######## crash_detect ########
### Placed cells, one color a class, crash_detect

Scale bar: 20 µm.
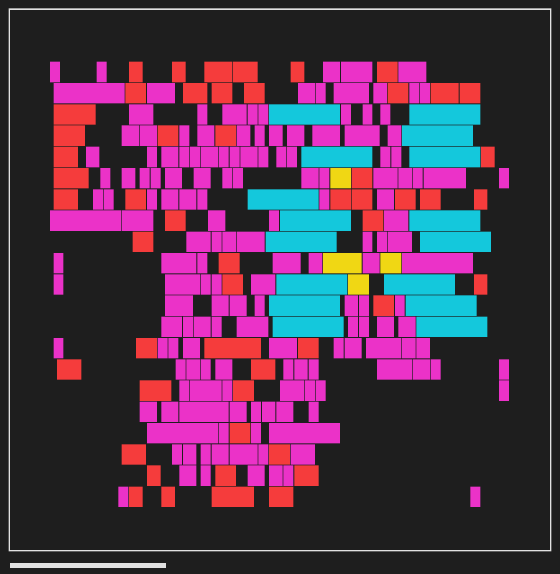

### src/rtl/crash_detect_pkg.sv
// crash_detect_pkg: shared settings for the collision stage.
// Crash bit indices, FSM state encodings, screen/paddle geometry defaults
// and the saturating score helper.
package crash_detect_pkg;

   // Crash vector bit positions: {left,right,up,down}
   localparam int CRASH_LEFT  = 3;
   localparam int CRASH_RIGHT = 2;
   localparam int CRASH_UP    = 1;
   localparam int CRASH_DOWN  = 0;

   // Screen and paddle geometry defaults
   localparam int SCREEN_RIGHT  = 639;
   localparam int SCREEN_BOTTOM = 479;
   localparam int BALL_SIZE     = 8;
   localparam int PADDLE_L_X    = 16;
   localparam int PADDLE_R_X    = 616;
   localparam int PADDLE_W      = 8;
   localparam int PADDLE_H      = 64;
   localparam int HOLDOFF       = 4;
   localparam int WIN_SCORE     = 9;

   // Counter width able to hold HOLDOFF (always at least one bit)
   localparam int HOLD_W = $clog2(HOLDOFF + 2);

   // Game FSM encodings
   typedef enum logic [1:0] {
      ST_PLAY = 2'd0,
      ST_MISS = 2'd1,
      ST_OVER = 2'd2
   } state_t;

   // Score increment that sticks at 15 instead of wrapping
   function automatic logic [3:0] score_inc(input logic [3:0] s);
      return (s == 4'd15) ? 4'd15 : (s + 4'd1);
   endfunction

endpackage

### src/rtl/crash_holdoff.sv
// crash_holdoff: turns one raw contact bit into a registered one-cycle
// pulse, then masks that bit for HOLDOFF cycles with a down-counter.
// 'fire' is the combinational "this edge will pulse" strobe so the
// parent can qualify events on the exact cycle the bit fires.
module crash_holdoff
   import crash_detect_pkg::*;
#(
   parameter int HLD = HOLDOFF
)
(
   input  logic clk,
   input  logic rst_n,
   input  logic srst,
   input  logic raw,
   output logic fire,
   output logic pulse
);

   localparam int CW = $clog2(HLD + 2);
   localparam logic [CW-1:0] HLD_LOAD = CW'(HLD);

   logic [CW-1:0] cnt_r;
   logic          pulse_r;

   // Contact passes only while the mask counter is idle
   always_comb begin
      fire = 1'b0;
      if (cnt_r == {CW{1'b0}}) begin
         fire = raw;
      end else begin
         fire = 1'b0;
      end
   end

   // Pulse register and holdoff down-counter
   always_ff @(posedge clk or negedge rst_n) begin
      if (!rst_n) begin
         cnt_r   <= {CW{1'b0}};
         pulse_r <= 1'b0;
      end else if (srst) begin
         cnt_r   <= {CW{1'b0}};
         pulse_r <= 1'b0;
      end else if (fire) begin
         cnt_r   <= HLD_LOAD;
         pulse_r <= 1'b1;
      end else begin
         pulse_r <= 1'b0;
         if (cnt_r != {CW{1'b0}}) begin
            cnt_r <= cnt_r - {{(CW-1){1'b0}}, 1'b1};
         end else begin
            cnt_r <= cnt_r;
         end
      end
   end

   assign pulse = pulse_r;

endmodule

### src/rtl/crash_detect.sv
// crash_detect: collision stage ahead of the ball mover. Produces the
// registered crash vector {left,right,up,down} with per-bit holdoff.
// Optional macro CRASH_SCORE_EN adds paddle hit/miss classification,
// per-player scores and the PLAY/MISS/OVER game FSM; without it every
// edge is a plain wall and the score outputs are tied low.
module crash_detect
   import crash_detect_pkg::*;
(
   input  logic       iVGA_CLK,
   input  logic       iRST_n,
   input  logic [9:0] iBall_x,
   input  logic [9:0] iBall_y,
   input  logic [9:0] iPaddle_l_y,
   input  logic [9:0] iPaddle_r_y,
   input  logic       iRestart,
   output logic [3:0] oCrash,
   output logic [3:0] oScore_l,
   output logic [3:0] oScore_r,
   output logic       oMiss,
   output logic       oGame_over
);

   // 11-bit geometry so ball+size sums never truncate
   localparam logic [10:0] BALL_W   = 11'(BALL_SIZE);
   localparam logic [10:0] RIGHT_LM = 11'(SCREEN_RIGHT);
   localparam logic [10:0] BOT_LM   = 11'(SCREEN_BOTTOM);

   logic [10:0] ball_xr_s;
   logic [10:0] ball_yb_s;
   logic        left_wall_s;
   logic        right_wall_s;
   logic        top_wall_s;
   logic        bottom_wall_s;
   logic        raw_left_s;
   logic        raw_right_s;
   logic [3:0]  raw_s;
   logic [3:0]  fire_s;
   logic [3:0]  crash_s;
   logic        restart_s;

   // Wall contacts; 2 px deep windows, low edges also catch 10-bit wrap
   always_comb begin
      ball_xr_s     = {1'b0, iBall_x} + BALL_W;
      ball_yb_s     = {1'b0, iBall_y} + BALL_W;
      left_wall_s   = (iBall_x <= 10'd1) || (iBall_x >= 10'd1020);
      right_wall_s  = (ball_xr_s >= RIGHT_LM);
      top_wall_s    = (iBall_y <= 10'd1) || (iBall_y >= 10'd1020);
      bottom_wall_s = (ball_yb_s >= BOT_LM);
   end

   // A wrapped position also satisfies the far-edge test, so the near
   // edge (left, up) wins when both evaluate true
   always_comb begin
      raw_s              = 4'd0;
      raw_s[CRASH_LEFT]  = raw_left_s;
      raw_s[CRASH_RIGHT] = raw_right_s & ~raw_left_s;
      raw_s[CRASH_UP]    = top_wall_s;
      raw_s[CRASH_DOWN]  = bottom_wall_s & ~top_wall_s;
   end

   for (genvar b = 0; b < 4; b++) begin : g_hold
      crash_holdoff #(.HLD(HOLDOFF)) u_hold (
         .clk   (iVGA_CLK),
         .rst_n (iRST_n),
         .srst  (restart_s),
         .raw   (raw_s[b]),
         .fire  (fire_s[b]),
         .pulse (crash_s[b])
      );
   end

   assign oCrash = crash_s;

`ifdef CRASH_SCORE_EN

   localparam logic [10:0]       PL_LO     = 11'(PADDLE_L_X + PADDLE_W - 2);
   localparam logic [10:0]       PL_HI     = 11'(PADDLE_L_X + PADDLE_W);
   localparam logic [10:0]       PR_LO     = 11'(PADDLE_R_X);
   localparam logic [10:0]       PR_HI     = 11'(PADDLE_R_X + 2);
   localparam logic [10:0]       PAD_H     = 11'(PADDLE_H);
   localparam logic [HOLD_W-1:0] MISS_LAST = HOLD_W'(HOLDOFF - 1);
   localparam logic [3:0]        WIN       = 4'(WIN_SCORE);

   logic              overlap_l_s;
   logic              overlap_r_s;
   logic              hit_l_s;
   logic              hit_r_s;
   logic              miss_left_s;
   logic              miss_right_s;
   logic              unused_s;
   state_t            state_r;
   logic [HOLD_W-1:0] miss_cnt_r;
   logic [3:0]        score_l_r;
   logic [3:0]        score_r_r;
   logic              miss_pulse_r;
   logic              game_over_r;

   assign restart_s = iRestart;
   assign unused_s  = ^fire_s[1:0];

   // Paddle overlap/hit and miss classification on the firing cycle
   always_comb begin
      overlap_l_s  = (ball_yb_s > {1'b0, iPaddle_l_y}) &&
                     ({1'b0, iBall_y} < ({1'b0, iPaddle_l_y} + PAD_H));
      overlap_r_s  = (ball_yb_s > {1'b0, iPaddle_r_y}) &&
                     ({1'b0, iBall_y} < ({1'b0, iPaddle_r_y} + PAD_H));
      hit_l_s      = overlap_l_s && ({1'b0, iBall_x} >= PL_LO) &&
                     ({1'b0, iBall_x} <= PL_HI);
      hit_r_s      = overlap_r_s && (ball_xr_s >= PR_LO) && (ball_xr_s <= PR_HI);
      raw_left_s   = left_wall_s | hit_l_s;
      raw_right_s  = right_wall_s | hit_r_s;
      miss_left_s  = fire_s[CRASH_LEFT] & left_wall_s & ~overlap_l_s;
      miss_right_s = fire_s[CRASH_RIGHT] & right_wall_s & ~overlap_r_s;
   end

   // Game FSM with score counters; restart outranks a same-cycle miss
   always_ff @(posedge iVGA_CLK or negedge iRST_n) begin
      if (!iRST_n) begin
         state_r      <= ST_PLAY;
         miss_cnt_r   <= {HOLD_W{1'b0}};
         score_l_r    <= 4'd0;
         score_r_r    <= 4'd0;
         miss_pulse_r <= 1'b0;
         game_over_r  <= 1'b0;
      end else if (iRestart) begin
         state_r      <= ST_PLAY;
         miss_cnt_r   <= {HOLD_W{1'b0}};
         score_l_r    <= 4'd0;
         score_r_r    <= 4'd0;
         miss_pulse_r <= 1'b0;
         game_over_r  <= 1'b0;
      end else begin
         case (state_r)
            ST_PLAY: begin
               if (miss_left_s || miss_right_s) begin
                  if (miss_left_s) begin
                     score_r_r <= score_inc(score_r_r);
                  end
                  if (miss_right_s) begin
                     score_l_r <= score_inc(score_l_r);
                  end
                  miss_pulse_r <= 1'b1;
                  miss_cnt_r   <= {HOLD_W{1'b0}};
                  state_r      <= ST_MISS;
               end else begin
                  miss_pulse_r <= 1'b0;
               end
            end
            ST_MISS: begin
               miss_pulse_r <= 1'b0;
               if (miss_cnt_r == MISS_LAST) begin
                  miss_cnt_r <= {HOLD_W{1'b0}};
                  if ((score_l_r == WIN) || (score_r_r == WIN)) begin
                     state_r     <= ST_OVER;
                     game_over_r <= 1'b1;
                  end else begin
                     state_r <= ST_PLAY;
                  end
               end else begin
                  miss_cnt_r <= miss_cnt_r + {{(HOLD_W-1){1'b0}}, 1'b1};
               end
            end
            ST_OVER: begin
               miss_pulse_r <= 1'b0;
               game_over_r  <= 1'b1;
            end
            default: begin
               state_r      <= ST_PLAY;
               miss_pulse_r <= 1'b0;
               game_over_r  <= 1'b0;
            end
         endcase
      end
   end

   assign oScore_l   = score_l_r;
   assign oScore_r   = score_r_r;
   assign oMiss      = miss_pulse_r;
   assign oGame_over = game_over_r;

`else

   logic unused_s;

   assign restart_s = 1'b0;
   assign unused_s  = ^{iRestart, iPaddle_l_y, iPaddle_r_y, fire_s};

   // Plain walls on the side edges
   always_comb begin
      raw_left_s  = left_wall_s;
      raw_right_s = right_wall_s;
   end

   assign oScore_l   = 4'd0;
   assign oScore_r   = 4'd0;
   assign oMiss      = 1'b0;
   assign oGame_over = 1'b0;

`endif

endmodule

### config.mk
export PLATFORM = sky130hd
export DESIGN_NAME = crash_detect
export DESIGN_NICKNAME = d
export VERILOG_FILES = /design/src/rtl/crash_detect_pkg.sv /design/src/rtl/crash_holdoff.sv /design/src/rtl/crash_detect.sv
export SDC_FILE = /design/constraint.sdc
export NUM_CORES = 1
export LEC_CHECK = 0
export ABC_AREA = 1
export CAP_MARGIN = 25
export CORE_MARGIN = 5
export CORE_UTILIZATION = 38
export CTS_CLUSTER_DIAMETER = 80
export CTS_CLUSTER_SIZE = 28
export DETAILED_ROUTE_END_ITERATION = 8
export PLACE_DENSITY = 0.79
export SLEW_MARGIN = 20
export SYNTH_ARGS = -nofsm -noshare
export SYNTH_HDL_FRONTEND = slang
export SYNTH_SLANG_ARGS = --single-unit
### constraint.sdc
create_clock -name iVGA_CLK -period 1.2 [get_ports iVGA_CLK]
set_input_delay 0.36 -clock iVGA_CLK [delete_from_list [all_inputs] [get_ports iVGA_CLK]]
set_output_delay 0.36 -clock iVGA_CLK [all_outputs]
set_load 0.01 [all_outputs]
######## conv_3x3_layer_sequencer ########
### src/rtl/conv_seq_pkg.sv
// Shared types and size helpers for the 3x3 conv layer sequencer.
package conv_seq_pkg;

  typedef enum logic [1:0] {
    IDLE      = 2'd0,
    LOAD_W    = 2'd1,
    STREAM_PX = 2'd2,
    WAIT_OUT  = 2'd3
  } seq_state_e;

  function automatic int unsigned w_total(input int unsigned kernel, input int unsigned ch_in);
    return kernel * kernel * ch_in;
  endfunction

  function automatic int unsigned p_total(input int unsigned width, input int unsigned height,
                                          input int unsigned ch_in);
    return width * height * ch_in;
  endfunction

  function automatic int unsigned o_total(input int unsigned width, input int unsigned height);
    return width * height;
  endfunction

  // Bits needed to hold 0..total inclusive.
  function automatic int unsigned cnt_width(input int unsigned total);
    return (total < 1) ? 1 : $clog2(total + 1);
  endfunction

  // Bits needed to index 0..n-1, never narrower than one bit.
  function automatic int unsigned idx_width(input int unsigned n);
    return (n < 2) ? 1 : $clog2(n);
  endfunction

endpackage

### src/rtl/conv_seq_term_cnt.sv
// Up-counter with clear, increment, optional saturation and a terminal-count flag.
module conv_seq_term_cnt #(
  parameter int unsigned WIDTH    = 4,
  parameter int unsigned LAST     = 15,
  parameter bit          SATURATE = 1'b0
) (
  input  logic             clk,
  input  logic             reset,
  input  logic             clr_i,
  input  logic             inc_i,
  output logic [WIDTH-1:0] cnt_o,
  output logic             last_o
);

  logic [WIDTH-1:0] cnt_q;
  logic [WIDTH-1:0] cnt_d;

  // Clear wins over increment; a saturating counter ignores increments at LAST.
  always_comb begin
    cnt_d = cnt_q;
    if (clr_i) begin
      cnt_d = '0;
    end else if (inc_i && !(SATURATE && last_o)) begin
      cnt_d = cnt_q + WIDTH'(1);
    end
  end

  always_ff @(posedge clk or posedge reset) begin
    if (reset) begin
      cnt_q <= '0;
    end else begin
      cnt_q <= cnt_d;
    end
  end

  assign cnt_o  = cnt_q;
  assign last_o = (cnt_q == WIDTH'(LAST));

endmodule

### src/rtl/conv_3x3_layer_sequencer.sv
// Per-output-channel scheduler for a 3x3 conv layer: weight load, pixel stream,
// then wait for every output pixel before the next channel.
module conv_3x3_layer_sequencer
  import conv_seq_pkg::*;
#(
  parameter int unsigned DATA_WIDTH      = 32,
  parameter int unsigned IMAGE_WIDTH     = 16,
  parameter int unsigned IMAGE_HEIGHT    = 16,
  parameter int unsigned CHANNEL_NUM_IN  = 256,
  parameter int unsigned CHANNEL_NUM_OUT = 256,
  parameter int unsigned KERNEL          = 3
) (
  input  logic                                      clk,
  input  logic                                      reset,
  input  logic                                      start,
  input  logic                                      w_valid,
  input  logic [DATA_WIDTH-1:0]                     w_data,
  output logic                                      w_ready,
  input  logic                                      p_valid,
  input  logic [DATA_WIDTH-1:0]                     p_data,
  output logic                                      p_ready,
  output logic                                      valid_weight_out,
  output logic [DATA_WIDTH-1:0]                     weight_out,
  output logic                                      valid_pxl_out,
  output logic [DATA_WIDTH-1:0]                     pxl_out,
  input  logic                                      conv_valid,
  output logic [idx_width(CHANNEL_NUM_OUT)-1:0]     ch_idx,
  output logic                                      busy,
  output logic                                      done,
  output logic                                      err
);

  localparam int unsigned W_TOTAL = w_total(KERNEL, CHANNEL_NUM_IN);
  localparam int unsigned P_TOTAL = p_total(IMAGE_WIDTH, IMAGE_HEIGHT, CHANNEL_NUM_IN);
  localparam int unsigned O_TOTAL = o_total(IMAGE_WIDTH, IMAGE_HEIGHT);
  localparam int unsigned W_CW    = cnt_width(W_TOTAL);
  localparam int unsigned P_CW    = cnt_width(P_TOTAL);
  localparam int unsigned O_CW    = cnt_width(O_TOTAL);
  localparam int unsigned CH_W    = idx_width(CHANNEL_NUM_OUT);

  seq_state_e            state_q;
  logic                  busy_q, done_q, err_q;
  logic                  vw_q, vp_q;
  logic [DATA_WIDTH-1:0] wd_q, pd_q;

  logic [W_CW-1:0] w_cnt;
  logic [P_CW-1:0] p_cnt;
  logic [O_CW-1:0] o_cnt;
  logic [CH_W-1:0] ch_cnt;
  logic            w_last, p_last, o_last, ch_last;
  logic            w_xfer, p_xfer, o_near, ch_exit, err_set;
  logic            in_idle, o_inc;
  logic            unused_cnt;

  assign in_idle = (state_q == IDLE);
  assign w_ready = (state_q == LOAD_W);
  assign p_ready = (state_q == STREAM_PX);
  assign w_xfer  = w_valid & w_ready;
  assign p_xfer  = p_valid & p_ready;
  assign o_inc   = conv_valid & ((state_q == STREAM_PX) | (state_q == WAIT_OUT));
  assign o_near  = (o_cnt == O_CW'(O_TOTAL - 1));

  // The final output pulse and the channel exit share one edge.
  assign ch_exit = (state_q == WAIT_OUT) & (o_last | (conv_valid & o_near));
  assign err_set = conv_valid & ((state_q == IDLE) | (state_q == LOAD_W) | o_last);
  assign unused_cnt = ^{w_cnt, p_cnt};

  conv_seq_term_cnt #(.WIDTH(W_CW), .LAST(W_TOTAL - 1), .SATURATE(1'b0)) u_w_cnt (
    .clk(clk), .reset(reset), .clr_i(in_idle | (w_xfer & w_last)), .inc_i(w_xfer),
    .cnt_o(w_cnt), .last_o(w_last)
  );

  conv_seq_term_cnt #(.WIDTH(P_CW), .LAST(P_TOTAL - 1), .SATURATE(1'b0)) u_p_cnt (
    .clk(clk), .reset(reset), .clr_i(in_idle | (p_xfer & p_last)), .inc_i(p_xfer),
    .cnt_o(p_cnt), .last_o(p_last)
  );

  conv_seq_term_cnt #(.WIDTH(O_CW), .LAST(O_TOTAL), .SATURATE(1'b1)) u_o_cnt (
    .clk(clk), .reset(reset), .clr_i(in_idle | ch_exit), .inc_i(o_inc),
    .cnt_o(o_cnt), .last_o(o_last)
  );

  conv_seq_term_cnt #(.WIDTH(CH_W), .LAST(CHANNEL_NUM_OUT - 1), .SATURATE(1'b0)) u_ch_cnt (
    .clk(clk), .reset(reset), .clr_i(in_idle | (ch_exit & ch_last)), .inc_i(ch_exit & ~ch_last),
    .cnt_o(ch_cnt), .last_o(ch_last)
  );

  // Phase sequencing with registered busy/done/err.
  always_ff @(posedge clk or posedge reset) begin
    if (reset) begin
      state_q <= IDLE;
      busy_q  <= 1'b0;
      done_q  <= 1'b0;
      err_q   <= 1'b0;
    end else begin
      done_q <= 1'b0;
      case (state_q)
        IDLE: begin
          if (start) begin
            state_q <= LOAD_W;
            busy_q  <= 1'b1;
            err_q   <= 1'b0;
          end
        end
        LOAD_W:    if (w_xfer && w_last) state_q <= STREAM_PX;
        STREAM_PX: if (p_xfer && p_last) state_q <= WAIT_OUT;
        WAIT_OUT: begin
          if (ch_exit) begin
            if (ch_last) begin
              state_q <= IDLE;
              busy_q  <= 1'b0;
              done_q  <= 1'b1;
            end else begin
              state_q <= LOAD_W;
            end
          end
        end
        default: state_q <= IDLE;
      endcase
      if (err_set) err_q <= 1'b1;
    end
  end

  // Forwarding registers hold the last accepted word between transfers.
  always_ff @(posedge clk or posedge reset) begin
    if (reset) begin
      vw_q <= 1'b0;
      vp_q <= 1'b0;
      wd_q <= '0;
      pd_q <= '0;
    end else begin
      vw_q <= w_xfer;
      vp_q <= p_xfer;
      if (w_xfer) wd_q <= w_data;
      if (p_xfer) pd_q <= p_data;
    end
  end

  assign valid_weight_out = vw_q;
  assign weight_out       = wd_q;
  assign valid_pxl_out    = vp_q;
  assign pxl_out          = pd_q;
  assign ch_idx           = ch_cnt;
  assign busy             = busy_q;
  assign done             = done_q;
  assign err              = err_q;

endmodule

### config.mk
export PLATFORM = sky130hd
export DESIGN_NAME = conv_3x3_layer_sequencer
export DESIGN_NICKNAME = d
export VERILOG_FILES = /design/src/rtl/conv_seq_pkg.sv /design/src/rtl/conv_seq_term_cnt.sv /design/src/rtl/conv_3x3_layer_sequencer.sv
export SDC_FILE = /design/constraint.sdc
export NUM_CORES = 1
export LEC_CHECK = 0
export ABC_AREA = 1
export CAP_MARGIN = 20
export CORE_MARGIN = 8
export CORE_UTILIZATION = 45
export CTS_CLUSTER_SIZE = 12
export DETAILED_ROUTE_END_ITERATION = 8
export GPL_ROUTABILITY_DRIVEN = 0
export HOLD_SLACK_MARGIN = 0.02
export PLACE_DENSITY = 0.77
export SYNTH_ARGS = -nofsm -noshare
export SYNTH_HDL_FRONTEND = slang
export SYNTH_SLANG_ARGS = --single-unit
### constraint.sdc
create_clock -name clk -period 6.1 [get_ports clk]
set_input_delay 1.22 -clock clk [delete_from_list [all_inputs] [get_ports clk]]
set_output_delay 1.22 -clock clk [all_outputs]
set_load 0.05 [all_outputs]
######## booth_mul_seq ########
<file path="config.mk">
export PLATFORM = sky130hd
export DESIGN_NAME = booth_mul_seq
export DESIGN_NICKNAME = d
export VERILOG_FILES = /design/src/rtl/booth_mul_pkg.sv /design/src/rtl/booth_mul_seq_digit_sel.sv /design/src/rtl/booth_mul_seq.sv
export SDC_FILE = /design/constraint.sdc
export NUM_CORES = 1
export LEC_CHECK = 0
export CAP_MARGIN = 30
export CORE_ASPECT_RATIO = 1.25
export CORE_MARGIN = 2
export CORE_UTILIZATION = 26
export DETAILED_ROUTE_END_ITERATION = 10
export PLACE_DENSITY = 0.51
export SETUP_SLACK_MARGIN = 0.2
export SYNTH_ARGS = -nofsm -noshare
export SYNTH_HDL_FRONTEND = slang
export SYNTH_SLANG_ARGS = --single-unit
</file>
<file path="constraint.sdc">
create_clock -name clk -period 9.2 [get_ports clk]
set_input_delay 0.92 -clock clk [delete_from_list [all_inputs] [get_ports clk]]
set_output_delay 0.92 -clock clk [all_outputs]
set_load 0.05 [all_outputs]
</file>
<file path="src/rtl/booth_mul_pkg.sv">
// Shared types for the sequential radix-4 Booth multiplier: FSM state
// encodings, the Booth digit set and the 3-bit window recoder.
package booth_mul_pkg;

  localparam logic [1:0] ST_IDLE = 2'd0;
  localparam logic [1:0] ST_CALC = 2'd1;
  localparam logic [1:0] ST_DONE = 2'd2;

  typedef enum logic [2:0] {ZERO, POS1, POS2, NEG1, NEG2} booth_digit_e;

  // Standard radix-4 recoding of {b[2i+1], b[2i], b[2i-1]}
  function automatic booth_digit_e booth_recode(input logic [2:0] win);
    booth_digit_e d;
    case (win)
      3'b001, 3'b010: d = POS1;
      3'b011:         d = POS2;
      3'b100:         d = NEG2;
      3'b101, 3'b110: d = NEG1;
      default:        d = ZERO;
    endcase
    return d;
  endfunction

endpackage

</file>
<file path="src/rtl/booth_mul_seq_digit_sel.sv">
// Combinational Booth multiple selector: turns a 3-bit multiplier window and
// the extended multiplicand into 0, +A, +2A, -A or -2A (WIDTH+3 bits, signed).
module booth_digit_sel
  import booth_mul_pkg::*;
#(
  parameter int WIDTH = 16
) (
  input  logic [2:0]       window,
  input  logic [WIDTH+1:0] a_ext,
  output logic [WIDTH+2:0] multiple
);

  logic [WIDTH+2:0] a1;
  logic [WIDTH+2:0] a2;

  assign a1 = {a_ext[WIDTH+1], a_ext};
  assign a2 = {a_ext, 1'b0};

  // Pick the signed multiple for the recoded digit
  always_comb begin
    multiple = '0;
    case (booth_recode(window))
      POS1:    multiple = a1;
      POS2:    multiple = a2;
      NEG1:    multiple = -a1;
      NEG2:    multiple = -a2;
      default: multiple = '0;
    endcase
  end

endmodule

</file>
<file path="src/rtl/booth_mul_seq.sv">
// Iterative radix-4 Booth multiplier, one digit per clock, valid/ready on
// both sides, signed/unsigned per transaction.
// Optional: define BOOTH_MUL_EARLY_TERM_EN to finish as soon as the
// remaining multiplier bits are all equal (remaining digits are all zero).
module booth_mul_seq
  import booth_mul_pkg::*;
#(
  parameter int WIDTH = 16
) (
  input  logic                 clk,
  input  logic                 rst_n,
  input  logic                 in_valid,
  output logic                 in_ready,
  input  logic [WIDTH-1:0]     a,
  input  logic [WIDTH-1:0]     b,
  input  logic                 is_signed,
  output logic                 out_valid,
  input  logic                 out_ready,
  output logic [2*WIDTH-1:0]   product
);

  localparam int AW = 2*WIDTH + 2;     // accumulator width
  localparam int BW = WIDTH + 3;       // extended multiplier incl. b[-1]
  localparam int IW = $clog2(WIDTH/2 + 2);

  logic [1:0]       state;
  logic [WIDTH+1:0] a_ext;
  logic [BW-1:0]    b_sh;              // multiplier, shifted so window is [2:0]
  logic [AW-1:0]    acc;
  logic [IW-1:0]    idx;
  logic [IW-1:0]    last_idx;
  logic [WIDTH+2:0] multiple;
  logic [AW-1:0]    addend;
  logic             skip;
  logic [1:0]       a_top;
  logic [1:0]       b_top;

  booth_digit_sel #(.WIDTH(WIDTH)) u_sel (
    .window   (b_sh[2:0]),
    .a_ext    (a_ext),
    .multiple (multiple)
  );

  assign addend = {{(AW-BW){multiple[WIDTH+2]}}, multiple} << {idx, 1'b0};

  // b_sh is arithmetically shifted, so "remaining bits all equal" is all-0/all-1
`ifdef BOOTH_MUL_EARLY_TERM_EN
  assign skip = (b_sh == '0) || (b_sh == '1);
`else
  assign skip = 1'b0;
`endif

  assign a_top     = is_signed ? {2{a[WIDTH-1]}} : 2'b00;
  assign b_top     = is_signed ? {2{b[WIDTH-1]}} : 2'b00;
  assign in_ready  = rst_n && (state == ST_IDLE);
  assign out_valid = (state == ST_DONE);
  assign product   = acc[2*WIDTH-1:0];

  // FSM, operand capture and digit-serial accumulation
  always_ff @(posedge clk) begin
    if (!rst_n) begin
      state    <= ST_IDLE;
      a_ext    <= '0;
      b_sh     <= '0;
      acc      <= '0;
      idx      <= '0;
      last_idx <= '0;
    end else begin
      case (state)
        ST_IDLE: begin
          if (in_valid) begin
            a_ext    <= {a_top, a};
            b_sh     <= {b_top, b, 1'b0};
            acc      <= '0;
            idx      <= '0;
            last_idx <= is_signed ? IW'(WIDTH/2 - 1) : IW'(WIDTH/2);
            state    <= ST_CALC;
          end
        end
        ST_CALC: begin
          if (skip) begin
            state <= ST_DONE;
          end else begin
            acc  <= acc + addend;
            b_sh <= BW'($signed(b_sh) >>> 2);
            idx  <= idx + 1'b1;
            if (idx == last_idx) state <= ST_DONE;
          end
        end
        ST_DONE: begin
          if (out_ready) state <= ST_IDLE;
        end
        default: state <= ST_IDLE;
      endcase
    end
  end

endmodule

</file>
### Placed cells, one color a class, booth_mul_seq

Scale bar: 50 µm.
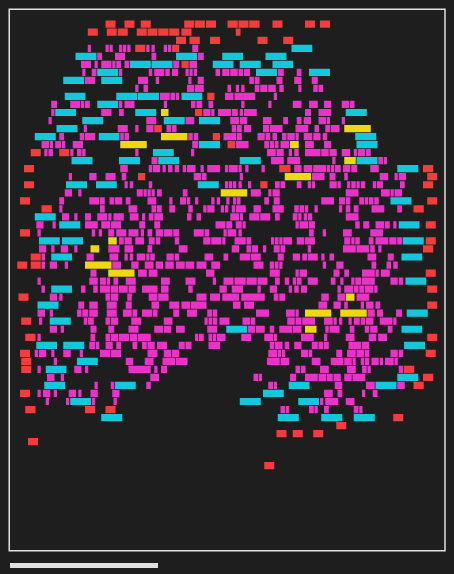
other buffers and delay cells -> red  # cells 80, share of their area 10%
flip-flops -> cyan  # cells 76, share of their area 20%
clock drivers and dummy loads -> yellow  # cells 16, share of their area 3.9%
all other logic -> magenta  # cells 743, share of their area 65%
Seq/total area: 19.39%
core area: 25210 µm²
Post-Route Utilization: 31.13%
Finished Cell Area: 7848 µm²
num rows: 65

==> impl_metrics.yaml, booth_mul_seq <==
# physical design summary
run_status:
  outcome: "finished clean"
global_routing:
  grtUsageMet3_pct: 2.214
  antenna_found_initial: 0
layout:
  nonClkBufAreaFrac_pct: 9.869
  stdcell_count: 1250
  num-nonclk-buffers: 80
  finalNetCount: 983
  dominant_cells: "combinational gates"
setup_path:
  crit_family: "AND-OR/OR-AND gates"
  r2r_cells: 16
  slowest_stage: "nor3b_2"
cts:
  cts_resized: 0
  insertion_delay_ns: 0.35
power_and_ir_drop:
  powerSeq_w: 0.000400
placement:
  place.port_buffers: 70
  placed_area_um2: 7557
routing:
  viasPerCell: 5.246
synth:
  simple_gate_share_pct: 22.08
  yosysTopAreaCell: "dfxtp_1"
  edf_count: 0
sta:
  layout_min_cycle_time_ns: 5.919
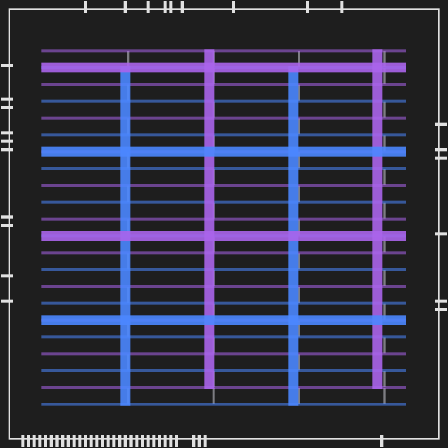
*PDN straps and rails, crash_detect*
Pins as bars on the die edge. Tap cells in gray.
VDD -> purple
VSS -> blue
met1 rails = 22
met4 straps = 4
core area: 3363 µm²
chip height: 69.14 µm
die span in x: 69.14 µm

## Picture notes: 'Placed cells, one color a class' of crash_detect
clock drivers and dummy loads -> yellow  # cells 4, share of their area 1.9%
other buffers and delay cells -> red  # cells 52, share of their area 22%
flip-flops -> cyan  # cells 16, share of their area 21%
all other logic -> magenta  # cells 163, share of their area 54%
Seq/total area: 20.57%
Post-Route Utilization: 57.89%

==> impl_metrics.yaml, crash_detect <==
# physical design summary
run_status:
  outcome: "finished clean"
setup_path:
  cpMostUsedCell: "nand3_2"
  endpoint: "g_hold[0].u_hold.cnt_r[1]$_DFFE_PN0P_"
  crit_fanout: 5
  arrival_ns: 1.37
global_routing:
  met1_usage_pct: 12.59
  grt-busiest-layer: "met2"
synth:
  syn_inst: 184
  ys_types: 25
  async_reset_ff_share_pct: 100.0
power_and_ir_drop:
  seqPwrFrac_pct: 32.7
  power_w: 0.002928
  powerSeq_w: 0.000957
  p_leak_nw: 0.9787
layout:
  logic_gates: 135
  flop_area_um2: 400.4
  antenna_cells: 0
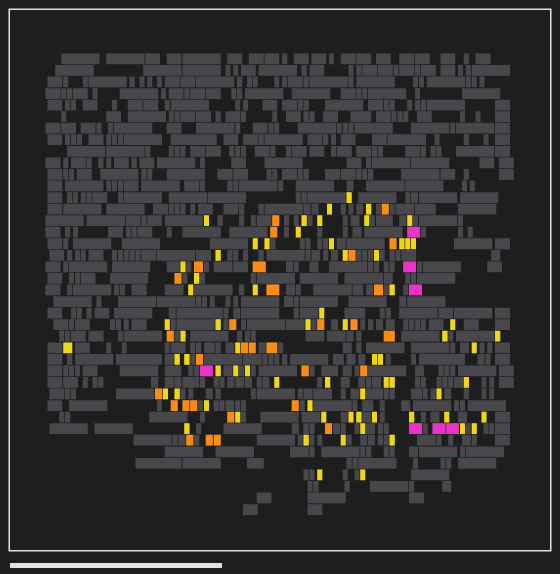
*Logic cells by family, conv_3x3_layer_sequencer*
Scale bar: 50 µm.
inverters -> yellow  # cells 70
XOR/XNOR gates -> magenta  # cells 7
inverting AOI/OAI gates -> orange  # cells 31
Non-Filler Instances: 1014
logic share of the area: 29.08%

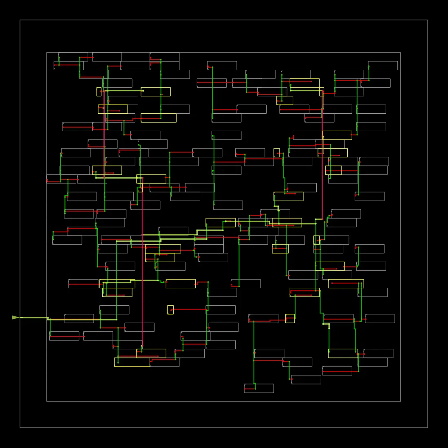
*Clock nets, conv_3x3_layer_sequencer*
clock network power: 0.00109 W
clkbuf count: 23

==> impl_metrics.yaml, conv_3x3_layer_sequencer <==
# physical design summary
run_status:
  outcome: "finished clean"
power_and_ir_drop:
  netSwitchingFraction_pct: 42.81
  p_comb_share_pct: 45.1
  power_per_cell_area_nw_per_um2: 519.3
floorplanning:
  design.die.area_um2: 16150
  die_x_um: 127.1
layout:
  final-clk-cell-share_pct: 8.364
  area_delta_synth_final_pct: 40.05
  logic_gates: 499
  lay_top_count: "nand2_1"
  seq_share_pct: 37.64
synth:
  simple_gate_share_pct: 33.79
  yosysTopAreaCell: "dfrtp_1"
  compound_area_share_pct: 3.357
  yosys-top-cells-count: "nand2_1, dfrtp_1, inv_1, nor2_1, nand4_1"
  ys_area_um2: 5554
  ys_types: 35
setup_path:
  endpoint: "p_ready"
  max_stage_delay_ns: 0.87
  cp_data_required_time_ns: 4.88
  arrival_ns: 2.17
sta:
  hold_viol: 0
  rsz0062_at_grt: "no"
job:
  warnings: 30
cts:
  cts_resized: 0
routing:
  first_pass_iters: 5
global_routing:
  met2_usage_pct: 28.25
  grt-ovfl-total: 0
placement:
  place.port_buffers: 148

==> gallery <==
Clock network drawn from the DEF.
image #1
Scale bar: 50 µm.
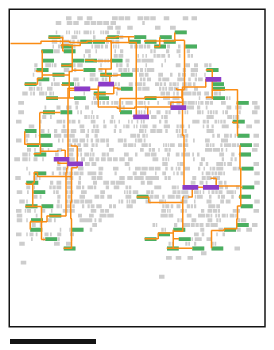
image #2
Scale bar: 20 µm.
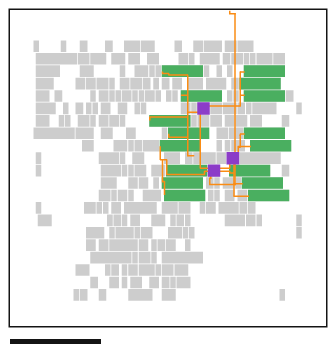
image #3
Scale bar: 50 µm.
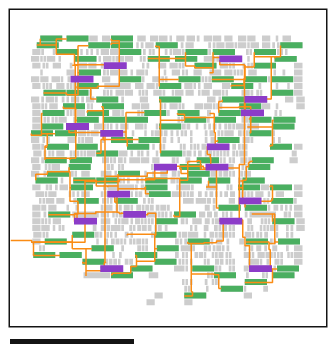
booth_mul_seq is image #1.
crash_detect is image #2.
conv_3x3_layer_sequencer is image #3.

Key to image #2:
clock wires -> orange  # length 184 µm
cells driving clock nets -> purple  # count 3
flip-flops -> green  # count 16
routed clock nets = 4


######## load_store_unit ########
### Clock network drawn from the DEF, load_store_unit

Scale bar: 20 µm.
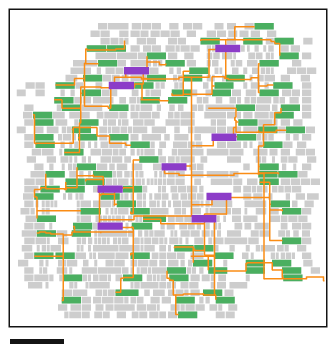

### config.mk
export PLATFORM = sky130hd
export DESIGN_NAME = load_store_unit
export DESIGN_NICKNAME = d
export VERILOG_FILES = /design/src/rtl/load_store_unit.sv
export SDC_FILE = /design/constraint.sdc
export NUM_CORES = 1
export LEC_CHECK = 0
export CORE_MARGIN = 2
export CORE_UTILIZATION = 41
export DETAILED_ROUTE_END_ITERATION = 10
export GPL_TIMING_DRIVEN = 0
export PLACE_DENSITY = 0.76
export SYNTH_ARGS = -nofsm -noshare
export SYNTH_HDL_FRONTEND = slang
export SYNTH_SLANG_ARGS = --single-unit
### constraint.sdc
create_clock -name clk -period 1.74 [get_ports clk]
set_input_delay 0.348 -clock clk [delete_from_list [all_inputs] [get_ports clk]]
set_output_delay 0.348 -clock clk [all_outputs]
set_load 0.005 [all_outputs]
### src/rtl/load_store_unit.sv
// Load/store unit between the core datapath and a single-port, whole-word data memory.
// Loads are sign/zero extended. Sub-word stores are done as read-modify-write.
module load_store_unit #(
  parameter int MEM_ADDR_BITS = 9,
  parameter int DATA_WIDTH    = 32
) (
  input  logic                     clk,
  input  logic                     Reset,
  input  logic                     ReqValid,
  output logic                     ReqReady,
  input  logic                     ReqStore,
  input  logic [2:0]               ReqFunct3,
  input  logic [31:0]              ReqAddr,
  input  logic [DATA_WIDTH-1:0]    ReqWrData,
  output logic                     RespValid,
  output logic                     RespErr,
  output logic [DATA_WIDTH-1:0]    LoadData,
  output logic                     MemWrEn,
  output logic [MEM_ADDR_BITS-1:0] MemAddr,
  output logic [DATA_WIDTH-1:0]    MemWrData,
  input  logic [DATA_WIDTH-1:0]    MemRdData
);

  localparam logic [2:0] ST_IDLE    = 3'd0;
  localparam logic [2:0] ST_LD_WAIT = 3'd1;
  localparam logic [2:0] ST_ST_RD   = 3'd2;
  localparam logic [2:0] ST_ST_WR   = 3'd3;
  localparam logic [2:0] ST_RESP    = 3'd4;
  localparam logic [2:0] ST_ERR     = 3'd5;

  localparam int AW = MEM_ADDR_BITS + 2;

  // Handshake: a request is taken on a rising edge where ReqValid && ReqReady;
  // ReqReady is high only in IDLE and the core must hold ReqValid until then.
  // RespValid is a single-cycle pulse; RespErr and LoadData qualify it.

  logic [2:0]            state_q, state_d;
  logic [AW-1:0]         addr_q, addr_d;
  logic [2:0]            funct3_q, funct3_d;
  logic [DATA_WIDTH-1:0] wdata_q, wdata_d;
  logic [DATA_WIDTH-1:0] load_data_q, load_data_d;
  logic [DATA_WIDTH-1:0] mem_wr_data_q, mem_wr_data_d;

  logic                  req_illegal;
  logic [7:0]            lane_byte;
  logic [15:0]           lane_half;
  logic [DATA_WIDTH-1:0] load_fmt;
  logic [DATA_WIDTH-1:0] merged;
  logic                  unused_addr_bits;

  assign unused_addr_bits = ^ReqAddr[31:AW];

  always_comb begin
    req_illegal = 1'b0;
    if (ReqStore) begin
      if (ReqFunct3 > 3'd2)                              req_illegal = 1'b1;
      else if (ReqFunct3 == 3'd1 && ReqAddr[0])          req_illegal = 1'b1;
      else if (ReqFunct3 == 3'd2 && ReqAddr[1:0] != 2'b00) req_illegal = 1'b1;
    end else begin
      case (ReqFunct3)
        3'd3, 3'd6, 3'd7: req_illegal = 1'b1;
        3'd1, 3'd5:       req_illegal = ReqAddr[0];
        3'd2:             req_illegal = (ReqAddr[1:0] != 2'b00);
        default:          req_illegal = 1'b0;
      endcase
    end
  end

  // Lane extraction for loads, using the captured byte offset.
  always_comb begin
    case (addr_q[1:0])
      2'd0:    lane_byte = MemRdData[7:0];
      2'd1:    lane_byte = MemRdData[15:8];
      2'd2:    lane_byte = MemRdData[23:16];
      default: lane_byte = MemRdData[31:24];
    endcase
    lane_half = addr_q[1] ? MemRdData[31:16] : MemRdData[15:0];
    case (funct3_q)
      3'd0:    load_fmt = {{24{lane_byte[7]}}, lane_byte};
      3'd1:    load_fmt = {{16{lane_half[15]}}, lane_half};
      3'd2:    load_fmt = MemRdData;
      3'd4:    load_fmt = {24'd0, lane_byte};
      3'd5:    load_fmt = {16'd0, lane_half};
      default: load_fmt = '0;
    endcase
  end

  // Merge the store data into the word just read back (SB/SH only reach here).
  always_comb begin
    merged = MemRdData;
    if (funct3_q[1:0] == 2'd0) begin
      case (addr_q[1:0])
        2'd0:    merged[7:0]   = wdata_q[7:0];
        2'd1:    merged[15:8]  = wdata_q[7:0];
        2'd2:    merged[23:16] = wdata_q[7:0];
        default: merged[31:24] = wdata_q[7:0];
      endcase
    end else if (addr_q[1]) begin
      merged[31:16] = wdata_q[15:0];
    end else begin
      merged[15:0] = wdata_q[15:0];
    end
  end

  always_comb begin
    state_d       = state_q;
    addr_d        = addr_q;
    funct3_d      = funct3_q;
    wdata_d       = wdata_q;
    load_data_d   = load_data_q;
    mem_wr_data_d = mem_wr_data_q;
    case (state_q)
      ST_IDLE: begin
        if (ReqValid) begin
          addr_d   = ReqAddr[AW-1:0];
          funct3_d = ReqFunct3;
          wdata_d  = ReqWrData;
          if (req_illegal) begin
            state_d     = ST_ERR;
            load_data_d = '0;
          end else if (!ReqStore) begin
            state_d = ST_LD_WAIT;
          end else if (ReqFunct3 == 3'd2) begin
            state_d       = ST_ST_WR;
            mem_wr_data_d = ReqWrData;
          end else begin
            state_d = ST_ST_RD;
          end
        end
      end
      ST_LD_WAIT: begin
        load_data_d = load_fmt;
        state_d     = ST_RESP;
      end
      ST_ST_RD: begin
        mem_wr_data_d = merged;
        state_d       = ST_ST_WR;
      end
      ST_ST_WR: begin
        load_data_d = '0;
        state_d     = ST_RESP;
      end
      default: state_d = ST_IDLE;
    endcase
  end

  always_ff @(posedge clk) begin
    if (Reset) begin
      state_q       <= ST_IDLE;
      addr_q        <= '0;
      funct3_q      <= '0;
      wdata_q       <= '0;
      load_data_q   <= '0;
      mem_wr_data_q <= '0;
    end else begin
      state_q       <= state_d;
      addr_q        <= addr_d;
      funct3_q      <= funct3_d;
      wdata_q       <= wdata_d;
      load_data_q   <= load_data_d;
      mem_wr_data_q <= mem_wr_data_d;
    end
  end

  // The read is issued in the accept cycle, so IDLE addresses memory straight from the ALU.
  assign MemAddr   = (state_q == ST_IDLE) ? ReqAddr[AW-1:2] : addr_q[AW-1:2];
  assign ReqReady  = (state_q == ST_IDLE);
  assign MemWrEn   = (state_q == ST_ST_WR) && !Reset;
  assign RespValid = ((state_q == ST_RESP) || (state_q == ST_ERR)) && !Reset;
  assign RespErr   = (state_q == ST_ERR) && !Reset;
  assign LoadData  = load_data_q;
  assign MemWrData = mem_wr_data_q;

endmodule

######## fetch_pc_unit_flat ########
--- src/rtl/fetch_pc_unit_pkg.sv ---
// Shared definitions for the fetch / next-PC sequencer: FSM encoding,
// MIPS opcode constants and the reset PC default.
package fetch_pc_unit_pkg;

    typedef enum logic [1:0] {
        IDLE  = 2'd0,
        FETCH = 2'd1,
        HOLD  = 2'd2
    } state_e;

    localparam logic [5:0] OP_R_FORMAT = 6'h00;
    localparam logic [5:0] OP_LW       = 6'h23;
    localparam logic [5:0] OP_SW       = 6'h2B;
    localparam logic [5:0] OP_ADDIU    = 6'h09;
    localparam logic [5:0] OP_BEQ      = 6'h04;
    localparam logic [5:0] OP_BGTZ     = 6'h07;
    localparam logic [5:0] OP_J        = 6'h02;

    localparam logic [31:0] DEFAULT_RESET_PC = 32'h0000_0000;

    // Sign-extended word offset of a branch immediate, in bytes.
    function automatic logic [31:0] branch_offset(input logic [15:0] imm);
        return {{14{imm[15]}}, imm, 2'b00};
    endfunction

endpackage

--- src/rtl/fetch_pc_unit_if.sv ---
// Fetch-unit bus: instruction-memory handshake plus the decode/retire
// side. master = fetch unit, slave = memory and datapath.
interface fetch_pc_unit_if #(
    parameter int CNT_W = 32
) ();
    logic             imem_req;
    logic [31:0]      imem_addr;
    logic             imem_valid;
    logic [31:0]      imem_rdata;
    logic [31:0]      inst;
    logic             inst_valid;
    logic [31:0]      pc_plus4;
    logic             retire;
    logic             Branch;
    logic             Jump;
    logic             Beq;
    logic             zero;
    logic             gtz;
    logic [CNT_W-1:0] retired_cnt;

    modport master (
        output imem_req, imem_addr, inst, inst_valid, pc_plus4, retired_cnt,
        input  imem_valid, imem_rdata, retire, Branch, Jump, Beq, zero, gtz
    );

    modport slave (
        input  imem_req, imem_addr, inst, inst_valid, pc_plus4, retired_cnt,
        output imem_valid, imem_rdata, retire, Branch, Jump, Beq, zero, gtz
    );
endinterface

--- src/rtl/fetch_pc_unit_next_pc_logic.sv ---
// Combinational next-PC resolution: sequential, conditional branch or jump,
// with jump taking priority. Kept standalone for reuse by a pipelined fetch.
module next_pc_logic
    import fetch_pc_unit_pkg::*;
(
    input  logic [31:0] pc_i,
    input  logic [25:0] target_i,
    input  logic        branch_i,
    input  logic        jump_i,
    input  logic        beq_i,
    input  logic        zero_i,
    input  logic        gtz_i,
    output logic [31:0] next_pc_o
);
    logic [31:0] seq_pc;
    logic [31:0] btgt;
    logic [31:0] jtgt;

    assign seq_pc = pc_i + 32'd4;
    assign btgt   = seq_pc + branch_offset(target_i[15:0]);
    assign jtgt   = {seq_pc[31:28], target_i, 2'b00};

    // Undriven/unknown controls fail every if-test and fall through to seq_pc.
    always_comb begin
        next_pc_o = seq_pc;
        if (jump_i) begin
            next_pc_o = jtgt;
        end else if (branch_i && beq_i && zero_i) begin
            next_pc_o = btgt;
        end else if (branch_i && !beq_i && gtz_i) begin
            next_pc_o = btgt;
        end
    end
endmodule

--- src/rtl/fetch_pc_unit.sv ---
// Instruction fetch / next-PC sequencer: owns the PC, fetches over a
// req/valid handshake, holds the word for decode and advances on retire.
module fetch_pc_unit
    import fetch_pc_unit_pkg::*;
#(
    parameter logic [31:0] RESET_PC = DEFAULT_RESET_PC,
    parameter int          CNT_W    = 32
) (
    input  logic           clk,
    input  logic           rst,
    fetch_pc_unit_if.master bus
);
    state_e           state_q, state_d;
    logic [31:0]      pc_q, pc_d;
    logic [31:0]      inst_q, inst_d;
    logic [CNT_W-1:0] cnt_q, cnt_d;
    logic [31:0]      next_pc;

    next_pc_logic u_next_pc (
        .pc_i      (pc_q),
        .target_i  (inst_q[25:0]),
        .branch_i  (bus.Branch),
        .jump_i    (bus.Jump),
        .beq_i     (bus.Beq),
        .zero_i    (bus.zero),
        .gtz_i     (bus.gtz),
        .next_pc_o (next_pc)
    );

    always_ff @(posedge clk) begin
        if (!rst) begin
            state_q <= IDLE;
            pc_q    <= {RESET_PC[31:2], 2'b00};
            inst_q  <= '0;
            cnt_q   <= '0;
        end else begin
            state_q <= state_d;
            pc_q    <= pc_d;
            inst_q  <= inst_d;
            cnt_q   <= cnt_d;
        end
    end

    always_comb begin
        state_d = state_q;
        pc_d    = pc_q;
        inst_d  = inst_q;
        cnt_d   = cnt_q;
        unique case (state_q)
            IDLE: state_d = FETCH;
            FETCH: begin
                if (bus.imem_valid) begin
                    inst_d  = bus.imem_rdata;
                    state_d = HOLD;
                end
            end
            HOLD: begin
                if (bus.retire) begin
                    pc_d    = next_pc;
                    cnt_d   = cnt_q + 1'b1;
                    state_d = FETCH;
                end
            end
            default: state_d = IDLE;
        endcase
    end

    assign bus.imem_req    = (state_q == FETCH);
    assign bus.imem_addr   = {pc_q[31:2], 2'b00};
    assign bus.inst        = inst_q;
    assign bus.inst_valid  = (state_q == HOLD);
    assign bus.pc_plus4    = pc_q + 32'd4;
    assign bus.retired_cnt = cnt_q;
endmodule

--- src/flat_wrapper.sv ---
// flat-port wrapper written by rule: the top's interface ports become plain ports
module fetch_pc_unit_flat import fetch_pc_unit_pkg::*;
#(
    parameter logic [31:0] RESET_PC = DEFAULT_RESET_PC,
    parameter int          CNT_W    = 32
)
  (clk, rst, bus_imem_req, bus_imem_addr, bus_inst, bus_inst_valid, bus_pc_plus4, bus_retired_cnt, bus_imem_valid, bus_imem_rdata, bus_retire, bus_Branch, bus_Jump, bus_Beq, bus_zero, bus_gtz);
  fetch_pc_unit_if #(.CNT_W(CNT_W)) bus_i ();
  input  logic clk;
  input  logic rst;
  output wire logic [$bits(bus_i.imem_req)-1:0] bus_imem_req;
  output wire logic [$bits(bus_i.imem_addr)-1:0] bus_imem_addr;
  output wire logic [$bits(bus_i.inst)-1:0] bus_inst;
  output wire logic [$bits(bus_i.inst_valid)-1:0] bus_inst_valid;
  output wire logic [$bits(bus_i.pc_plus4)-1:0] bus_pc_plus4;
  output wire logic [$bits(bus_i.retired_cnt)-1:0] bus_retired_cnt;
  input wire logic [$bits(bus_i.imem_valid)-1:0] bus_imem_valid;
  input wire logic [$bits(bus_i.imem_rdata)-1:0] bus_imem_rdata;
  input wire logic [$bits(bus_i.retire)-1:0] bus_retire;
  input wire logic [$bits(bus_i.Branch)-1:0] bus_Branch;
  input wire logic [$bits(bus_i.Jump)-1:0] bus_Jump;
  input wire logic [$bits(bus_i.Beq)-1:0] bus_Beq;
  input wire logic [$bits(bus_i.zero)-1:0] bus_zero;
  input wire logic [$bits(bus_i.gtz)-1:0] bus_gtz;
  assign bus_imem_req = bus_i.imem_req;
  assign bus_imem_addr = bus_i.imem_addr;
  assign bus_inst = bus_i.inst;
  assign bus_inst_valid = bus_i.inst_valid;
  assign bus_pc_plus4 = bus_i.pc_plus4;
  assign bus_retired_cnt = bus_i.retired_cnt;
  assign bus_i.imem_valid = bus_imem_valid;
  assign bus_i.imem_rdata = bus_imem_rdata;
  assign bus_i.retire = bus_retire;
  assign bus_i.Branch = bus_Branch;
  assign bus_i.Jump = bus_Jump;
  assign bus_i.Beq = bus_Beq;
  assign bus_i.zero = bus_zero;
  assign bus_i.gtz = bus_gtz;
  fetch_pc_unit #(.RESET_PC(RESET_PC), .CNT_W(CNT_W)) u_core (.clk(clk), .rst(rst), .bus(bus_i));
endmodule
--- config.mk ---
export PLATFORM = sky130hd
export DESIGN_NAME = fetch_pc_unit_flat
export DESIGN_NICKNAME = d
export VERILOG_FILES = /design/src/rtl/fetch_pc_unit_pkg.sv /design/src/rtl/fetch_pc_unit_if.sv /design/src/rtl/fetch_pc_unit_next_pc_logic.sv /design/src/rtl/fetch_pc_unit.sv /design/src/flat_wrapper.sv
export SDC_FILE = /design/constraint.sdc
export NUM_CORES = 1
export LEC_CHECK = 0
export CAP_MARGIN = 10
export CORE_AREA = 8 8 128 130
export DETAILED_ROUTE_END_ITERATION = 8
export DIE_AREA = 0 0 136 138
export GPL_TIMING_DRIVEN = 0
export PLACE_DENSITY = 0.88
export SLEW_MARGIN = 10
export SYNTH_ARGS = -nofsm -noshare
export SYNTH_HDL_FRONTEND = slang
export SYNTH_SLANG_ARGS = --single-unit
--- constraint.sdc ---
create_clock -name clk -period 3.13 [get_ports clk]
set_input_delay 0.313 -clock clk [delete_from_list [all_inputs] [get_ports clk]]
set_output_delay 0.313 -clock clk [all_outputs]
set_load 0.02 [all_outputs]
######## seq_mlp_engine ########
--- config.mk ---
export PLATFORM = sky130hd
export DESIGN_NAME = seq_mlp_engine
export DESIGN_NICKNAME = d
export VERILOG_FILES = /design/src/rtl/seq_mlp_pkg.sv /design/src/rtl/mlp_mac_unit.sv /design/src/rtl/seq_mlp_engine.sv
export SDC_FILE = /design/constraint.sdc
export NUM_CORES = 1
export LEC_CHECK = 0
export ABC_AREA = 1
export CORE_ASPECT_RATIO = 0.7
export CORE_UTILIZATION = 61
export DETAILED_ROUTE_END_ITERATION = 8
export GPL_TIMING_DRIVEN = 0
export PLACE_DENSITY_LB_ADDON = 0.15
export SLEW_MARGIN = 40
export SYNTH_ARGS = -nofsm -noshare
export SYNTH_HDL_FRONTEND = slang
export SYNTH_SLANG_ARGS = --single-unit
--- constraint.sdc ---
create_clock -name clk -period 44.7 [get_ports clk]
set_input_delay 8.94 -clock clk [delete_from_list [all_inputs] [get_ports clk]]
set_output_delay 8.94 -clock clk [all_outputs]
set_load 0.02 [all_outputs]
--- src/rtl/seq_mlp_pkg.sv ---
// Shared definitions for the sequential MLP engine.
//   state_t        : controller states
//   out_width      : width of the class-index output, at least one bit
//   cnt_width      : width of the shared neuron/input counters
//   weight_offset  : bit offset of w(neuron, src) inside the flat weight bus
//   bias_offset    : bit offset of b(neuron) inside the flat bias bus
package seq_mlp_pkg;

    typedef enum logic [1:0] {
        IDLE = 2'd0,
        L0   = 2'd1,
        L1   = 2'd2,
        DONE = 2'd3
    } state_t;

    function automatic int out_width(input int n_out);
        return (n_out > 1) ? $clog2(n_out) : 1;
    endfunction

    // Counters never exceed (largest dimension - 1).
    function automatic int cnt_width(input int a, input int b, input int c);
        int m;
        m = (a > b) ? a : b;
        m = (m > c) ? m : c;
        return (m > 1) ? $clog2(m) : 1;
    endfunction

    // Layer 0: w(j,i) for hidden neuron j and input i.
    // Layer 1: w(k,j) for class k and hidden neuron j, stored after all layer-0 weights.
    function automatic int weight_offset(input int layer, input int neuron, input int src,
                                         input int n_in, input int n_hid, input int w_w);
        if (layer == 0) begin
            return (neuron * n_in + src) * w_w;
        end
        return (n_in * n_hid + neuron * n_hid + src) * w_w;
    endfunction

    function automatic int bias_offset(input int layer, input int neuron, input int n_hid,
                                       input int b0_w, input int b1_w);
        if (layer == 0) begin
            return neuron * b0_w;
        end
        return n_hid * b0_w + neuron * b1_w;
    endfunction

endpackage

--- src/rtl/mlp_mac_unit.sv ---
// Multiply-accumulate slice used once per MLP layer.
//   clk, rst  : clock, synchronous active-high reset
//   en        : accumulate this cycle
//   load      : first product of a neuron; start from the bias instead of the accumulator
//   operand   : unsigned activation (zero-extended)
//   weight    : signed weight (sign-extended)
//   bias      : bias already sign-extended to ACC_W
//   relu_sum  : ReLU of the sum being formed this cycle (valid while en=1)
module mlp_mac_unit #(
    parameter int OP_W  = 4,
    parameter int W_W   = 8,
    parameter int ACC_W = 16
) (
    input  logic                 clk,
    input  logic                 rst,
    input  logic                 en,
    input  logic                 load,
    input  logic [OP_W-1:0]      operand,
    input  logic [W_W-1:0]       weight,
    input  logic [ACC_W-1:0]     bias,
    output logic [ACC_W-2:0]     relu_sum
);

    logic        [ACC_W-1:0] acc_reg;
    logic        [ACC_W-1:0] acc_next;
    logic signed [W_W-1:0]   weight_s;
    logic signed [ACC_W-1:0] op_ext;
    logic signed [ACC_W-1:0] w_ext;
    logic signed [ACC_W-1:0] prod;

    assign weight_s = weight;
    assign op_ext   = ACC_W'(operand);
    assign w_ext    = ACC_W'(weight_s);
    // Product kept at accumulator width: everything wraps modulo 2^ACC_W anyway.
    assign prod     = op_ext * w_ext;
    assign acc_next = (load ? bias : acc_reg) + prod;
    assign relu_sum = acc_next[ACC_W-1] ? '0 : acc_next[ACC_W-2:0];

    always_ff @(posedge clk) begin
        if (rst) begin
            acc_reg <= '0;
        end else if (en) begin
            acc_reg <= acc_next;
        end
    end

endmodule

--- src/rtl/seq_mlp_engine.sv ---
// Time-multiplexed two-layer ReLU MLP classifier, one product per clock.
//   clk, rst   : clock, synchronous active-high reset
//   in_valid   : sample, weights and biases presented
//   in_ready   : engine idle (low while rst is high)
//   inp        : N_IN unsigned features, IN_W bits each
//   weights    : layer-0 then layer-1 signed weights, W_W bits each
//   biases     : layer-0 (B0_W) then layer-1 (B1_W) signed biases
//   out_valid  : class index held on out
//   out_ready  : sink takes the result
//   out        : argmax class index, ties to the lowest index
module seq_mlp_engine
    import seq_mlp_pkg::*;
#(
    parameter int N_IN   = 4,
    parameter int N_HID  = 3,
    parameter int N_OUT  = 3,
    parameter int IN_W   = 4,
    parameter int W_W    = 8,
    parameter int B0_W   = 11,
    parameter int B1_W   = 17,
    parameter int ACC0_W = 16,
    parameter int ACC1_W = 24
) (
    input  logic                                      clk,
    input  logic                                      rst,
    input  logic                                      in_valid,
    output logic                                      in_ready,
    input  logic [N_IN*IN_W-1:0]                      inp,
    input  logic [(N_IN*N_HID+N_HID*N_OUT)*W_W-1:0]   weights,
    input  logic [N_HID*B0_W+N_OUT*B1_W-1:0]          biases,
    output logic                                      out_valid,
    input  logic                                      out_ready,
    output logic [out_width(N_OUT)-1:0]               out
);

    localparam int OUT_W = out_width(N_OUT);
    localparam int CNT_W = cnt_width(N_IN, N_HID, N_OUT);
    localparam int HID_W = ACC0_W - 1;
    localparam int Y_W   = ACC1_W - 1;

    state_t state_reg, state_next;

    logic [N_IN*IN_W-1:0]                    inp_reg;
    logic [(N_IN*N_HID+N_HID*N_OUT)*W_W-1:0] weights_reg;
    logic [N_HID*B0_W+N_OUT*B1_W-1:0]        biases_reg;

    // outer: neuron j in L0, class k in L1; inner: input i in L0, hidden j in L1
    logic [CNT_W-1:0] outer_reg, inner_reg;
    logic             inner_last, outer_last;
    logic             accept;

    logic [HID_W-1:0] hid_reg [N_HID];
    logic [Y_W-1:0]   best_reg, best_next;
    logic [OUT_W-1:0] idx_reg, idx_next, out_reg;
    logic             take;

    // Fixed slices of the captured buses
    logic [IN_W-1:0] x_arr  [N_IN];
    logic [W_W-1:0]  w0_arr [N_HID][N_IN];
    logic [W_W-1:0]  w1_arr [N_OUT][N_HID];
    logic [B0_W-1:0] b0_arr [N_HID];
    logic [B1_W-1:0] b1_arr [N_OUT];

    logic [IN_W-1:0]   x_sel;
    logic [HID_W-1:0]  hid_sel;
    logic [W_W-1:0]    w0_sel, w1_sel;
    logic [B0_W-1:0]   b0_sel;
    logic [B1_W-1:0]   b1_sel;
    logic [ACC0_W-1:0] b0_ext;
    logic [ACC1_W-1:0] b1_ext;
    logic [HID_W-1:0]  relu0;
    logic [Y_W-1:0]    relu1;

    for (genvar gi = 0; gi < N_IN; gi++) begin : g_x
        assign x_arr[gi] = inp_reg[gi*IN_W +: IN_W];
    end

    for (genvar gi = 0; gi < N_HID; gi++) begin : g_l0
        assign b0_arr[gi] = biases_reg[bias_offset(0, gi, N_HID, B0_W, B1_W) +: B0_W];
        for (genvar gj = 0; gj < N_IN; gj++) begin : g_w0
            assign w0_arr[gi][gj] = weights_reg[weight_offset(0, gi, gj, N_IN, N_HID, W_W) +: W_W];
        end
    end

    for (genvar gi = 0; gi < N_OUT; gi++) begin : g_l1
        assign b1_arr[gi] = biases_reg[bias_offset(1, gi, N_HID, B0_W, B1_W) +: B1_W];
        for (genvar gj = 0; gj < N_HID; gj++) begin : g_w1
            assign w1_arr[gi][gj] = weights_reg[weight_offset(1, gi, gj, N_IN, N_HID, W_W) +: W_W];
        end
    end

    // Counter-driven operand muxes (compare-based so no index ever goes out of range)
    always_comb begin
        x_sel   = '0;
        hid_sel = '0;
        w0_sel  = '0;
        w1_sel  = '0;
        b0_sel  = '0;
        b1_sel  = '0;
        for (int i = 0; i < N_IN; i++) begin
            if (inner_reg == CNT_W'(i)) x_sel = x_arr[i];
        end
        for (int j = 0; j < N_HID; j++) begin
            if (outer_reg == CNT_W'(j)) b0_sel = b0_arr[j];
            if (inner_reg == CNT_W'(j)) hid_sel = hid_reg[j];
            for (int i = 0; i < N_IN; i++) begin
                if (outer_reg == CNT_W'(j) && inner_reg == CNT_W'(i)) w0_sel = w0_arr[j][i];
            end
        end
        for (int k = 0; k < N_OUT; k++) begin
            if (outer_reg == CNT_W'(k)) b1_sel = b1_arr[k];
            for (int j = 0; j < N_HID; j++) begin
                if (outer_reg == CNT_W'(k) && inner_reg == CNT_W'(j)) w1_sel = w1_arr[k][j];
            end
        end
    end

    assign b0_ext = ACC0_W'(signed'(b0_sel));
    assign b1_ext = ACC1_W'(signed'(b1_sel));

    mlp_mac_unit #(.OP_W(IN_W), .W_W(W_W), .ACC_W(ACC0_W)) u_mac0 (
        .clk      (clk),
        .rst      (rst),
        .en       (state_reg == L0),
        .load     (inner_reg == '0),
        .operand  (x_sel),
        .weight   (w0_sel),
        .bias     (b0_ext),
        .relu_sum (relu0)
    );

    mlp_mac_unit #(.OP_W(HID_W), .W_W(W_W), .ACC_W(ACC1_W)) u_mac1 (
        .clk      (clk),
        .rst      (rst),
        .en       (state_reg == L1),
        .load     (inner_reg == '0),
        .operand  (hid_sel),
        .weight   (w1_sel),
        .bias     (b1_ext),
        .relu_sum (relu1)
    );

    always_comb begin
        inner_last = 1'b0;
        outer_last = 1'b0;
        if (state_reg == L0) begin
            inner_last = (inner_reg == CNT_W'(N_IN - 1));
            outer_last = (outer_reg == CNT_W'(N_HID - 1));
        end else if (state_reg == L1) begin
            inner_last = (inner_reg == CNT_W'(N_HID - 1));
            outer_last = (outer_reg == CNT_W'(N_OUT - 1));
        end
    end

    // Running argmax; class 0 always seeds it, later classes need a strict win.
    assign take      = (outer_reg == '0) || (relu1 > best_reg);
    assign best_next = take ? relu1 : best_reg;
    assign idx_next  = take ? OUT_W'(outer_reg) : idx_reg;

    always_comb begin
        state_next = state_reg;
        in_ready   = 1'b0;
        out_valid  = 1'b0;
        case (state_reg)
            IDLE: begin
                in_ready = !rst;
                if (in_valid && !rst) state_next = L0;
            end
            L0: begin
                if (inner_last && outer_last) state_next = L1;
            end
            L1: begin
                if (inner_last && outer_last) state_next = DONE;
            end
            DONE: begin
                out_valid = 1'b1;
                if (out_ready) state_next = IDLE;
            end
            default: state_next = IDLE;
        endcase
    end

    assign accept = in_valid && in_ready;
    assign out    = out_reg;

    always_ff @(posedge clk) begin
        if (rst) begin
            state_reg <= IDLE;
        end else begin
            state_reg <= state_next;
        end
    end

    always_ff @(posedge clk) begin
        if (rst) begin
            outer_reg <= '0;
            inner_reg <= '0;
            best_reg  <= '0;
            idx_reg   <= '0;
            out_reg   <= '0;
        end else begin
            case (state_reg)
                IDLE: begin
                    if (accept) begin
                        outer_reg <= '0;
                        inner_reg <= '0;
                    end
                end
                L0, L1: begin
                    if (inner_last) begin
                        inner_reg <= '0;
                        outer_reg <= outer_last ? '0 : outer_reg + CNT_W'(1);
                    end else begin
                        inner_reg <= inner_reg + CNT_W'(1);
                    end
                    if (state_reg == L1 && inner_last) begin
                        best_reg <= best_next;
                        idx_reg  <= idx_next;
                        if (outer_last) out_reg <= idx_next;
                    end
                end
                default: ;
            endcase
        end
    end

    // Operand capture: the engine works only from these copies after acceptance.
    always_ff @(posedge clk) begin
        if (accept) begin
            inp_reg     <= inp;
            weights_reg <= weights;
            biases_reg  <= biases;
        end
    end

    always_ff @(posedge clk) begin
        if (rst) begin
            for (int j = 0; j < N_HID; j++) hid_reg[j] <= '0;
        end else if (state_reg == L0 && inner_last) begin
            for (int j = 0; j < N_HID; j++) begin
                if (outer_reg == CNT_W'(j)) hid_reg[j] <= relu0;
            end
        end
    end

endmodule

### Clock network drawn from the DEF, fetch_pc_unit_flat

Scale bar: 50 µm.
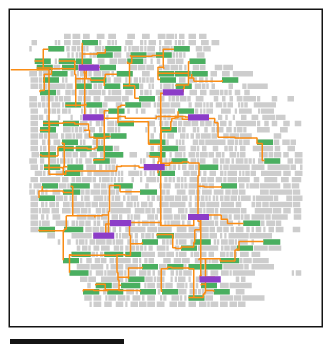
cells driving clock nets -> purple  # count 9
flip-flops -> green  # count 96
clock wires -> orange  # length 1350 µm
routed clock nets = 10
clock skew: 0.006811 ns
Late-Pin Clk Latency: 0.36 ns

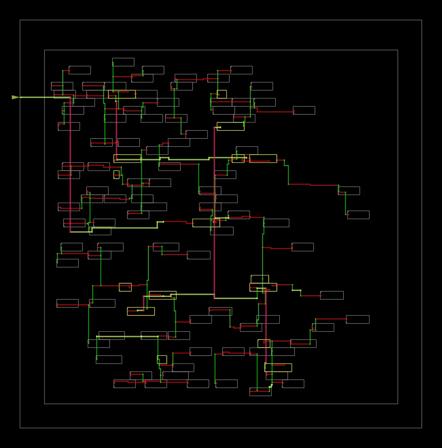
*Clock nets, fetch_pc_unit_flat*
CTS buffer count: 9
flop count: 96
clkbuf count: 9

==> impl_metrics.yaml, fetch_pc_unit_flat <==
# physical design summary
run_status:
  outcome: "finished with violations"
  violations: "setup timing"
synth:
  yosys-top-cells-count: "nand2_1, a21oi_1, dfxtp_1, nor2_1, o21ai_0"
  ys_types: 70
  async_reset_ff_share_pct: 0
layout:
  finalNetCount: 1142
  inverters: 18
  area_delta_synth_final_pct: 57.58
floorplanning:
  rows: 44
  design.die.area_um2: 18770
sta:
  setup_viol: 8
  period_used_pct: 106.4
  layout_setup_ws_ns: -0.2000
  rsz0062_at_grt: "yes"
cts:
  numClockSinks: 96
  root_buffer: "clkbuf_16"
setup_path:
  arrival_ns: 3.57
  r2r_slack_ns: -0.20
routing:
  wl_per_cell_um: 19.46
  vias: 7360
global_routing:
  grt-busiest-layer: "met2"
  grtUsageMet3_pct: 7.246
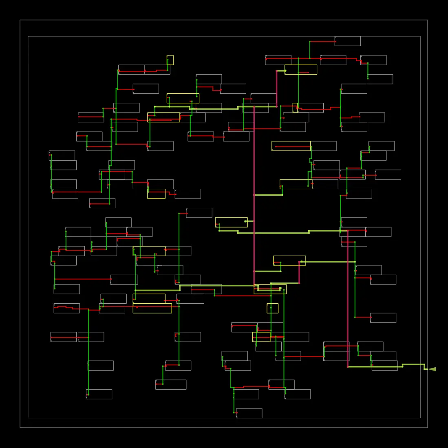
*Clock nets, load_store_unit*
CTS buffer count: 9
clkbuf count: 12
Sink Count: 97
Late-Pin Clk Latency: 0.35 ns
flop count: 97

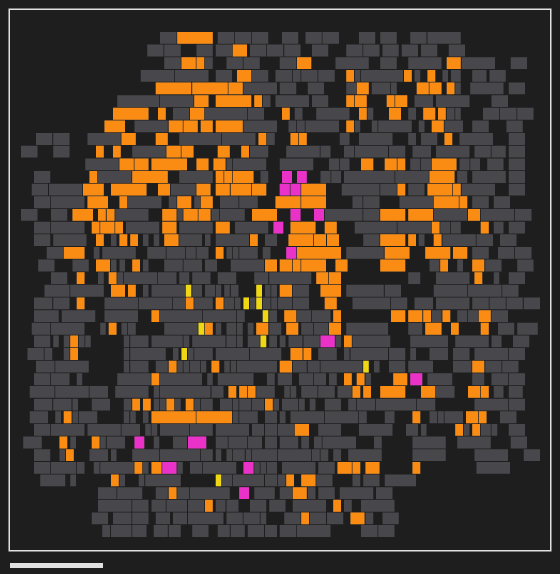
*Logic cells by family, load_store_unit*
Scale bar: 20 µm.
AND and OR gates -> magenta  # cells 15
inverters -> yellow  # cells 10, where center
inverting AOI/OAI gates -> orange  # cells 214
Commonest Layout Cell: clkdlybuf4s50_1
logic share of the area: 41.39%
Non-Filler Instances: 990

About 'Clock network drawn from the DEF' of load_store_unit:
clock wires -> orange  # length 1250 µm
flip-flops -> green  # count 97
cells driving clock nets -> purple  # count 9
routed clock nets = 10
clock skew: 0.006868 ns

==> impl_metrics.yaml, load_store_unit <==
# physical design summary
run_status:
  outcome: "finished with violations"
  violations: "setup timing"
setup_path:
  worstPathCellList: "buf_6 -> buf_4 -> buf_8 -> nor4b_4 -> buf_4 -> o211a_4 -> buf_8 -> buf_12 -> o31ai_2 -> a21oi_1"
  rr_endpoint: "MemWrData[13]$_SDFFE_PP0P_"
  slowest_stage: "nor4b_4"
  worst_setup_path_end_kind: "flop"
  path_class: "flop to flop"
  r2r_cells: 10
floorplanning:
  dieHeight_um: 116.2
synth:
  syn_inst: 608
  synthTopLogicFamily: "AND-OR/OR-AND gates"
  floorplan.nets: 711
sta:
  setup_viol: 42
  layout_setup_ws_ns: -0.2814
global_routing:
  met2_usage_pct: 49.16
  grt-ovfl-total: 0
  grtUsageMet3_pct: 6.331
  antenna_found_initial: 0
routing:
  first_pass_iters: 5
  wl_met2_um: 10100
placement:
  gp_congestion: 0.9677
  dp_hpwl_um: 14730
  dp.cells: 933
layout:
  finalNetCount: 920
  nonClkBufAreaFrac_pct: 28.27
  combGateArea_um2: 3451
  drive_gt1_share_pct: 29.81
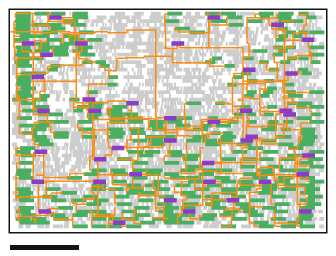
*Clock network drawn from the DEF, seq_mlp_engine*
Scale bar: 50 µm.
cells driving clock nets -> purple  # count 40
clock wires -> orange  # length 5090 µm
flip-flops -> green  # count 386
routed clock nets = 41
clock skew: 0.03118 ns
Late-Pin Clk Latency: 0.57 ns

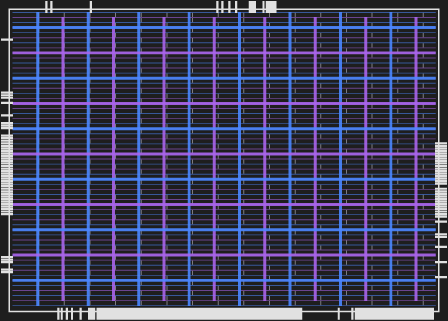
*PDN straps and rails, seq_mlp_engine*
Pins as bars on the die edge. Tap cells in gray.
VSS -> blue
VDD -> purple
signal pins = 276
tap cells = 480
rows = 58
die span in x: 230.3 µm
core area: 35920 µm²
chip height: 161.8 µm

==> impl_metrics.yaml, seq_mlp_engine <==
# physical design summary
run_status:
  outcome: "finished clean"
cts:
  numClockSinks: 386
  root_buffer: "clkbuf_16"
routing:
  drc: 0
  ant_nets: 0
  viasPerCell: 5.905
floorplanning:
  core_util_floorplan_pct: 61.94
synth:
  compound_area_share_pct: 11.32
  syn_inst: 2183
  syn_area_um2: 22250
  numSynthFlops: 386
sta:
  fmax_mhz: 50.26
worst_hold_path:
  hold_path_end: "out[0]$_SDFFE_PP0P_"
layout:
  inverters: 292
  drive_gt1_share_pct: 6.245
  clkbuf_count: 47
  dominant_cells: "flip-flops and latches"
global_routing:
  track_usage_pct: 37.19
setup_path:
  endpoint: "in_ready"

######## rx_flow_scheduler ########
### Clock nets, rx_flow_scheduler

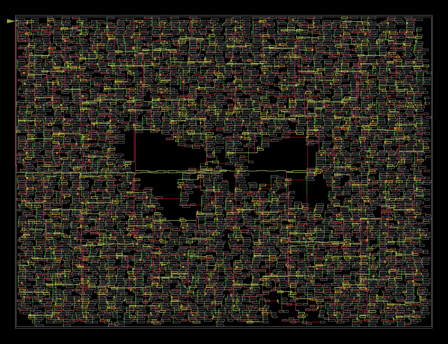

**src/rtl/rx_flow_scheduler.sv**
```systemverilog
`default_nettype none
// ============================================================================
// Module      : rx_flow_scheduler
// Description : Per-flow receive queueing with a round-robin scheduler.
//               Incoming RPC packets are steered into one FIFO per flow and
//               drained one packet per cycle through a single registered
//               output stage with valid/ready handshake.
// Ports       : clk, reset               - clock, synchronous active-high reset
//               number_of_flows          - active flow count (0 = all flows)
//               start                    - enables granting to the output
//               rpc_in / _valid / flow_id_in
//                                        - input packet, no backpressure
//               rpc_out / _valid / _ready / flow_id_out
//                                        - scheduled packet handshake
//               pdrop_out, pdrop_cnt     - drop pulse and saturating count
//               empty_out                - all FIFOs and output stage empty
// Revision    : 1.0 - initial release
// ============================================================================
module rx_flow_scheduler #(
  parameter int LMAX_NUM_OF_FLOWS = 1,
  parameter int LFLOW_DEPTH       = 2,
  parameter int PKT_WIDTH         = 512
) (
  input  logic                         clk,
  input  logic                         reset,
  input  logic [LMAX_NUM_OF_FLOWS-1:0] number_of_flows,
  input  logic                         start,
  input  logic [PKT_WIDTH-1:0]         rpc_in,
  input  logic                         rpc_in_valid,
  input  logic [LMAX_NUM_OF_FLOWS-1:0] rpc_flow_id_in,
  output logic [PKT_WIDTH-1:0]         rpc_out,
  output logic                         rpc_out_valid,
  input  logic                         rpc_out_ready,
  output logic [LMAX_NUM_OF_FLOWS-1:0] rpc_flow_id_out,
  output logic                         pdrop_out,
  output logic [31:0]                  pdrop_cnt,
  output logic                         empty_out
);

  localparam int FW    = LMAX_NUM_OF_FLOWS;
  localparam int NF    = 1 << FW;
  localparam int DEPTH = 1 << LFLOW_DEPTH;
  localparam int PW    = LFLOW_DEPTH + 1;
  localparam logic [FW:0] NF_CNT = (FW+1)'(NF);

  // --------------------------------------------------------------------------
  // Effective flow count (one bit wider so that "all flows" is representable)
  // --------------------------------------------------------------------------
  logic [FW:0] eff_cnt;
  assign eff_cnt = (number_of_flows == '0) ? NF_CNT : {1'b0, number_of_flows};

  // --------------------------------------------------------------------------
  // Per-flow status and control vectors
  // --------------------------------------------------------------------------
  logic [NF-1:0]                fifo_empty;
  logic [NF-1:0]                fifo_full;
  logic [NF-1:0]                wr_en;
  logic [NF-1:0]                pop_en;
  logic [NF-1:0][PKT_WIDTH-1:0] fifo_head;

  // Output stage registers
  logic                 out_valid_q, out_valid_d;
  logic [PKT_WIDTH-1:0] out_data_q,  out_data_d;
  logic [FW-1:0]        out_id_q,    out_id_d;
  logic [FW-1:0]        rr_ptr_q,    rr_ptr_d;
  logic                 pdrop_q,     pdrop_d;
  logic [31:0]          pdrop_cnt_q, pdrop_cnt_d;

  // --------------------------------------------------------------------------
  // Input admission. Fullness is taken from the registered pointers, so a
  // pop in the same cycle never makes room for an incoming packet.
  // --------------------------------------------------------------------------
  logic id_oob;
  logic tgt_full;
  logic drop;
  logic accept;

  assign id_oob   = ({1'b0, rpc_flow_id_in} >= eff_cnt);
  assign tgt_full = fifo_full[rpc_flow_id_in];
  assign drop     = rpc_in_valid && (id_oob || tgt_full);
  assign accept   = rpc_in_valid && !drop;

  // --------------------------------------------------------------------------
  // Round-robin arbiter
  // --------------------------------------------------------------------------
  logic          out_load;
  logic          found;
  logic          grant;
  logic [FW-1:0] grant_idx;
  logic [FW:0]   rr_base;
  logic [FW:0]   cand;
  logic [FW:0]   rr_nxt;

  // The output register can take a new packet when it is empty or its
  // current packet is being accepted this cycle.
  assign out_load = !out_valid_q || rpc_out_ready;

  // A pointer left beyond the active range (after the flow count was
  // reduced) restarts the search from flow 0.
  assign rr_base = ({1'b0, rr_ptr_q} >= eff_cnt) ? '0 : {1'b0, rr_ptr_q};

  always_comb begin
    found     = 1'b0;
    grant_idx = '0;
    cand      = '0;
    for (int k = 0; k < NF; k++) begin
      // rr_base < eff_cnt and k < eff_cnt, so one subtraction wraps it.
      cand = rr_base + (FW+1)'(k);
      if (cand >= eff_cnt) begin
        cand = cand - eff_cnt;
      end
      if (!found && ((FW+1)'(k) < eff_cnt) && (cand < eff_cnt) &&
          !fifo_empty[cand[FW-1:0]]) begin
        found     = 1'b1;
        grant_idx = cand[FW-1:0];
      end
    end
  end

  assign grant  = out_load && start && found;
  assign rr_nxt = {1'b0, grant_idx} + (FW+1)'(1);

  // --------------------------------------------------------------------------
  // Per-flow FIFOs
  // --------------------------------------------------------------------------
  for (genvar f = 0; f < NF; f++) begin : g_flow
    logic [PW-1:0]        wr_ptr_q;
    logic [PW-1:0]        rd_ptr_q;
    logic [PKT_WIDTH-1:0] mem_q [DEPTH];

    assign wr_en[f]      = accept && (rpc_flow_id_in == FW'(f));
    assign pop_en[f]     = grant && (grant_idx == FW'(f));
    assign fifo_empty[f] = (wr_ptr_q == rd_ptr_q);
    // Extra pointer bit distinguishes full from empty when indices match.
    assign fifo_full[f]  = (wr_ptr_q[PW-1] != rd_ptr_q[PW-1]) &&
                           (wr_ptr_q[PW-2:0] == rd_ptr_q[PW-2:0]);
    assign fifo_head[f]  = mem_q[rd_ptr_q[PW-2:0]];

    always_ff @(posedge clk) begin
      if (reset) begin
        wr_ptr_q <= '0;
        rd_ptr_q <= '0;
      end else begin
        if (wr_en[f]) begin
          wr_ptr_q <= wr_ptr_q + PW'(1);
        end
        if (pop_en[f]) begin
          rd_ptr_q <= rd_ptr_q + PW'(1);
        end
      end
    end

    // Storage carries no reset; occupancy is defined solely by the pointers.
    always_ff @(posedge clk) begin
      if (wr_en[f]) begin
        mem_q[wr_ptr_q[PW-2:0]] <= rpc_in;
      end
    end
  end

  // --------------------------------------------------------------------------
  // Next-state logic for output stage, round-robin pointer and drop tracking
  // --------------------------------------------------------------------------
  always_comb begin
    out_valid_d = out_valid_q;
    out_data_d  = out_data_q;
    out_id_d    = out_id_q;
    rr_ptr_d    = rr_ptr_q;
    pdrop_d     = drop;
    pdrop_cnt_d = pdrop_cnt_q;

    if (grant) begin
      out_valid_d = 1'b1;
      out_data_d  = fifo_head[grant_idx];
      out_id_d    = grant_idx;
      rr_ptr_d    = (rr_nxt >= eff_cnt) ? '0 : rr_nxt[FW-1:0];
    end else if (out_load) begin
      // Either already empty or the held packet was just accepted.
      out_valid_d = 1'b0;
    end

    if (drop && (pdrop_cnt_q != 32'hFFFF_FFFF)) begin
      pdrop_cnt_d = pdrop_cnt_q + 32'd1;
    end
  end

  always_ff @(posedge clk) begin
    if (reset) begin
      out_valid_q <= 1'b0;
      out_data_q  <= '0;
      out_id_q    <= '0;
      rr_ptr_q    <= '0;
      pdrop_q     <= 1'b0;
      pdrop_cnt_q <= '0;
    end else begin
      out_valid_q <= out_valid_d;
      out_data_q  <= out_data_d;
      out_id_q    <= out_id_d;
      rr_ptr_q    <= rr_ptr_d;
      pdrop_q     <= pdrop_d;
      pdrop_cnt_q <= pdrop_cnt_d;
    end
  end

  // --------------------------------------------------------------------------
  // Outputs
  // --------------------------------------------------------------------------
  assign rpc_out         = out_data_q;
  assign rpc_out_valid   = out_valid_q;
  assign rpc_flow_id_out = out_id_q;
  assign pdrop_out       = pdrop_q;
  assign pdrop_cnt       = pdrop_cnt_q;
  assign empty_out       = (&fifo_empty) && !out_valid_q;

endmodule
`default_nettype wire
```
**config.mk**
```make
export PLATFORM = sky130hd
export DESIGN_NAME = rx_flow_scheduler
export DESIGN_NICKNAME = d
export VERILOG_FILES = /design/src/rtl/rx_flow_scheduler.sv
export SDC_FILE = /design/constraint.sdc
export NUM_CORES = 2
export LEC_CHECK = 0
export CAP_MARGIN = 20
export CORE_ASPECT_RATIO = 0.75
export CORE_UTILIZATION = 56
export DETAILED_ROUTE_END_ITERATION = 7
export HOLD_SLACK_MARGIN = 0.08
export MAX_ROUTING_LAYER = met4
export PLACE_DENSITY_LB_ADDON = 0.12
export SETUP_SLACK_MARGIN = 0.4
export SYNTH_ARGS = -nofsm -noshare
export SYNTH_HDL_FRONTEND = slang
export SYNTH_SLANG_ARGS = --single-unit
```
**constraint.sdc**
```tcl
create_clock -name clk -period 27.8 [get_ports clk]
set_input_delay 4.17 -clock clk [delete_from_list [all_inputs] [get_ports clk]]
set_output_delay 4.17 -clock clk [all_outputs]
set_load 0.01 [all_outputs]
```
######## apb_req_arbiter ########
**src/rtl/apb_req_arbiter.sv**
```systemverilog
// Purpose : round-robin arbiter that funnels four requesters onto one APB master,
//           with per-transfer stall timeout and abort.
// Latency : grant registered one cycle after an eligible req in IDLE; m_new the same cycle;
//           done/err pulse the cycle after the completing or timing-out enable cycle.
// Backpressure: pready low stretches WAIT; after TIMEOUT stalled enable cycles the transfer is aborted.
// Ports   : clk/preset (sync, active-high); req/req_wr/req_addr/req_wdata packed per requester;
//           penable/pready/prdata observed from the APB bus; m_* drive the APB master;
//           gnt/done/err/rdata/busy report back to the requesters.
module apb_req_arbiter #(
  parameter int unsigned TIMEOUT = 15
) (
  input  logic        clk,
  input  logic        preset,
  input  logic [3:0]  req,
  input  logic [3:0]  req_wr,
  input  logic [11:0] req_addr,
  input  logic [19:0] req_wdata,
  input  logic        penable,
  input  logic        pready,
  input  logic [4:0]  prdata,
  output logic        m_new,
  output logic        m_wr,
  output logic [2:0]  m_addr,
  output logic [4:0]  m_wdata,
  output logic        m_rst,
  output logic [3:0]  gnt,
  output logic [3:0]  done,
  output logic [3:0]  err,
  output logic [4:0]  rdata,
  output logic        busy
);

  typedef enum logic [1:0] {IDLE, ISSUE, WAIT} state_t;

  state_t     state;
  logic [1:0] last_gnt;
  logic [1:0] cur_idx;
  logic [3:0] cnt;

  logic [3:0] elig;
  logic       win_vld;
  logic [1:0] win_idx;

  // A requester whose done/err pulse is still visible is skipped this cycle,
  // so a held req cannot win again immediately after its own completion.
  // The loop walks from farthest to nearest so the entry just after
  // last_gnt overrides the rest.
  always_comb begin
    elig    = req & ~done & ~err;
    win_vld = 1'b0;
    win_idx = 2'd0;
    for (int k = 3; k >= 0; k--) begin
      if (elig[2'(int'(last_gnt) + k + 1)]) begin
        win_vld = 1'b1;
        win_idx = 2'(int'(last_gnt) + k + 1);
      end
    end
  end

  always_ff @(posedge clk) begin
    if (preset) begin
      state    <= IDLE;
      last_gnt <= 2'd3;
      cur_idx  <= 2'd0;
      cnt      <= 4'd0;
      m_new    <= 1'b0;
      m_wr     <= 1'b0;
      m_addr   <= 3'd0;
      m_wdata  <= 5'd0;
      m_rst    <= 1'b0;
      gnt      <= 4'd0;
      done     <= 4'd0;
      err      <= 4'd0;
      rdata    <= 5'd0;
      busy     <= 1'b0;
    end else begin
      // single-cycle strobes default low
      m_new <= 1'b0;
      m_rst <= 1'b0;
      done  <= 4'd0;
      err   <= 4'd0;

      case (state)
        IDLE: begin
          if (win_vld) begin
            state   <= ISSUE;
            busy    <= 1'b1;
            gnt     <= 4'b0001 << win_idx;
            cur_idx <= win_idx;
            m_wr    <= req_wr[win_idx];
            m_addr  <= req_addr[int'(win_idx)*3 +: 3];
            m_wdata <= req_wdata[int'(win_idx)*5 +: 5];
            m_new   <= 1'b1;
            cnt     <= 4'd0;
          end
        end

        ISSUE: begin
          state <= WAIT;
        end

        WAIT: begin
          // pready is only meaningful in the enable phase; checking pready
          // first gives completion priority over a coincident timeout.
          if (penable) begin
            if (pready) begin
              done     <= gnt;
              rdata    <= m_wr ? 5'd0 : prdata;
              gnt      <= 4'd0;
              last_gnt <= cur_idx;
              state    <= IDLE;
              busy     <= 1'b0;
            end else if (cnt == 4'(TIMEOUT - 1)) begin
              // this stalled cycle brings the count to TIMEOUT: abort
              m_rst    <= 1'b1;
              err      <= gnt;
              rdata    <= 5'd0;
              gnt      <= 4'd0;
              last_gnt <= cur_idx;
              state    <= IDLE;
              busy     <= 1'b0;
            end else begin
              cnt <= cnt + 4'd1;
            end
          end
        end

        default: begin
          state <= IDLE;
          gnt   <= 4'd0;
          busy  <= 1'b0;
        end
      endcase
    end
  end

endmodule

```
**config.mk**
```make
export PLATFORM = sky130hd
export DESIGN_NAME = apb_req_arbiter
export DESIGN_NICKNAME = d
export VERILOG_FILES = /design/src/rtl/apb_req_arbiter.sv
export SDC_FILE = /design/constraint.sdc
export NUM_CORES = 1
export LEC_CHECK = 0
export CORE_AREA = 2 2 101 73
export CTS_CLUSTER_DIAMETER = 100
export DETAILED_ROUTE_END_ITERATION = 10
export DIE_AREA = 0 0 103 75
export SETUP_SLACK_MARGIN = 0.1
export SLEW_MARGIN = 20
export SYNTH_ARGS = -nofsm -noshare
export SYNTH_HDL_FRONTEND = slang
export SYNTH_SLANG_ARGS = --single-unit
```
**constraint.sdc**
```tcl
create_clock -name clk -period 2 [get_ports clk]
set_input_delay 0.6 -clock clk [delete_from_list [all_inputs] [get_ports clk]]
set_output_delay 0.6 -clock clk [all_outputs]
set_load 0.01 [all_outputs]
```
######## fetch_unit_flat ########
[config.mk]
export PLATFORM = sky130hd
export DESIGN_NAME = fetch_unit_flat
export DESIGN_NICKNAME = d
export VERILOG_FILES = /design/src/rtl/fetch_pkg.sv /design/src/rtl/fetch_if.sv /design/src/rtl/fetch_fifo.sv /design/src/rtl/fetch_unit.sv /design/src/flat_wrapper.sv
export SDC_FILE = /design/constraint.sdc
export NUM_CORES = 1
export LEC_CHECK = 0
export CORE_MARGIN = 4
export CORE_UTILIZATION = 35
export CTS_CLUSTER_DIAMETER = 120
export DETAILED_ROUTE_END_ITERATION = 7
export GPL_TIMING_DRIVEN = 0
export PLACE_DENSITY = 0.6
export RECOVER_POWER = 100
export SLEW_MARGIN = 20
export SYNTH_ARGS = -nofsm -noshare
export SYNTH_HDL_FRONTEND = slang
export SYNTH_SLANG_ARGS = --single-unit
[constraint.sdc]
create_clock -name clk -period 4.9 [get_ports clk]
set_input_delay 0.98 -clock clk [delete_from_list [all_inputs] [get_ports clk]]
set_output_delay 0.98 -clock clk [all_outputs]
set_load 0.1 [all_outputs]
[src/rtl/fetch_pkg.sv]
// Shared constants and types for the instruction fetch stage.
package fetch_pkg;

  // PC reset value; also the base address of main memory.
  localparam logic [31:0] START_ADDRESS = 32'h8002_0000;

  // Memory access size encoding for a single word.
  localparam logic [1:0] ACC_WORD = 2'b00;

  // Buffered fetch result at the default 32-bit widths.
  typedef struct packed {
    logic [31:0] pc;
    logic [31:0] insn;
  } fetch_entry_t;

endpackage

[src/rtl/fetch_if.sv]
// Fetch-stage bus: memory read port plus the decode valid/ready handshake.
// master = fetch unit side, slave = memory/decode side.
interface fetch_if #(
  parameter int unsigned ADDRESS_SIZE = 32,
  parameter int unsigned DATA_SIZE    = 32
);

  logic                    insn_valid;
  logic                    insn_ready;
  logic [DATA_SIZE-1:0]    insn;
  logic [ADDRESS_SIZE-1:0] insn_pc;

  logic [ADDRESS_SIZE-1:0] mem_addr;
  logic                    mem_en;
  logic                    mem_wren;
  logic [1:0]              mem_acc_size;
  logic [DATA_SIZE-1:0]    mem_rdata;
  logic                    mem_busy;

  modport master (
    output insn_valid, insn, insn_pc, mem_addr, mem_en, mem_wren, mem_acc_size,
    input  insn_ready, mem_rdata, mem_busy
  );

  modport slave (
    input  insn_valid, insn, insn_pc, mem_addr, mem_en, mem_wren, mem_acc_size,
    output insn_ready, mem_rdata, mem_busy
  );

endinterface

[src/rtl/fetch_fifo.sv]
// Small shift-register FIFO. Entry 0 is the head, so the head output comes
// straight from a register and is stable until popped.
module fetch_fifo #(
  parameter type         entry_t = fetch_pkg::fetch_entry_t,
  parameter int unsigned DEPTH   = 2,
  localparam int unsigned CntW   = $clog2(DEPTH + 1),
  localparam int unsigned IdxW   = (DEPTH > 1) ? $clog2(DEPTH) : 1
) (
  input  logic            clk,
  input  logic            rst_n,
  input  logic            push,
  input  entry_t          push_data,
  input  logic            pop,
  input  logic            flush,
  output logic            full,
  output logic [CntW-1:0] count,
  output entry_t          head
);

  entry_t          entries_q [DEPTH];
  entry_t          entries_d [DEPTH];
  logic [CntW-1:0] count_q;
  logic [CntW-1:0] count_d;
  logic [IdxW-1:0] wr_idx;

  assign full  = (count_q == CntW'(DEPTH));
  assign count = count_q;
  assign head  = entries_q[0];

  // After a pop the tail slot moves down one, so the push lands at count-1.
  assign wr_idx = pop ? IdxW'(count_q - CntW'(1)) : IdxW'(count_q);

  // Next-state: shift on pop, write on push, clear count on flush.
  always_comb begin
    entries_d = entries_q;
    count_d   = count_q;
    if (flush) begin
      count_d = '0;
    end else begin
      if (pop) begin
        for (int i = 0; i < int'(DEPTH) - 1; i++) begin
          entries_d[i] = entries_q[i + 1];
        end
      end
      if (push) begin
        entries_d[wr_idx] = push_data;
      end
      count_d = count_q + CntW'(push) - CntW'(pop);
    end
  end

  // Storage and occupancy registers.
  always_ff @(posedge clk or negedge rst_n) begin
    if (!rst_n) begin
      entries_q <= '{default: '0};
      count_q   <= '0;
    end else begin
      entries_q <= entries_d;
      count_q   <= count_d;
    end
  end

endmodule

[src/rtl/fetch_unit.sv]
// Instruction fetch stage: owns the PC, issues one-word reads to main memory,
// buffers returned words with their PCs and hands them to decode.
module fetch_unit #(
  parameter int unsigned             ADDRESS_SIZE  = 32,
  parameter int unsigned             DATA_SIZE     = 32,
  parameter logic [ADDRESS_SIZE-1:0] START_ADDRESS = fetch_pkg::START_ADDRESS,
  parameter int unsigned             FIFO_DEPTH    = 2
) (
  input  logic                    clk,
  input  logic                    rst_n,
  input  logic                    redirect,
  input  logic [ADDRESS_SIZE-1:0] redirect_pc,
  fetch_if.master                 bus
);

  import fetch_pkg::*;

  localparam int unsigned CntW = $clog2(FIFO_DEPTH + 1);

  typedef struct packed {
    logic [ADDRESS_SIZE-1:0] pc;
    logic [DATA_SIZE-1:0]    insn;
  } entry_t;

  logic [ADDRESS_SIZE-1:0] pc_q;
  logic [ADDRESS_SIZE-1:0] pc_d;
  logic [ADDRESS_SIZE-1:0] inflight_pc_q;
  logic                    inflight_q;
  logic                    kill_q;
  logic                    kill_d;

  logic                    issue;
  logic                    pop;
  logic                    push;
  logic                    fifo_full;
  logic [CntW-1:0]         count;
  logic [CntW:0]           occupancy;
  entry_t                  push_entry;
  entry_t                  head;

  assign pop = bus.insn_valid && bus.insn_ready;

  // Entries held plus the one still coming back, less the one leaving now.
  assign occupancy = {1'b0, count} + {{CntW{1'b0}}, inflight_q} - {{CntW{1'b0}}, pop};

  assign issue = rst_n && !redirect && !bus.mem_busy
                 && (occupancy < (CntW + 1)'(FIFO_DEPTH));

  // A response arriving during a redirect belongs to the old path.
  assign push = inflight_q && !kill_q && !redirect;

  assign push_entry = '{pc: inflight_pc_q, insn: bus.mem_rdata};

  assign bus.mem_en       = issue;
  assign bus.mem_addr     = pc_q;
  assign bus.mem_wren     = 1'b0;
  assign bus.mem_acc_size = ACC_WORD;
  assign bus.insn_valid   = (count != '0);
  assign bus.insn         = head.insn;
  assign bus.insn_pc      = head.pc;

  // Next PC: redirect wins, otherwise step past the issued word.
  always_comb begin
    pc_d   = pc_q;
    kill_d = 1'b0;
    if (redirect) begin
      pc_d   = {redirect_pc[ADDRESS_SIZE-1:2], 2'b00};
      kill_d = issue;
    end else if (issue) begin
      pc_d = pc_q + ADDRESS_SIZE'(4);
    end
  end

  // PC and in-flight request tracking.
  always_ff @(posedge clk or negedge rst_n) begin
    if (!rst_n) begin
      pc_q          <= START_ADDRESS;
      inflight_pc_q <= '0;
      inflight_q    <= 1'b0;
      kill_q        <= 1'b0;
    end else begin
      pc_q       <= pc_d;
      inflight_q <= issue;
      kill_q     <= kill_d;
      if (issue) begin
        inflight_pc_q <= pc_q;
      end
    end
  end

  fetch_fifo #(
    .entry_t (entry_t),
    .DEPTH   (FIFO_DEPTH)
  ) u_fifo (
    .clk       (clk),
    .rst_n     (rst_n),
    .push      (push),
    .push_data (push_entry),
    .pop       (pop && !redirect),
    .flush     (redirect),
    .full      (fifo_full),
    .count     (count),
    .head      (head)
  );

endmodule

[src/flat_wrapper.sv]
// flat-port wrapper written by rule: the top's interface ports become plain ports
module fetch_unit_flat import fetch_pkg::*;
#(
  parameter int unsigned             ADDRESS_SIZE  = 32,
  parameter int unsigned             DATA_SIZE     = 32,
  parameter logic [ADDRESS_SIZE-1:0] START_ADDRESS = fetch_pkg::START_ADDRESS,
  parameter int unsigned             FIFO_DEPTH    = 2
)
  (clk, rst_n, redirect, redirect_pc, bus_insn_valid, bus_insn, bus_insn_pc, bus_mem_addr, bus_mem_en, bus_mem_wren, bus_mem_acc_size, bus_insn_ready, bus_mem_rdata, bus_mem_busy);
  fetch_if #(.ADDRESS_SIZE(ADDRESS_SIZE), .DATA_SIZE(DATA_SIZE)) bus_i ();
  input  logic clk;
  input  logic rst_n;
  input  logic redirect;
  input  logic [ADDRESS_SIZE-1:0] redirect_pc;
  output wire logic [$bits(bus_i.insn_valid)-1:0] bus_insn_valid;
  output wire logic [$bits(bus_i.insn)-1:0] bus_insn;
  output wire logic [$bits(bus_i.insn_pc)-1:0] bus_insn_pc;
  output wire logic [$bits(bus_i.mem_addr)-1:0] bus_mem_addr;
  output wire logic [$bits(bus_i.mem_en)-1:0] bus_mem_en;
  output wire logic [$bits(bus_i.mem_wren)-1:0] bus_mem_wren;
  output wire logic [$bits(bus_i.mem_acc_size)-1:0] bus_mem_acc_size;
  input wire logic [$bits(bus_i.insn_ready)-1:0] bus_insn_ready;
  input wire logic [$bits(bus_i.mem_rdata)-1:0] bus_mem_rdata;
  input wire logic [$bits(bus_i.mem_busy)-1:0] bus_mem_busy;
  assign bus_insn_valid = bus_i.insn_valid;
  assign bus_insn = bus_i.insn;
  assign bus_insn_pc = bus_i.insn_pc;
  assign bus_mem_addr = bus_i.mem_addr;
  assign bus_mem_en = bus_i.mem_en;
  assign bus_mem_wren = bus_i.mem_wren;
  assign bus_mem_acc_size = bus_i.mem_acc_size;
  assign bus_i.insn_ready = bus_insn_ready;
  assign bus_i.mem_rdata = bus_mem_rdata;
  assign bus_i.mem_busy = bus_mem_busy;
  fetch_unit #(.ADDRESS_SIZE(ADDRESS_SIZE), .DATA_SIZE(DATA_SIZE), .START_ADDRESS(START_ADDRESS), .FIFO_DEPTH(FIFO_DEPTH)) u_core (.clk(clk), .rst_n(rst_n), .redirect(redirect), .redirect_pc(redirect_pc), .bus(bus_i));
endmodule
######## instruction_fetch_unit ########
`src/rtl/instruction_fetch_unit.sv`:
```
`default_nettype none
// ============================================================================
// Module   : instruction_fetch_unit
// Purpose  : Multi-cycle fetch stage that owns the PC, issues one word request
//            at a time over req/ack and hands words to decode over valid/ready.
// Options  : FETCH_PERF_COUNTERS_EN adds perf_fetched / perf_stall_cycles.
// Revision : 1.0 - initial release
// ============================================================================
module instruction_fetch_unit #(
    parameter logic [31:0] RESET_PC  = 32'h0000_0000,
    parameter logic [31:0] NOP_INSTR = 32'h0000_0013
) (
    input  logic        clk,
    input  logic        reset,
    output logic        imem_req,
    output logic [31:0] imem_addr,
    input  logic        imem_ack,
    input  logic [31:0] imem_rdata,
    input  logic        redirect_valid,
    input  logic [31:0] redirect_pc,
    output logic        instr_valid,
    input  logic        instr_ready,
    output logic [31:0] instr,
    output logic [31:0] instr_pc,
    output logic [31:0] instr_pc_plus4
`ifdef FETCH_PERF_COUNTERS_EN
    ,
    output logic [31:0] perf_fetched,
    output logic [31:0] perf_stall_cycles
`endif
);

    localparam logic [31:0] c_WORD_MASK = 32'hFFFF_FFFC;
    localparam logic [31:0] c_PC_STEP   = 32'd4;

    typedef enum logic [1:0] {
        S_IDLE  = 2'd0,
        S_FETCH = 2'd1,
        S_DRAIN = 2'd2
    } state_t;

    state_t      state_q;
    logic [31:0] pc_q;
    logic        imem_req_q;
    logic [31:0] imem_addr_q;
    logic        instr_valid_q;
    logic [31:0] instr_q;
    logic [31:0] instr_pc_q;

    logic w_slot_free;
    logic w_load;
    logic w_consume;

    assign w_slot_free = !instr_valid_q || instr_ready;
    assign w_load      = (state_q == S_FETCH) && imem_ack && !redirect_valid;
    assign w_consume   = instr_valid_q && instr_ready && !w_load;

    always_ff @(posedge clk) begin
        if (reset) begin
            state_q       <= S_IDLE;
            pc_q          <= RESET_PC;
            imem_req_q    <= 1'b0;
            imem_addr_q   <= RESET_PC;
            instr_valid_q <= 1'b0;
            instr_q       <= NOP_INSTR;
            instr_pc_q    <= 32'h0;
        end else if (redirect_valid) begin
            // Redirect flushes the slot; an in-flight request must still be
            // completed (DRAIN) because the memory owes us one ack.
            pc_q          <= redirect_pc & c_WORD_MASK;
            instr_valid_q <= 1'b0;
            instr_q       <= NOP_INSTR;
            case (state_q)
                S_FETCH, S_DRAIN: begin
                    if (imem_ack) begin
                        state_q    <= S_IDLE;
                        imem_req_q <= 1'b0;
                    end else begin
                        state_q    <= S_DRAIN;
                    end
                end
                default: begin
                    state_q <= S_IDLE;
                end
            endcase
        end else begin
            if (w_consume) begin
                instr_valid_q <= 1'b0;
                instr_q       <= NOP_INSTR;
            end
            case (state_q)
                S_IDLE: begin
                    if (w_slot_free) begin
                        state_q     <= S_FETCH;
                        imem_req_q  <= 1'b1;
                        imem_addr_q <= pc_q;
                    end
                end
                S_FETCH: begin
                    if (imem_ack) begin
                        instr_q       <= imem_rdata;
                        instr_pc_q    <= imem_addr_q;
                        instr_valid_q <= 1'b1;
                        pc_q          <= pc_q + c_PC_STEP;
                        state_q       <= S_IDLE;
                        imem_req_q    <= 1'b0;
                    end
                end
                S_DRAIN: begin
                    if (imem_ack) begin
                        state_q    <= S_IDLE;
                        imem_req_q <= 1'b0;
                    end
                end
                default: begin
                    state_q    <= S_IDLE;
                    imem_req_q <= 1'b0;
                end
            endcase
        end
    end

`ifdef FETCH_PERF_COUNTERS_EN
    logic [31:0] perf_fetched_q;
    logic [31:0] perf_stall_q;

    always_ff @(posedge clk) begin
        if (reset) begin
            perf_fetched_q <= 32'h0;
            perf_stall_q   <= 32'h0;
        end else begin
            if (w_load) begin
                perf_fetched_q <= perf_fetched_q + 32'd1;
            end
            if (imem_req_q && !imem_ack) begin
                perf_stall_q <= perf_stall_q + 32'd1;
            end
        end
    end

    assign perf_fetched      = perf_fetched_q;
    assign perf_stall_cycles = perf_stall_q;
`endif

    assign imem_req       = imem_req_q;
    assign imem_addr      = imem_addr_q;
    assign instr_valid    = instr_valid_q;
    assign instr          = instr_q;
    assign instr_pc       = instr_pc_q;
    assign instr_pc_plus4 = instr_pc_q + c_PC_STEP;

endmodule
`default_nettype wire
```
`config.mk`:
```
export PLATFORM = sky130hd
export DESIGN_NAME = instruction_fetch_unit
export DESIGN_NICKNAME = d
export VERILOG_FILES = /design/src/rtl/instruction_fetch_unit.sv
export SDC_FILE = /design/constraint.sdc
export NUM_CORES = 1
export LEC_CHECK = 0
export ABC_AREA = 1
export CORE_MARGIN = 4
export CORE_UTILIZATION = 45
export CTS_BUF_LIST = sky130_fd_sc_hd__clkbuf_8 sky130_fd_sc_hd__clkbuf_16
export CTS_CLUSTER_SIZE = 25
export DETAILED_ROUTE_END_ITERATION = 10
export PLACE_DENSITY_LB_ADDON = 0.3
export SLEW_MARGIN = 20
export SYNTH_ARGS = -nofsm -noshare
export SYNTH_HDL_FRONTEND = slang
export SYNTH_SLANG_ARGS = --single-unit
```
`constraint.sdc`:
```
create_clock -name clk -period 2.1 [get_ports clk]
set_input_delay 0.315 -clock clk [delete_from_list [all_inputs] [get_ports clk]]
set_output_delay 0.315 -clock clk [all_outputs]
set_load 0.05 [all_outputs]
```
### Clock network drawn from the DEF, fetch_unit_flat

Scale bar: 50 µm.
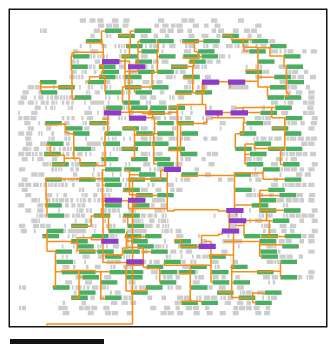
flip-flops -> green  # count 190
cells driving clock nets -> purple  # count 17
clock wires -> orange  # length 2420 µm
routed clock nets = 18
flops lie = all over the die
clock skew: 0.01274 ns
Clk pwr share: 23.1%
Late-Pin Clk Latency: 0.43 ns
clock network power: 0.00149 W

==> impl_metrics.yaml, fetch_unit_flat <==
# physical design summary
placement:
  dp_hpwl_um: 16000
power_and_ir_drop:
  comb_power_w: 0.00288
  p_leak_nw: 5.254
run_status:
  outcome: "finished with violations"
  violations: "capacitance limit, slew limit"
layout:
  final-clk-cell-share_pct: 5.472
  lay_top_count: "dfrtp_1"
job:
  maxCapViolCount: 1
floorplanning:
  die_x_um: 167.4
  taps: 330
sta:
  drv_slew: 76
setup_path:
  crit_fanout: 22
  r2r_slack_ns: 1.26
  worstPathCellList: "clkdlybuf4s50_1 -> o21ai_0 -> inv_1 -> ha_1 -> nand2b_1 -> fa_1 -> nand4bb_1 -> or2_2 -> clkinvlp_4 -> buf_6"
worst_hold_path:
  min_path_type: "input pin to async pin"
routing:
  first_pass_iters: 5
synth:
  ys_cells: 845
cts:
  cts_resized: 8
  cts_tree: "done"
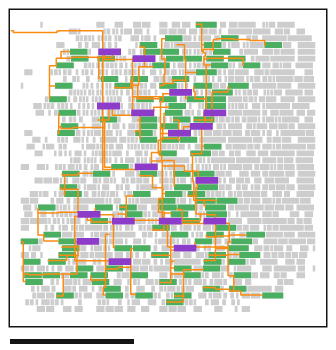
*Clock network drawn from the DEF, instruction_fetch_unit*
Scale bar: 50 µm.
flip-flops -> green  # count 126
clock wires -> orange  # length 1540 µm
cells driving clock nets -> purple  # count 17
routed clock nets = 18
Clk pwr share: 47.5%
Late-Pin Clk Latency: 0.41 ns

==> impl_metrics.yaml, instruction_fetch_unit <==
# physical design summary
run_status:
  outcome: "finished with violations"
  violations: "setup timing"
setup_path:
  cp_data_required_time_ns: 1.78
  path_class: "flop to output pin"
synth:
  synthTopLogicFamily: "simple AND/OR/NAND/NOR gates"
  ys_cells: 905
  top_cell_area_share_pct: 39.60
  ys_types: 43
  edf_count: 0
floorplanning:
  die_x_um: 127.0
layout:
  combGateArea_um2: 4084
  inverters: 85
  flop_area_um2: 2596
  final_util_pct: 77.50
  seq_share_pct: 24.13
power_and_ir_drop:
  p_int_w: 0.005125
  power_per_cell_area_nw_per_um2: 651.4
sta:
  fin_skew_ns: 0.01099
  layout_setup_ws_ns: -0.3091
  setup_viol: 22
  period_used_pct: 114.7
cts:
  cts_tree: "done"
routing:
  vias: 7094
  wl_met2_um: 11530
global_routing:
  grt_pass1_wl_um: 33350
job:
  warnings: 33
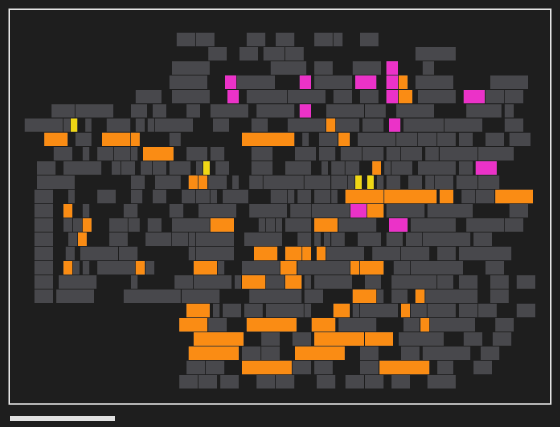
*Logic cells by family, apb_req_arbiter*
Scale bar: 20 µm.
inverting AOI/OAI gates -> orange  # cells 50
inverters -> yellow  # cells 4
AND and OR gates -> magenta  # cells 13
Non-Filler Instances: 433
logic share of the area: 37.47%
Commonest Layout Cell: clkdlybuf4s50_1

==> impl_metrics.yaml, apb_req_arbiter <==
# physical design summary
sta:
  hold_viol: 0
  layout_min_cycle_time_ns: 1.962
synth:
  edf_count: 0
  yosysWarnings: 0
  fa_ha_area_share_pct: 1.186
floorplanning:
  fp.coreArea_um2: 6694
placement:
  dp.cells: 398
layout:
  seq_share_pct: 19.58
  dominant_cells: "combinational gates"
cts:
  htreeDepth: 2
global_routing:
  grtUsageMet3_pct: 4.085
setup_path:
  worst-path-stages: 9
power_and_ir_drop:
  comb_power_w: 0.000880
  p_clk_share_pct: 27.6
run_status:
  outcome: "finished clean"
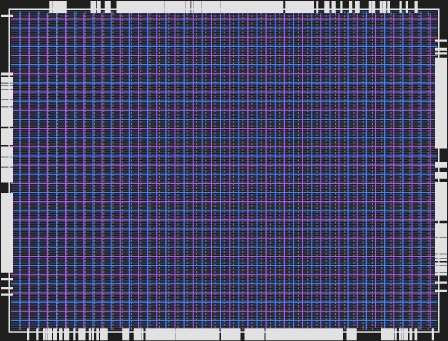
*PDN straps and rails, rx_flow_scheduler*
Pins as bars on the die edge. Tap cells in gray.
VSS -> blue
VDD -> purple
met1 rails = 175
tap cells = 3960
Peak supply drop: 0.06320 mV
chip height: 478.4 µm
core area: 300400 µm²

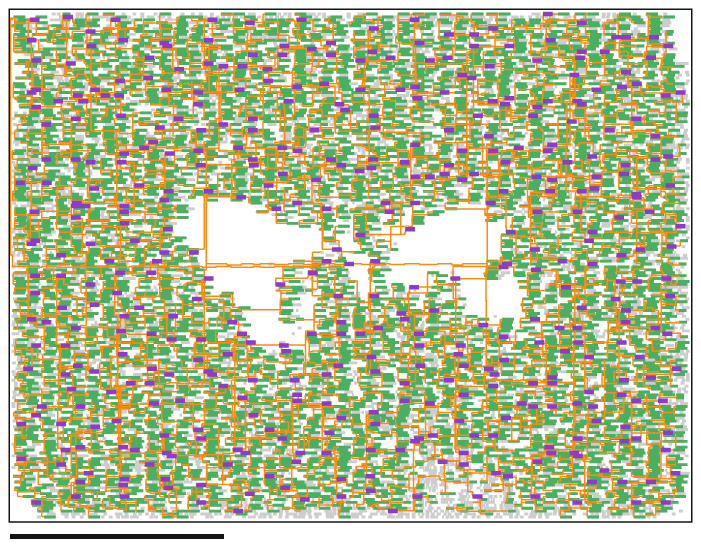
*Clock network drawn from the DEF, rx_flow_scheduler*
Scale bar: 200 µm.
clock wires -> orange  # length 49.4 mm
flip-flops -> green  # count 4660
cells driving clock nets -> purple  # count 437
flops lie = all over the die
clock network power: 0.00592 W
clock skew: 0.03728 ns
Clk pwr share: 39.2%

Notes on 'Clock nets' of rx_flow_scheduler above:
Sink Count: 4660
clkbuf count: 622
flop count: 4660
CTS buffer count: 437
Late-Pin Clk Latency: 0.92 ns

==> impl_metrics.yaml, rx_flow_scheduler <==
# physical design summary
routing:
  dr.max_layer_used: "met4"
  viasPerCell: 6.258
  first_pass_iters: 6
  first_iter_violations: 8191
synth:
  synth_top_flop_cell: "edfxtp_1"
  most_common_cell: "edfxtp_1"
  syn_inst: 7364
  yosysWarnings: 0
global_routing:
  grt-busiest-layer: "met2"
  met1_usage_pct: 37.05
  grt_pass1_vias: 81589
worst_hold_path:
  hold_path_end: "rpc_out[101]$_SDFFE_PP0N_"
job:
  warnings: 45
power_and_ir_drop:
  switchingPower_w: 0.003275
  p_leak_nw: 61.79
run_status:
  outcome: "finished clean"
placement:
  dp.cells: 12134
setup_path:
  r2r_slack_ns: 22.15
cts:
  cts_resized: 0

==> notes/layouts.md <==
Pictures saved along the way, in no particular order.

Clock nets.
(a)
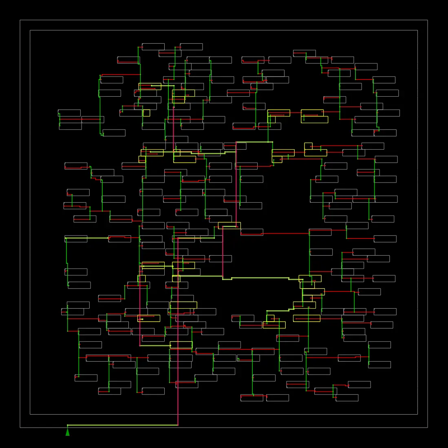
(b)
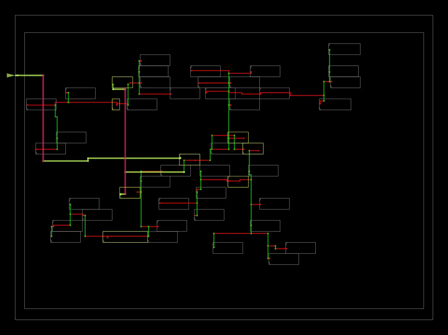
(c)
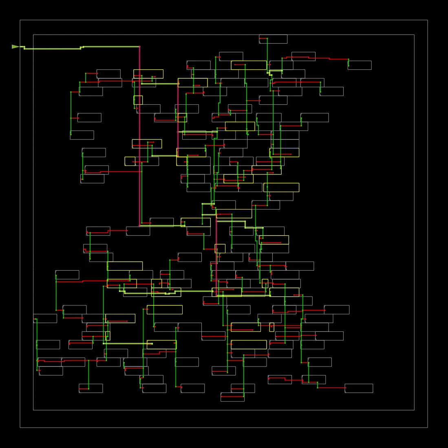
- apb_req_arbiter = (b)
- instruction_fetch_unit = (c)
- fetch_unit_flat = (a)
- fewest sequential cells: (b)


######## mult_array ########
<file path="config.mk">
export PLATFORM = sky130hd
export DESIGN_NAME = mult_array
export DESIGN_NICKNAME = d
export VERILOG_FILES = /design/src/rtl/mult_array.sv
export SDC_FILE = /design/constraint.sdc
export NUM_CORES = 1
export LEC_CHECK = 0
export CORE_MARGIN = 2
export CORE_UTILIZATION = 43
export DETAILED_ROUTE_END_ITERATION = 7
export GPL_ROUTABILITY_DRIVEN = 0
export PLACE_DENSITY = 0.71
export SETUP_SLACK_MARGIN = 0.4
export SLEW_MARGIN = 25
export SYNTH_ARGS = -nofsm -noshare
export SYNTH_HDL_FRONTEND = slang
export SYNTH_SLANG_ARGS = --single-unit
</file>
<file path="constraint.sdc">
create_clock -name clk -period 5.3 [get_ports clk]
set_clock_uncertainty 0.15 [all_clocks]
set_input_delay 1.06 -clock clk [delete_from_list [all_inputs] [get_ports clk]]
set_output_delay 1.06 -clock clk [all_outputs]
set_load 0.01 [all_outputs]
</file>
<file path="src/rtl/mult_array.sv">
// N-channel pipelined multiplier with optional signed mode, rounding right shift and
// per-channel output saturation. A valid bit travels with the data through the pipeline.
module mult_array #(
  parameter int CH     = 3,
  parameter int WA     = 6,
  parameter int WB     = 8,
  parameter int WO     = 14,
  parameter int SHIFT  = 0,
  parameter int ROUND  = 0,
  parameter int SIGNED = 0,
  parameter int PIPE   = 4
) (
  input  logic             clk,
  input  logic             rst,
  input  logic             clk_en,
  input  logic             i_valid,
  input  logic [CH*WA-1:0] i_dataa,
  input  logic [CH*WB-1:0] i_datab,
  input  logic             i_ovf_clr,
  output logic [CH*WO-1:0] o_data,
  output logic             o_valid,
  output logic [CH-1:0]    o_ovf,
  output logic [CH-1:0]    o_ovf_sticky
);

  localparam int WP = WA + WB;
  // Guard width: holds the rounded product and both clamp limits without wrapping.
  localparam int WC = ((WP + 2) > (WO + 2)) ? (WP + 2) : (WO + 2);
  localparam int RSH = (SHIFT > 0) ? (SHIFT - 1) : 0;
  localparam logic signed [WC-1:0] ONE  = 1;
  localparam logic signed [WC-1:0] MAXV = (SIGNED != 0) ? ((ONE <<< (WO - 1)) - ONE)
                                                        : ((ONE <<< WO) - ONE);
  localparam logic signed [WC-1:0] MINV = (SIGNED != 0) ? -(ONE <<< (WO - 1)) : '0;
  localparam logic signed [WC-1:0] RND  = ((ROUND != 0) && (SHIFT > 0)) ? (ONE <<< RSH) : '0;

  logic [PIPE-1:0]    v_q;
  logic [PIPE-1:0]    v_d;
  logic [CH*WP-1:0]   prod_d;
  logic [CH*WP-1:0]   last_prod;
  logic               last_vin;
  logic [CH*WO-1:0]   res_d;
  logic [CH-1:0]      ovf_d;
  logic [CH*WO-1:0]   data_q;
  logic [CH-1:0]      ovf_q;
  logic [CH-1:0]      sticky_q;
  logic [CH-1:0]      sticky_d;

  genvar gi;
  generate
    for (gi = 0; gi < CH; gi++) begin : g_ch
      logic signed [WP-1:0] a_w;
      logic signed [WP-1:0] b_w;
      logic signed [WP-1:0] p_w;
      logic        [WP-1:0] lp;
      logic signed [WC-1:0] p_ext;
      logic signed [WC-1:0] r_sh;
      logic        [WO-1:0] res_c;
      logic                 ovf_c;

      always_comb begin
        if (SIGNED != 0) begin
          a_w = WP'($signed(i_dataa[gi*WA +: WA]));
          b_w = WP'($signed(i_datab[gi*WB +: WB]));
        end else begin
          a_w = WP'(i_dataa[gi*WA +: WA]);
          b_w = WP'(i_datab[gi*WB +: WB]);
        end
      end

      // The full product fits exactly in WP bits in either signedness.
      assign p_w = a_w * b_w;
      assign prod_d[gi*WP +: WP] = p_w;
      assign lp = last_prod[gi*WP +: WP];

      always_comb begin
        if (SIGNED != 0) p_ext = WC'($signed(lp));
        else             p_ext = WC'(lp);
        r_sh  = (p_ext + RND) >>> SHIFT;
        res_c = r_sh[WO-1:0];
        ovf_c = 1'b0;
        if (r_sh > MAXV) begin
          res_c = MAXV[WO-1:0];
          ovf_c = 1'b1;
        end else if (r_sh < MINV) begin
          res_c = MINV[WO-1:0];
          ovf_c = 1'b1;
        end
      end

      assign res_d[gi*WO +: WO] = res_c;
      assign ovf_d[gi]          = ovf_c;
    end

    // Products ride through PIPE-1 stages; round/saturate happens on entry to the last stage.
    if (PIPE > 1) begin : g_deep
      logic [CH*WP-1:0] prod_q [PIPE-1];

      always_ff @(posedge clk) begin
        if (rst) begin
          for (int k = 0; k < PIPE - 1; k++) prod_q[k] <= '0;
        end else if (clk_en) begin
          if (i_valid) prod_q[0] <= prod_d;
          for (int k = 1; k < PIPE - 1; k++) begin
            if (v_q[k-1]) prod_q[k] <= prod_q[k-1];
          end
        end
      end

      assign last_prod = prod_q[PIPE-2];
      assign last_vin  = v_q[PIPE-2];
    end else begin : g_flat
      assign last_prod = prod_d;
      assign last_vin  = i_valid;
    end
  endgenerate

  assign v_d      = (v_q << 1) | PIPE'(i_valid);
  assign sticky_d = (sticky_q & ~{CH{i_ovf_clr}}) | ((clk_en && last_vin) ? ovf_d : '0);

  always_ff @(posedge clk) begin
    if (rst) begin
      v_q      <= '0;
      data_q   <= '0;
      ovf_q    <= '0;
      sticky_q <= '0;
    end else begin
      if (clk_en) begin
        v_q <= v_d;
        if (last_vin) begin
          data_q <= res_d;
          ovf_q  <= ovf_d;
        end
      end
      sticky_q <= sticky_d;
    end
  end

  assign o_data       = data_q;
  assign o_valid      = v_q[PIPE-1];
  assign o_ovf        = ovf_q;
  assign o_ovf_sticky = sticky_q;

endmodule
</file>
==> impl_metrics.yaml <==
# physical design summary
sta:
  period_used_pct: 88.97
  rsz0062_at_grt: "no"
  hold_viol: 0
  layout_setup_ws_ns: 0.5848
power_and_ir_drop:
  power_clock_w: 0.00124
  p_comb_share_pct: 27.0
synth:
  fa_ha_area_share_pct: 21.92
  xor_area_share_pct: 1.733
  compound_area_share_pct: 6.483
  yosysWarnings: 0
cts:
  cts_resized: 0
  clkTransAtPathRegs_ns: 0.06
  postCtsSetupBuffers: 0
  htreeDepth: 4
  root_buffer: "clkbuf_16"
layout:
  finalNetCount: 1268
  fillers: 2190
  design_area_um2: 12560
job:
  maxCapViolCount: 0
setup_path:
  r2r_slack_ns: 3.33
  cp-start-kind: "input pin"
  crit_family: "adder cells"
global_routing:
  antenna_found_initial: 0
  met2_usage_pct: 21.05
run_status:
  outcome: "finished clean"
routing:
  wl_per_cell_um: 12.13
placement:
  placed_area_um2: 11930
worst_hold_path:
  hold_path_end: "o_data[40]$_SDFFE_PP0P_"
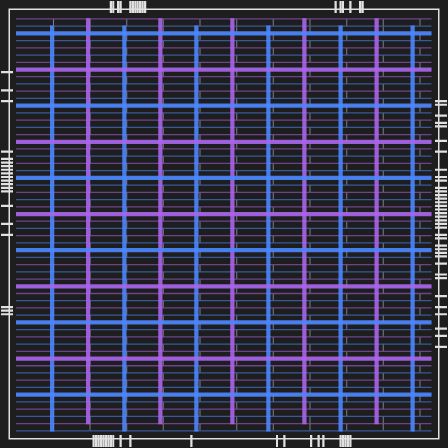
*PDN straps and rails, mult_array*
Pins as bars on the die edge. Tap cells in gray.
VDD -> purple
VSS -> blue
tap cells = 324
met5 straps = 11
signal pins = 96
met1 rails = 58
met4 straps = 11
die span in x: 161.1 µm
core area: 24250 µm²
Peak supply drop: 0.2000 mV
chip height: 161.1 µm

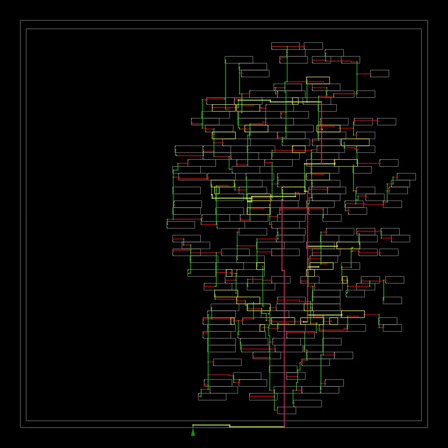
*Clock nets, mult_array*
clkbuf count: 22
flop count: 178
Late-Pin Clk Latency: 0.41 ns
Sink Count: 178



==> screenshots <==
Clock nets.
panel A
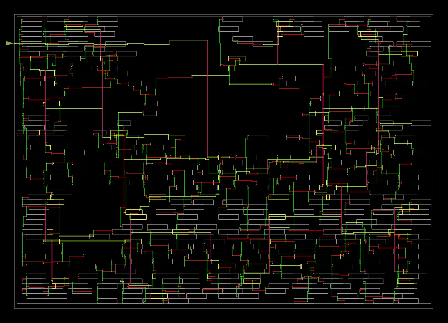
panel B
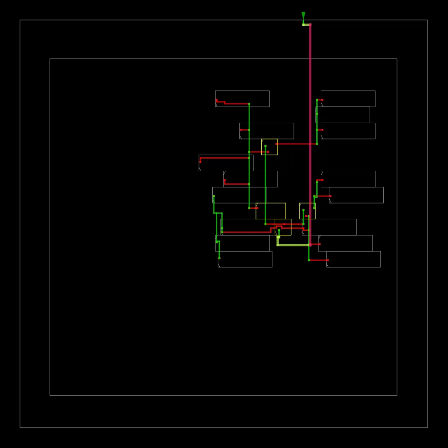
panel C
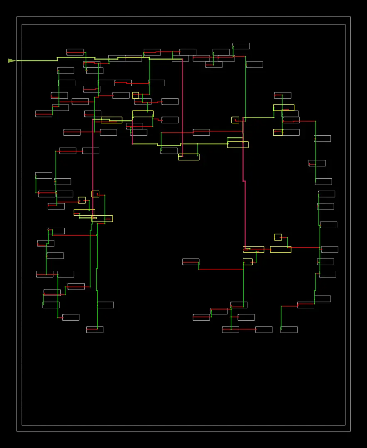
Of these, fewest clock buffers: panel B
Of these, most clock buffers: panel A
- panel A = seq_mlp_engine
- panel C = booth_mul_seq
- panel B = crash_detect


## Gallery

Placed cells, one color a class.
picture 1
Scale bar: 50 µm.
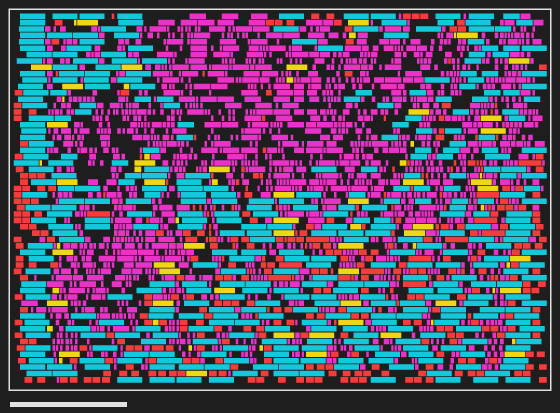
picture 2
Scale bar: 50 µm.
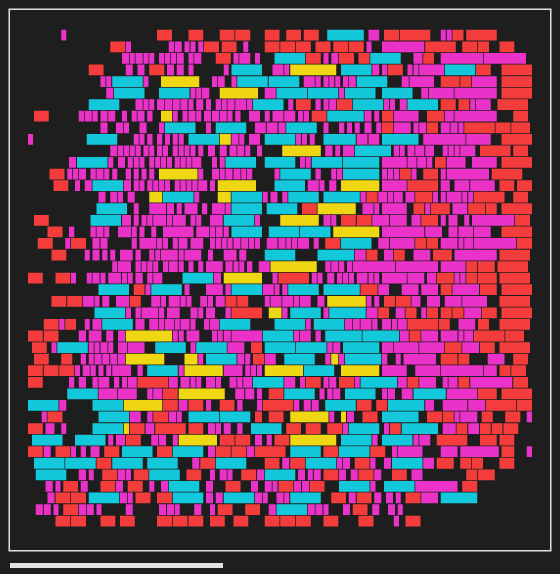
picture 3
Scale bar: 20 µm.
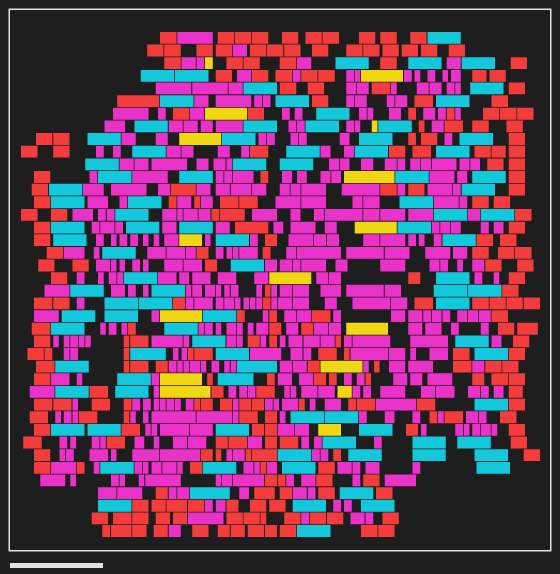
picture 4
Scale bar: 20 µm.
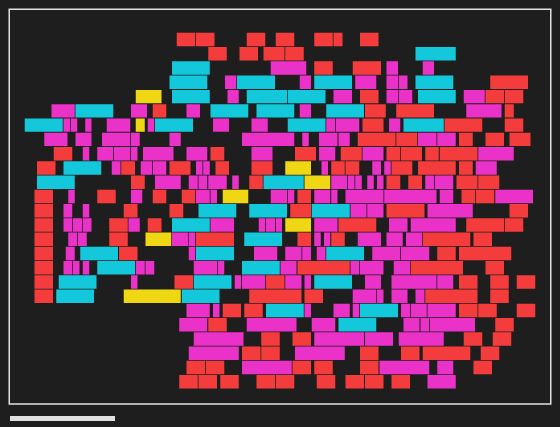
picture 5
Scale bar: 200 µm.
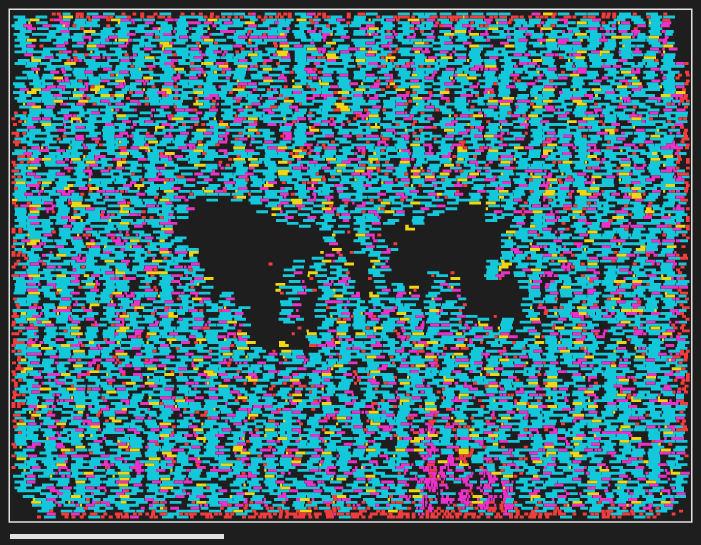
picture 6
Scale bar: 50 µm.
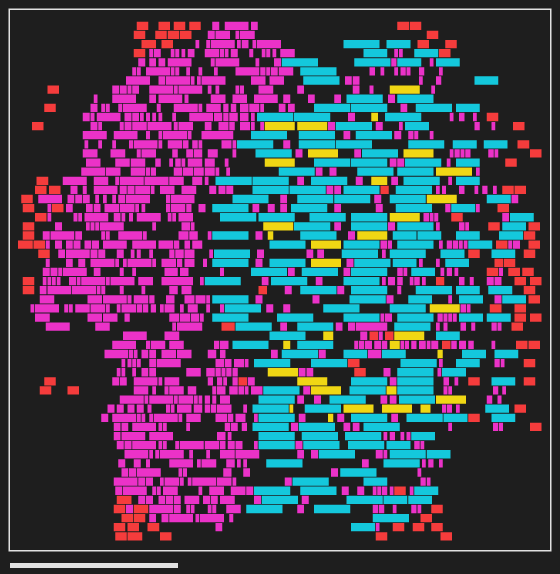
| from | picture |
|---|---|
| apb_req_arbiter | picture 4 |
| mult_array | picture 6 |
| seq_mlp_engine | picture 1 |
| instruction_fetch_unit | picture 2 |
| rx_flow_scheduler | picture 5 |
| load_store_unit | picture 3 |

Power and IR drop assume default switching activity.
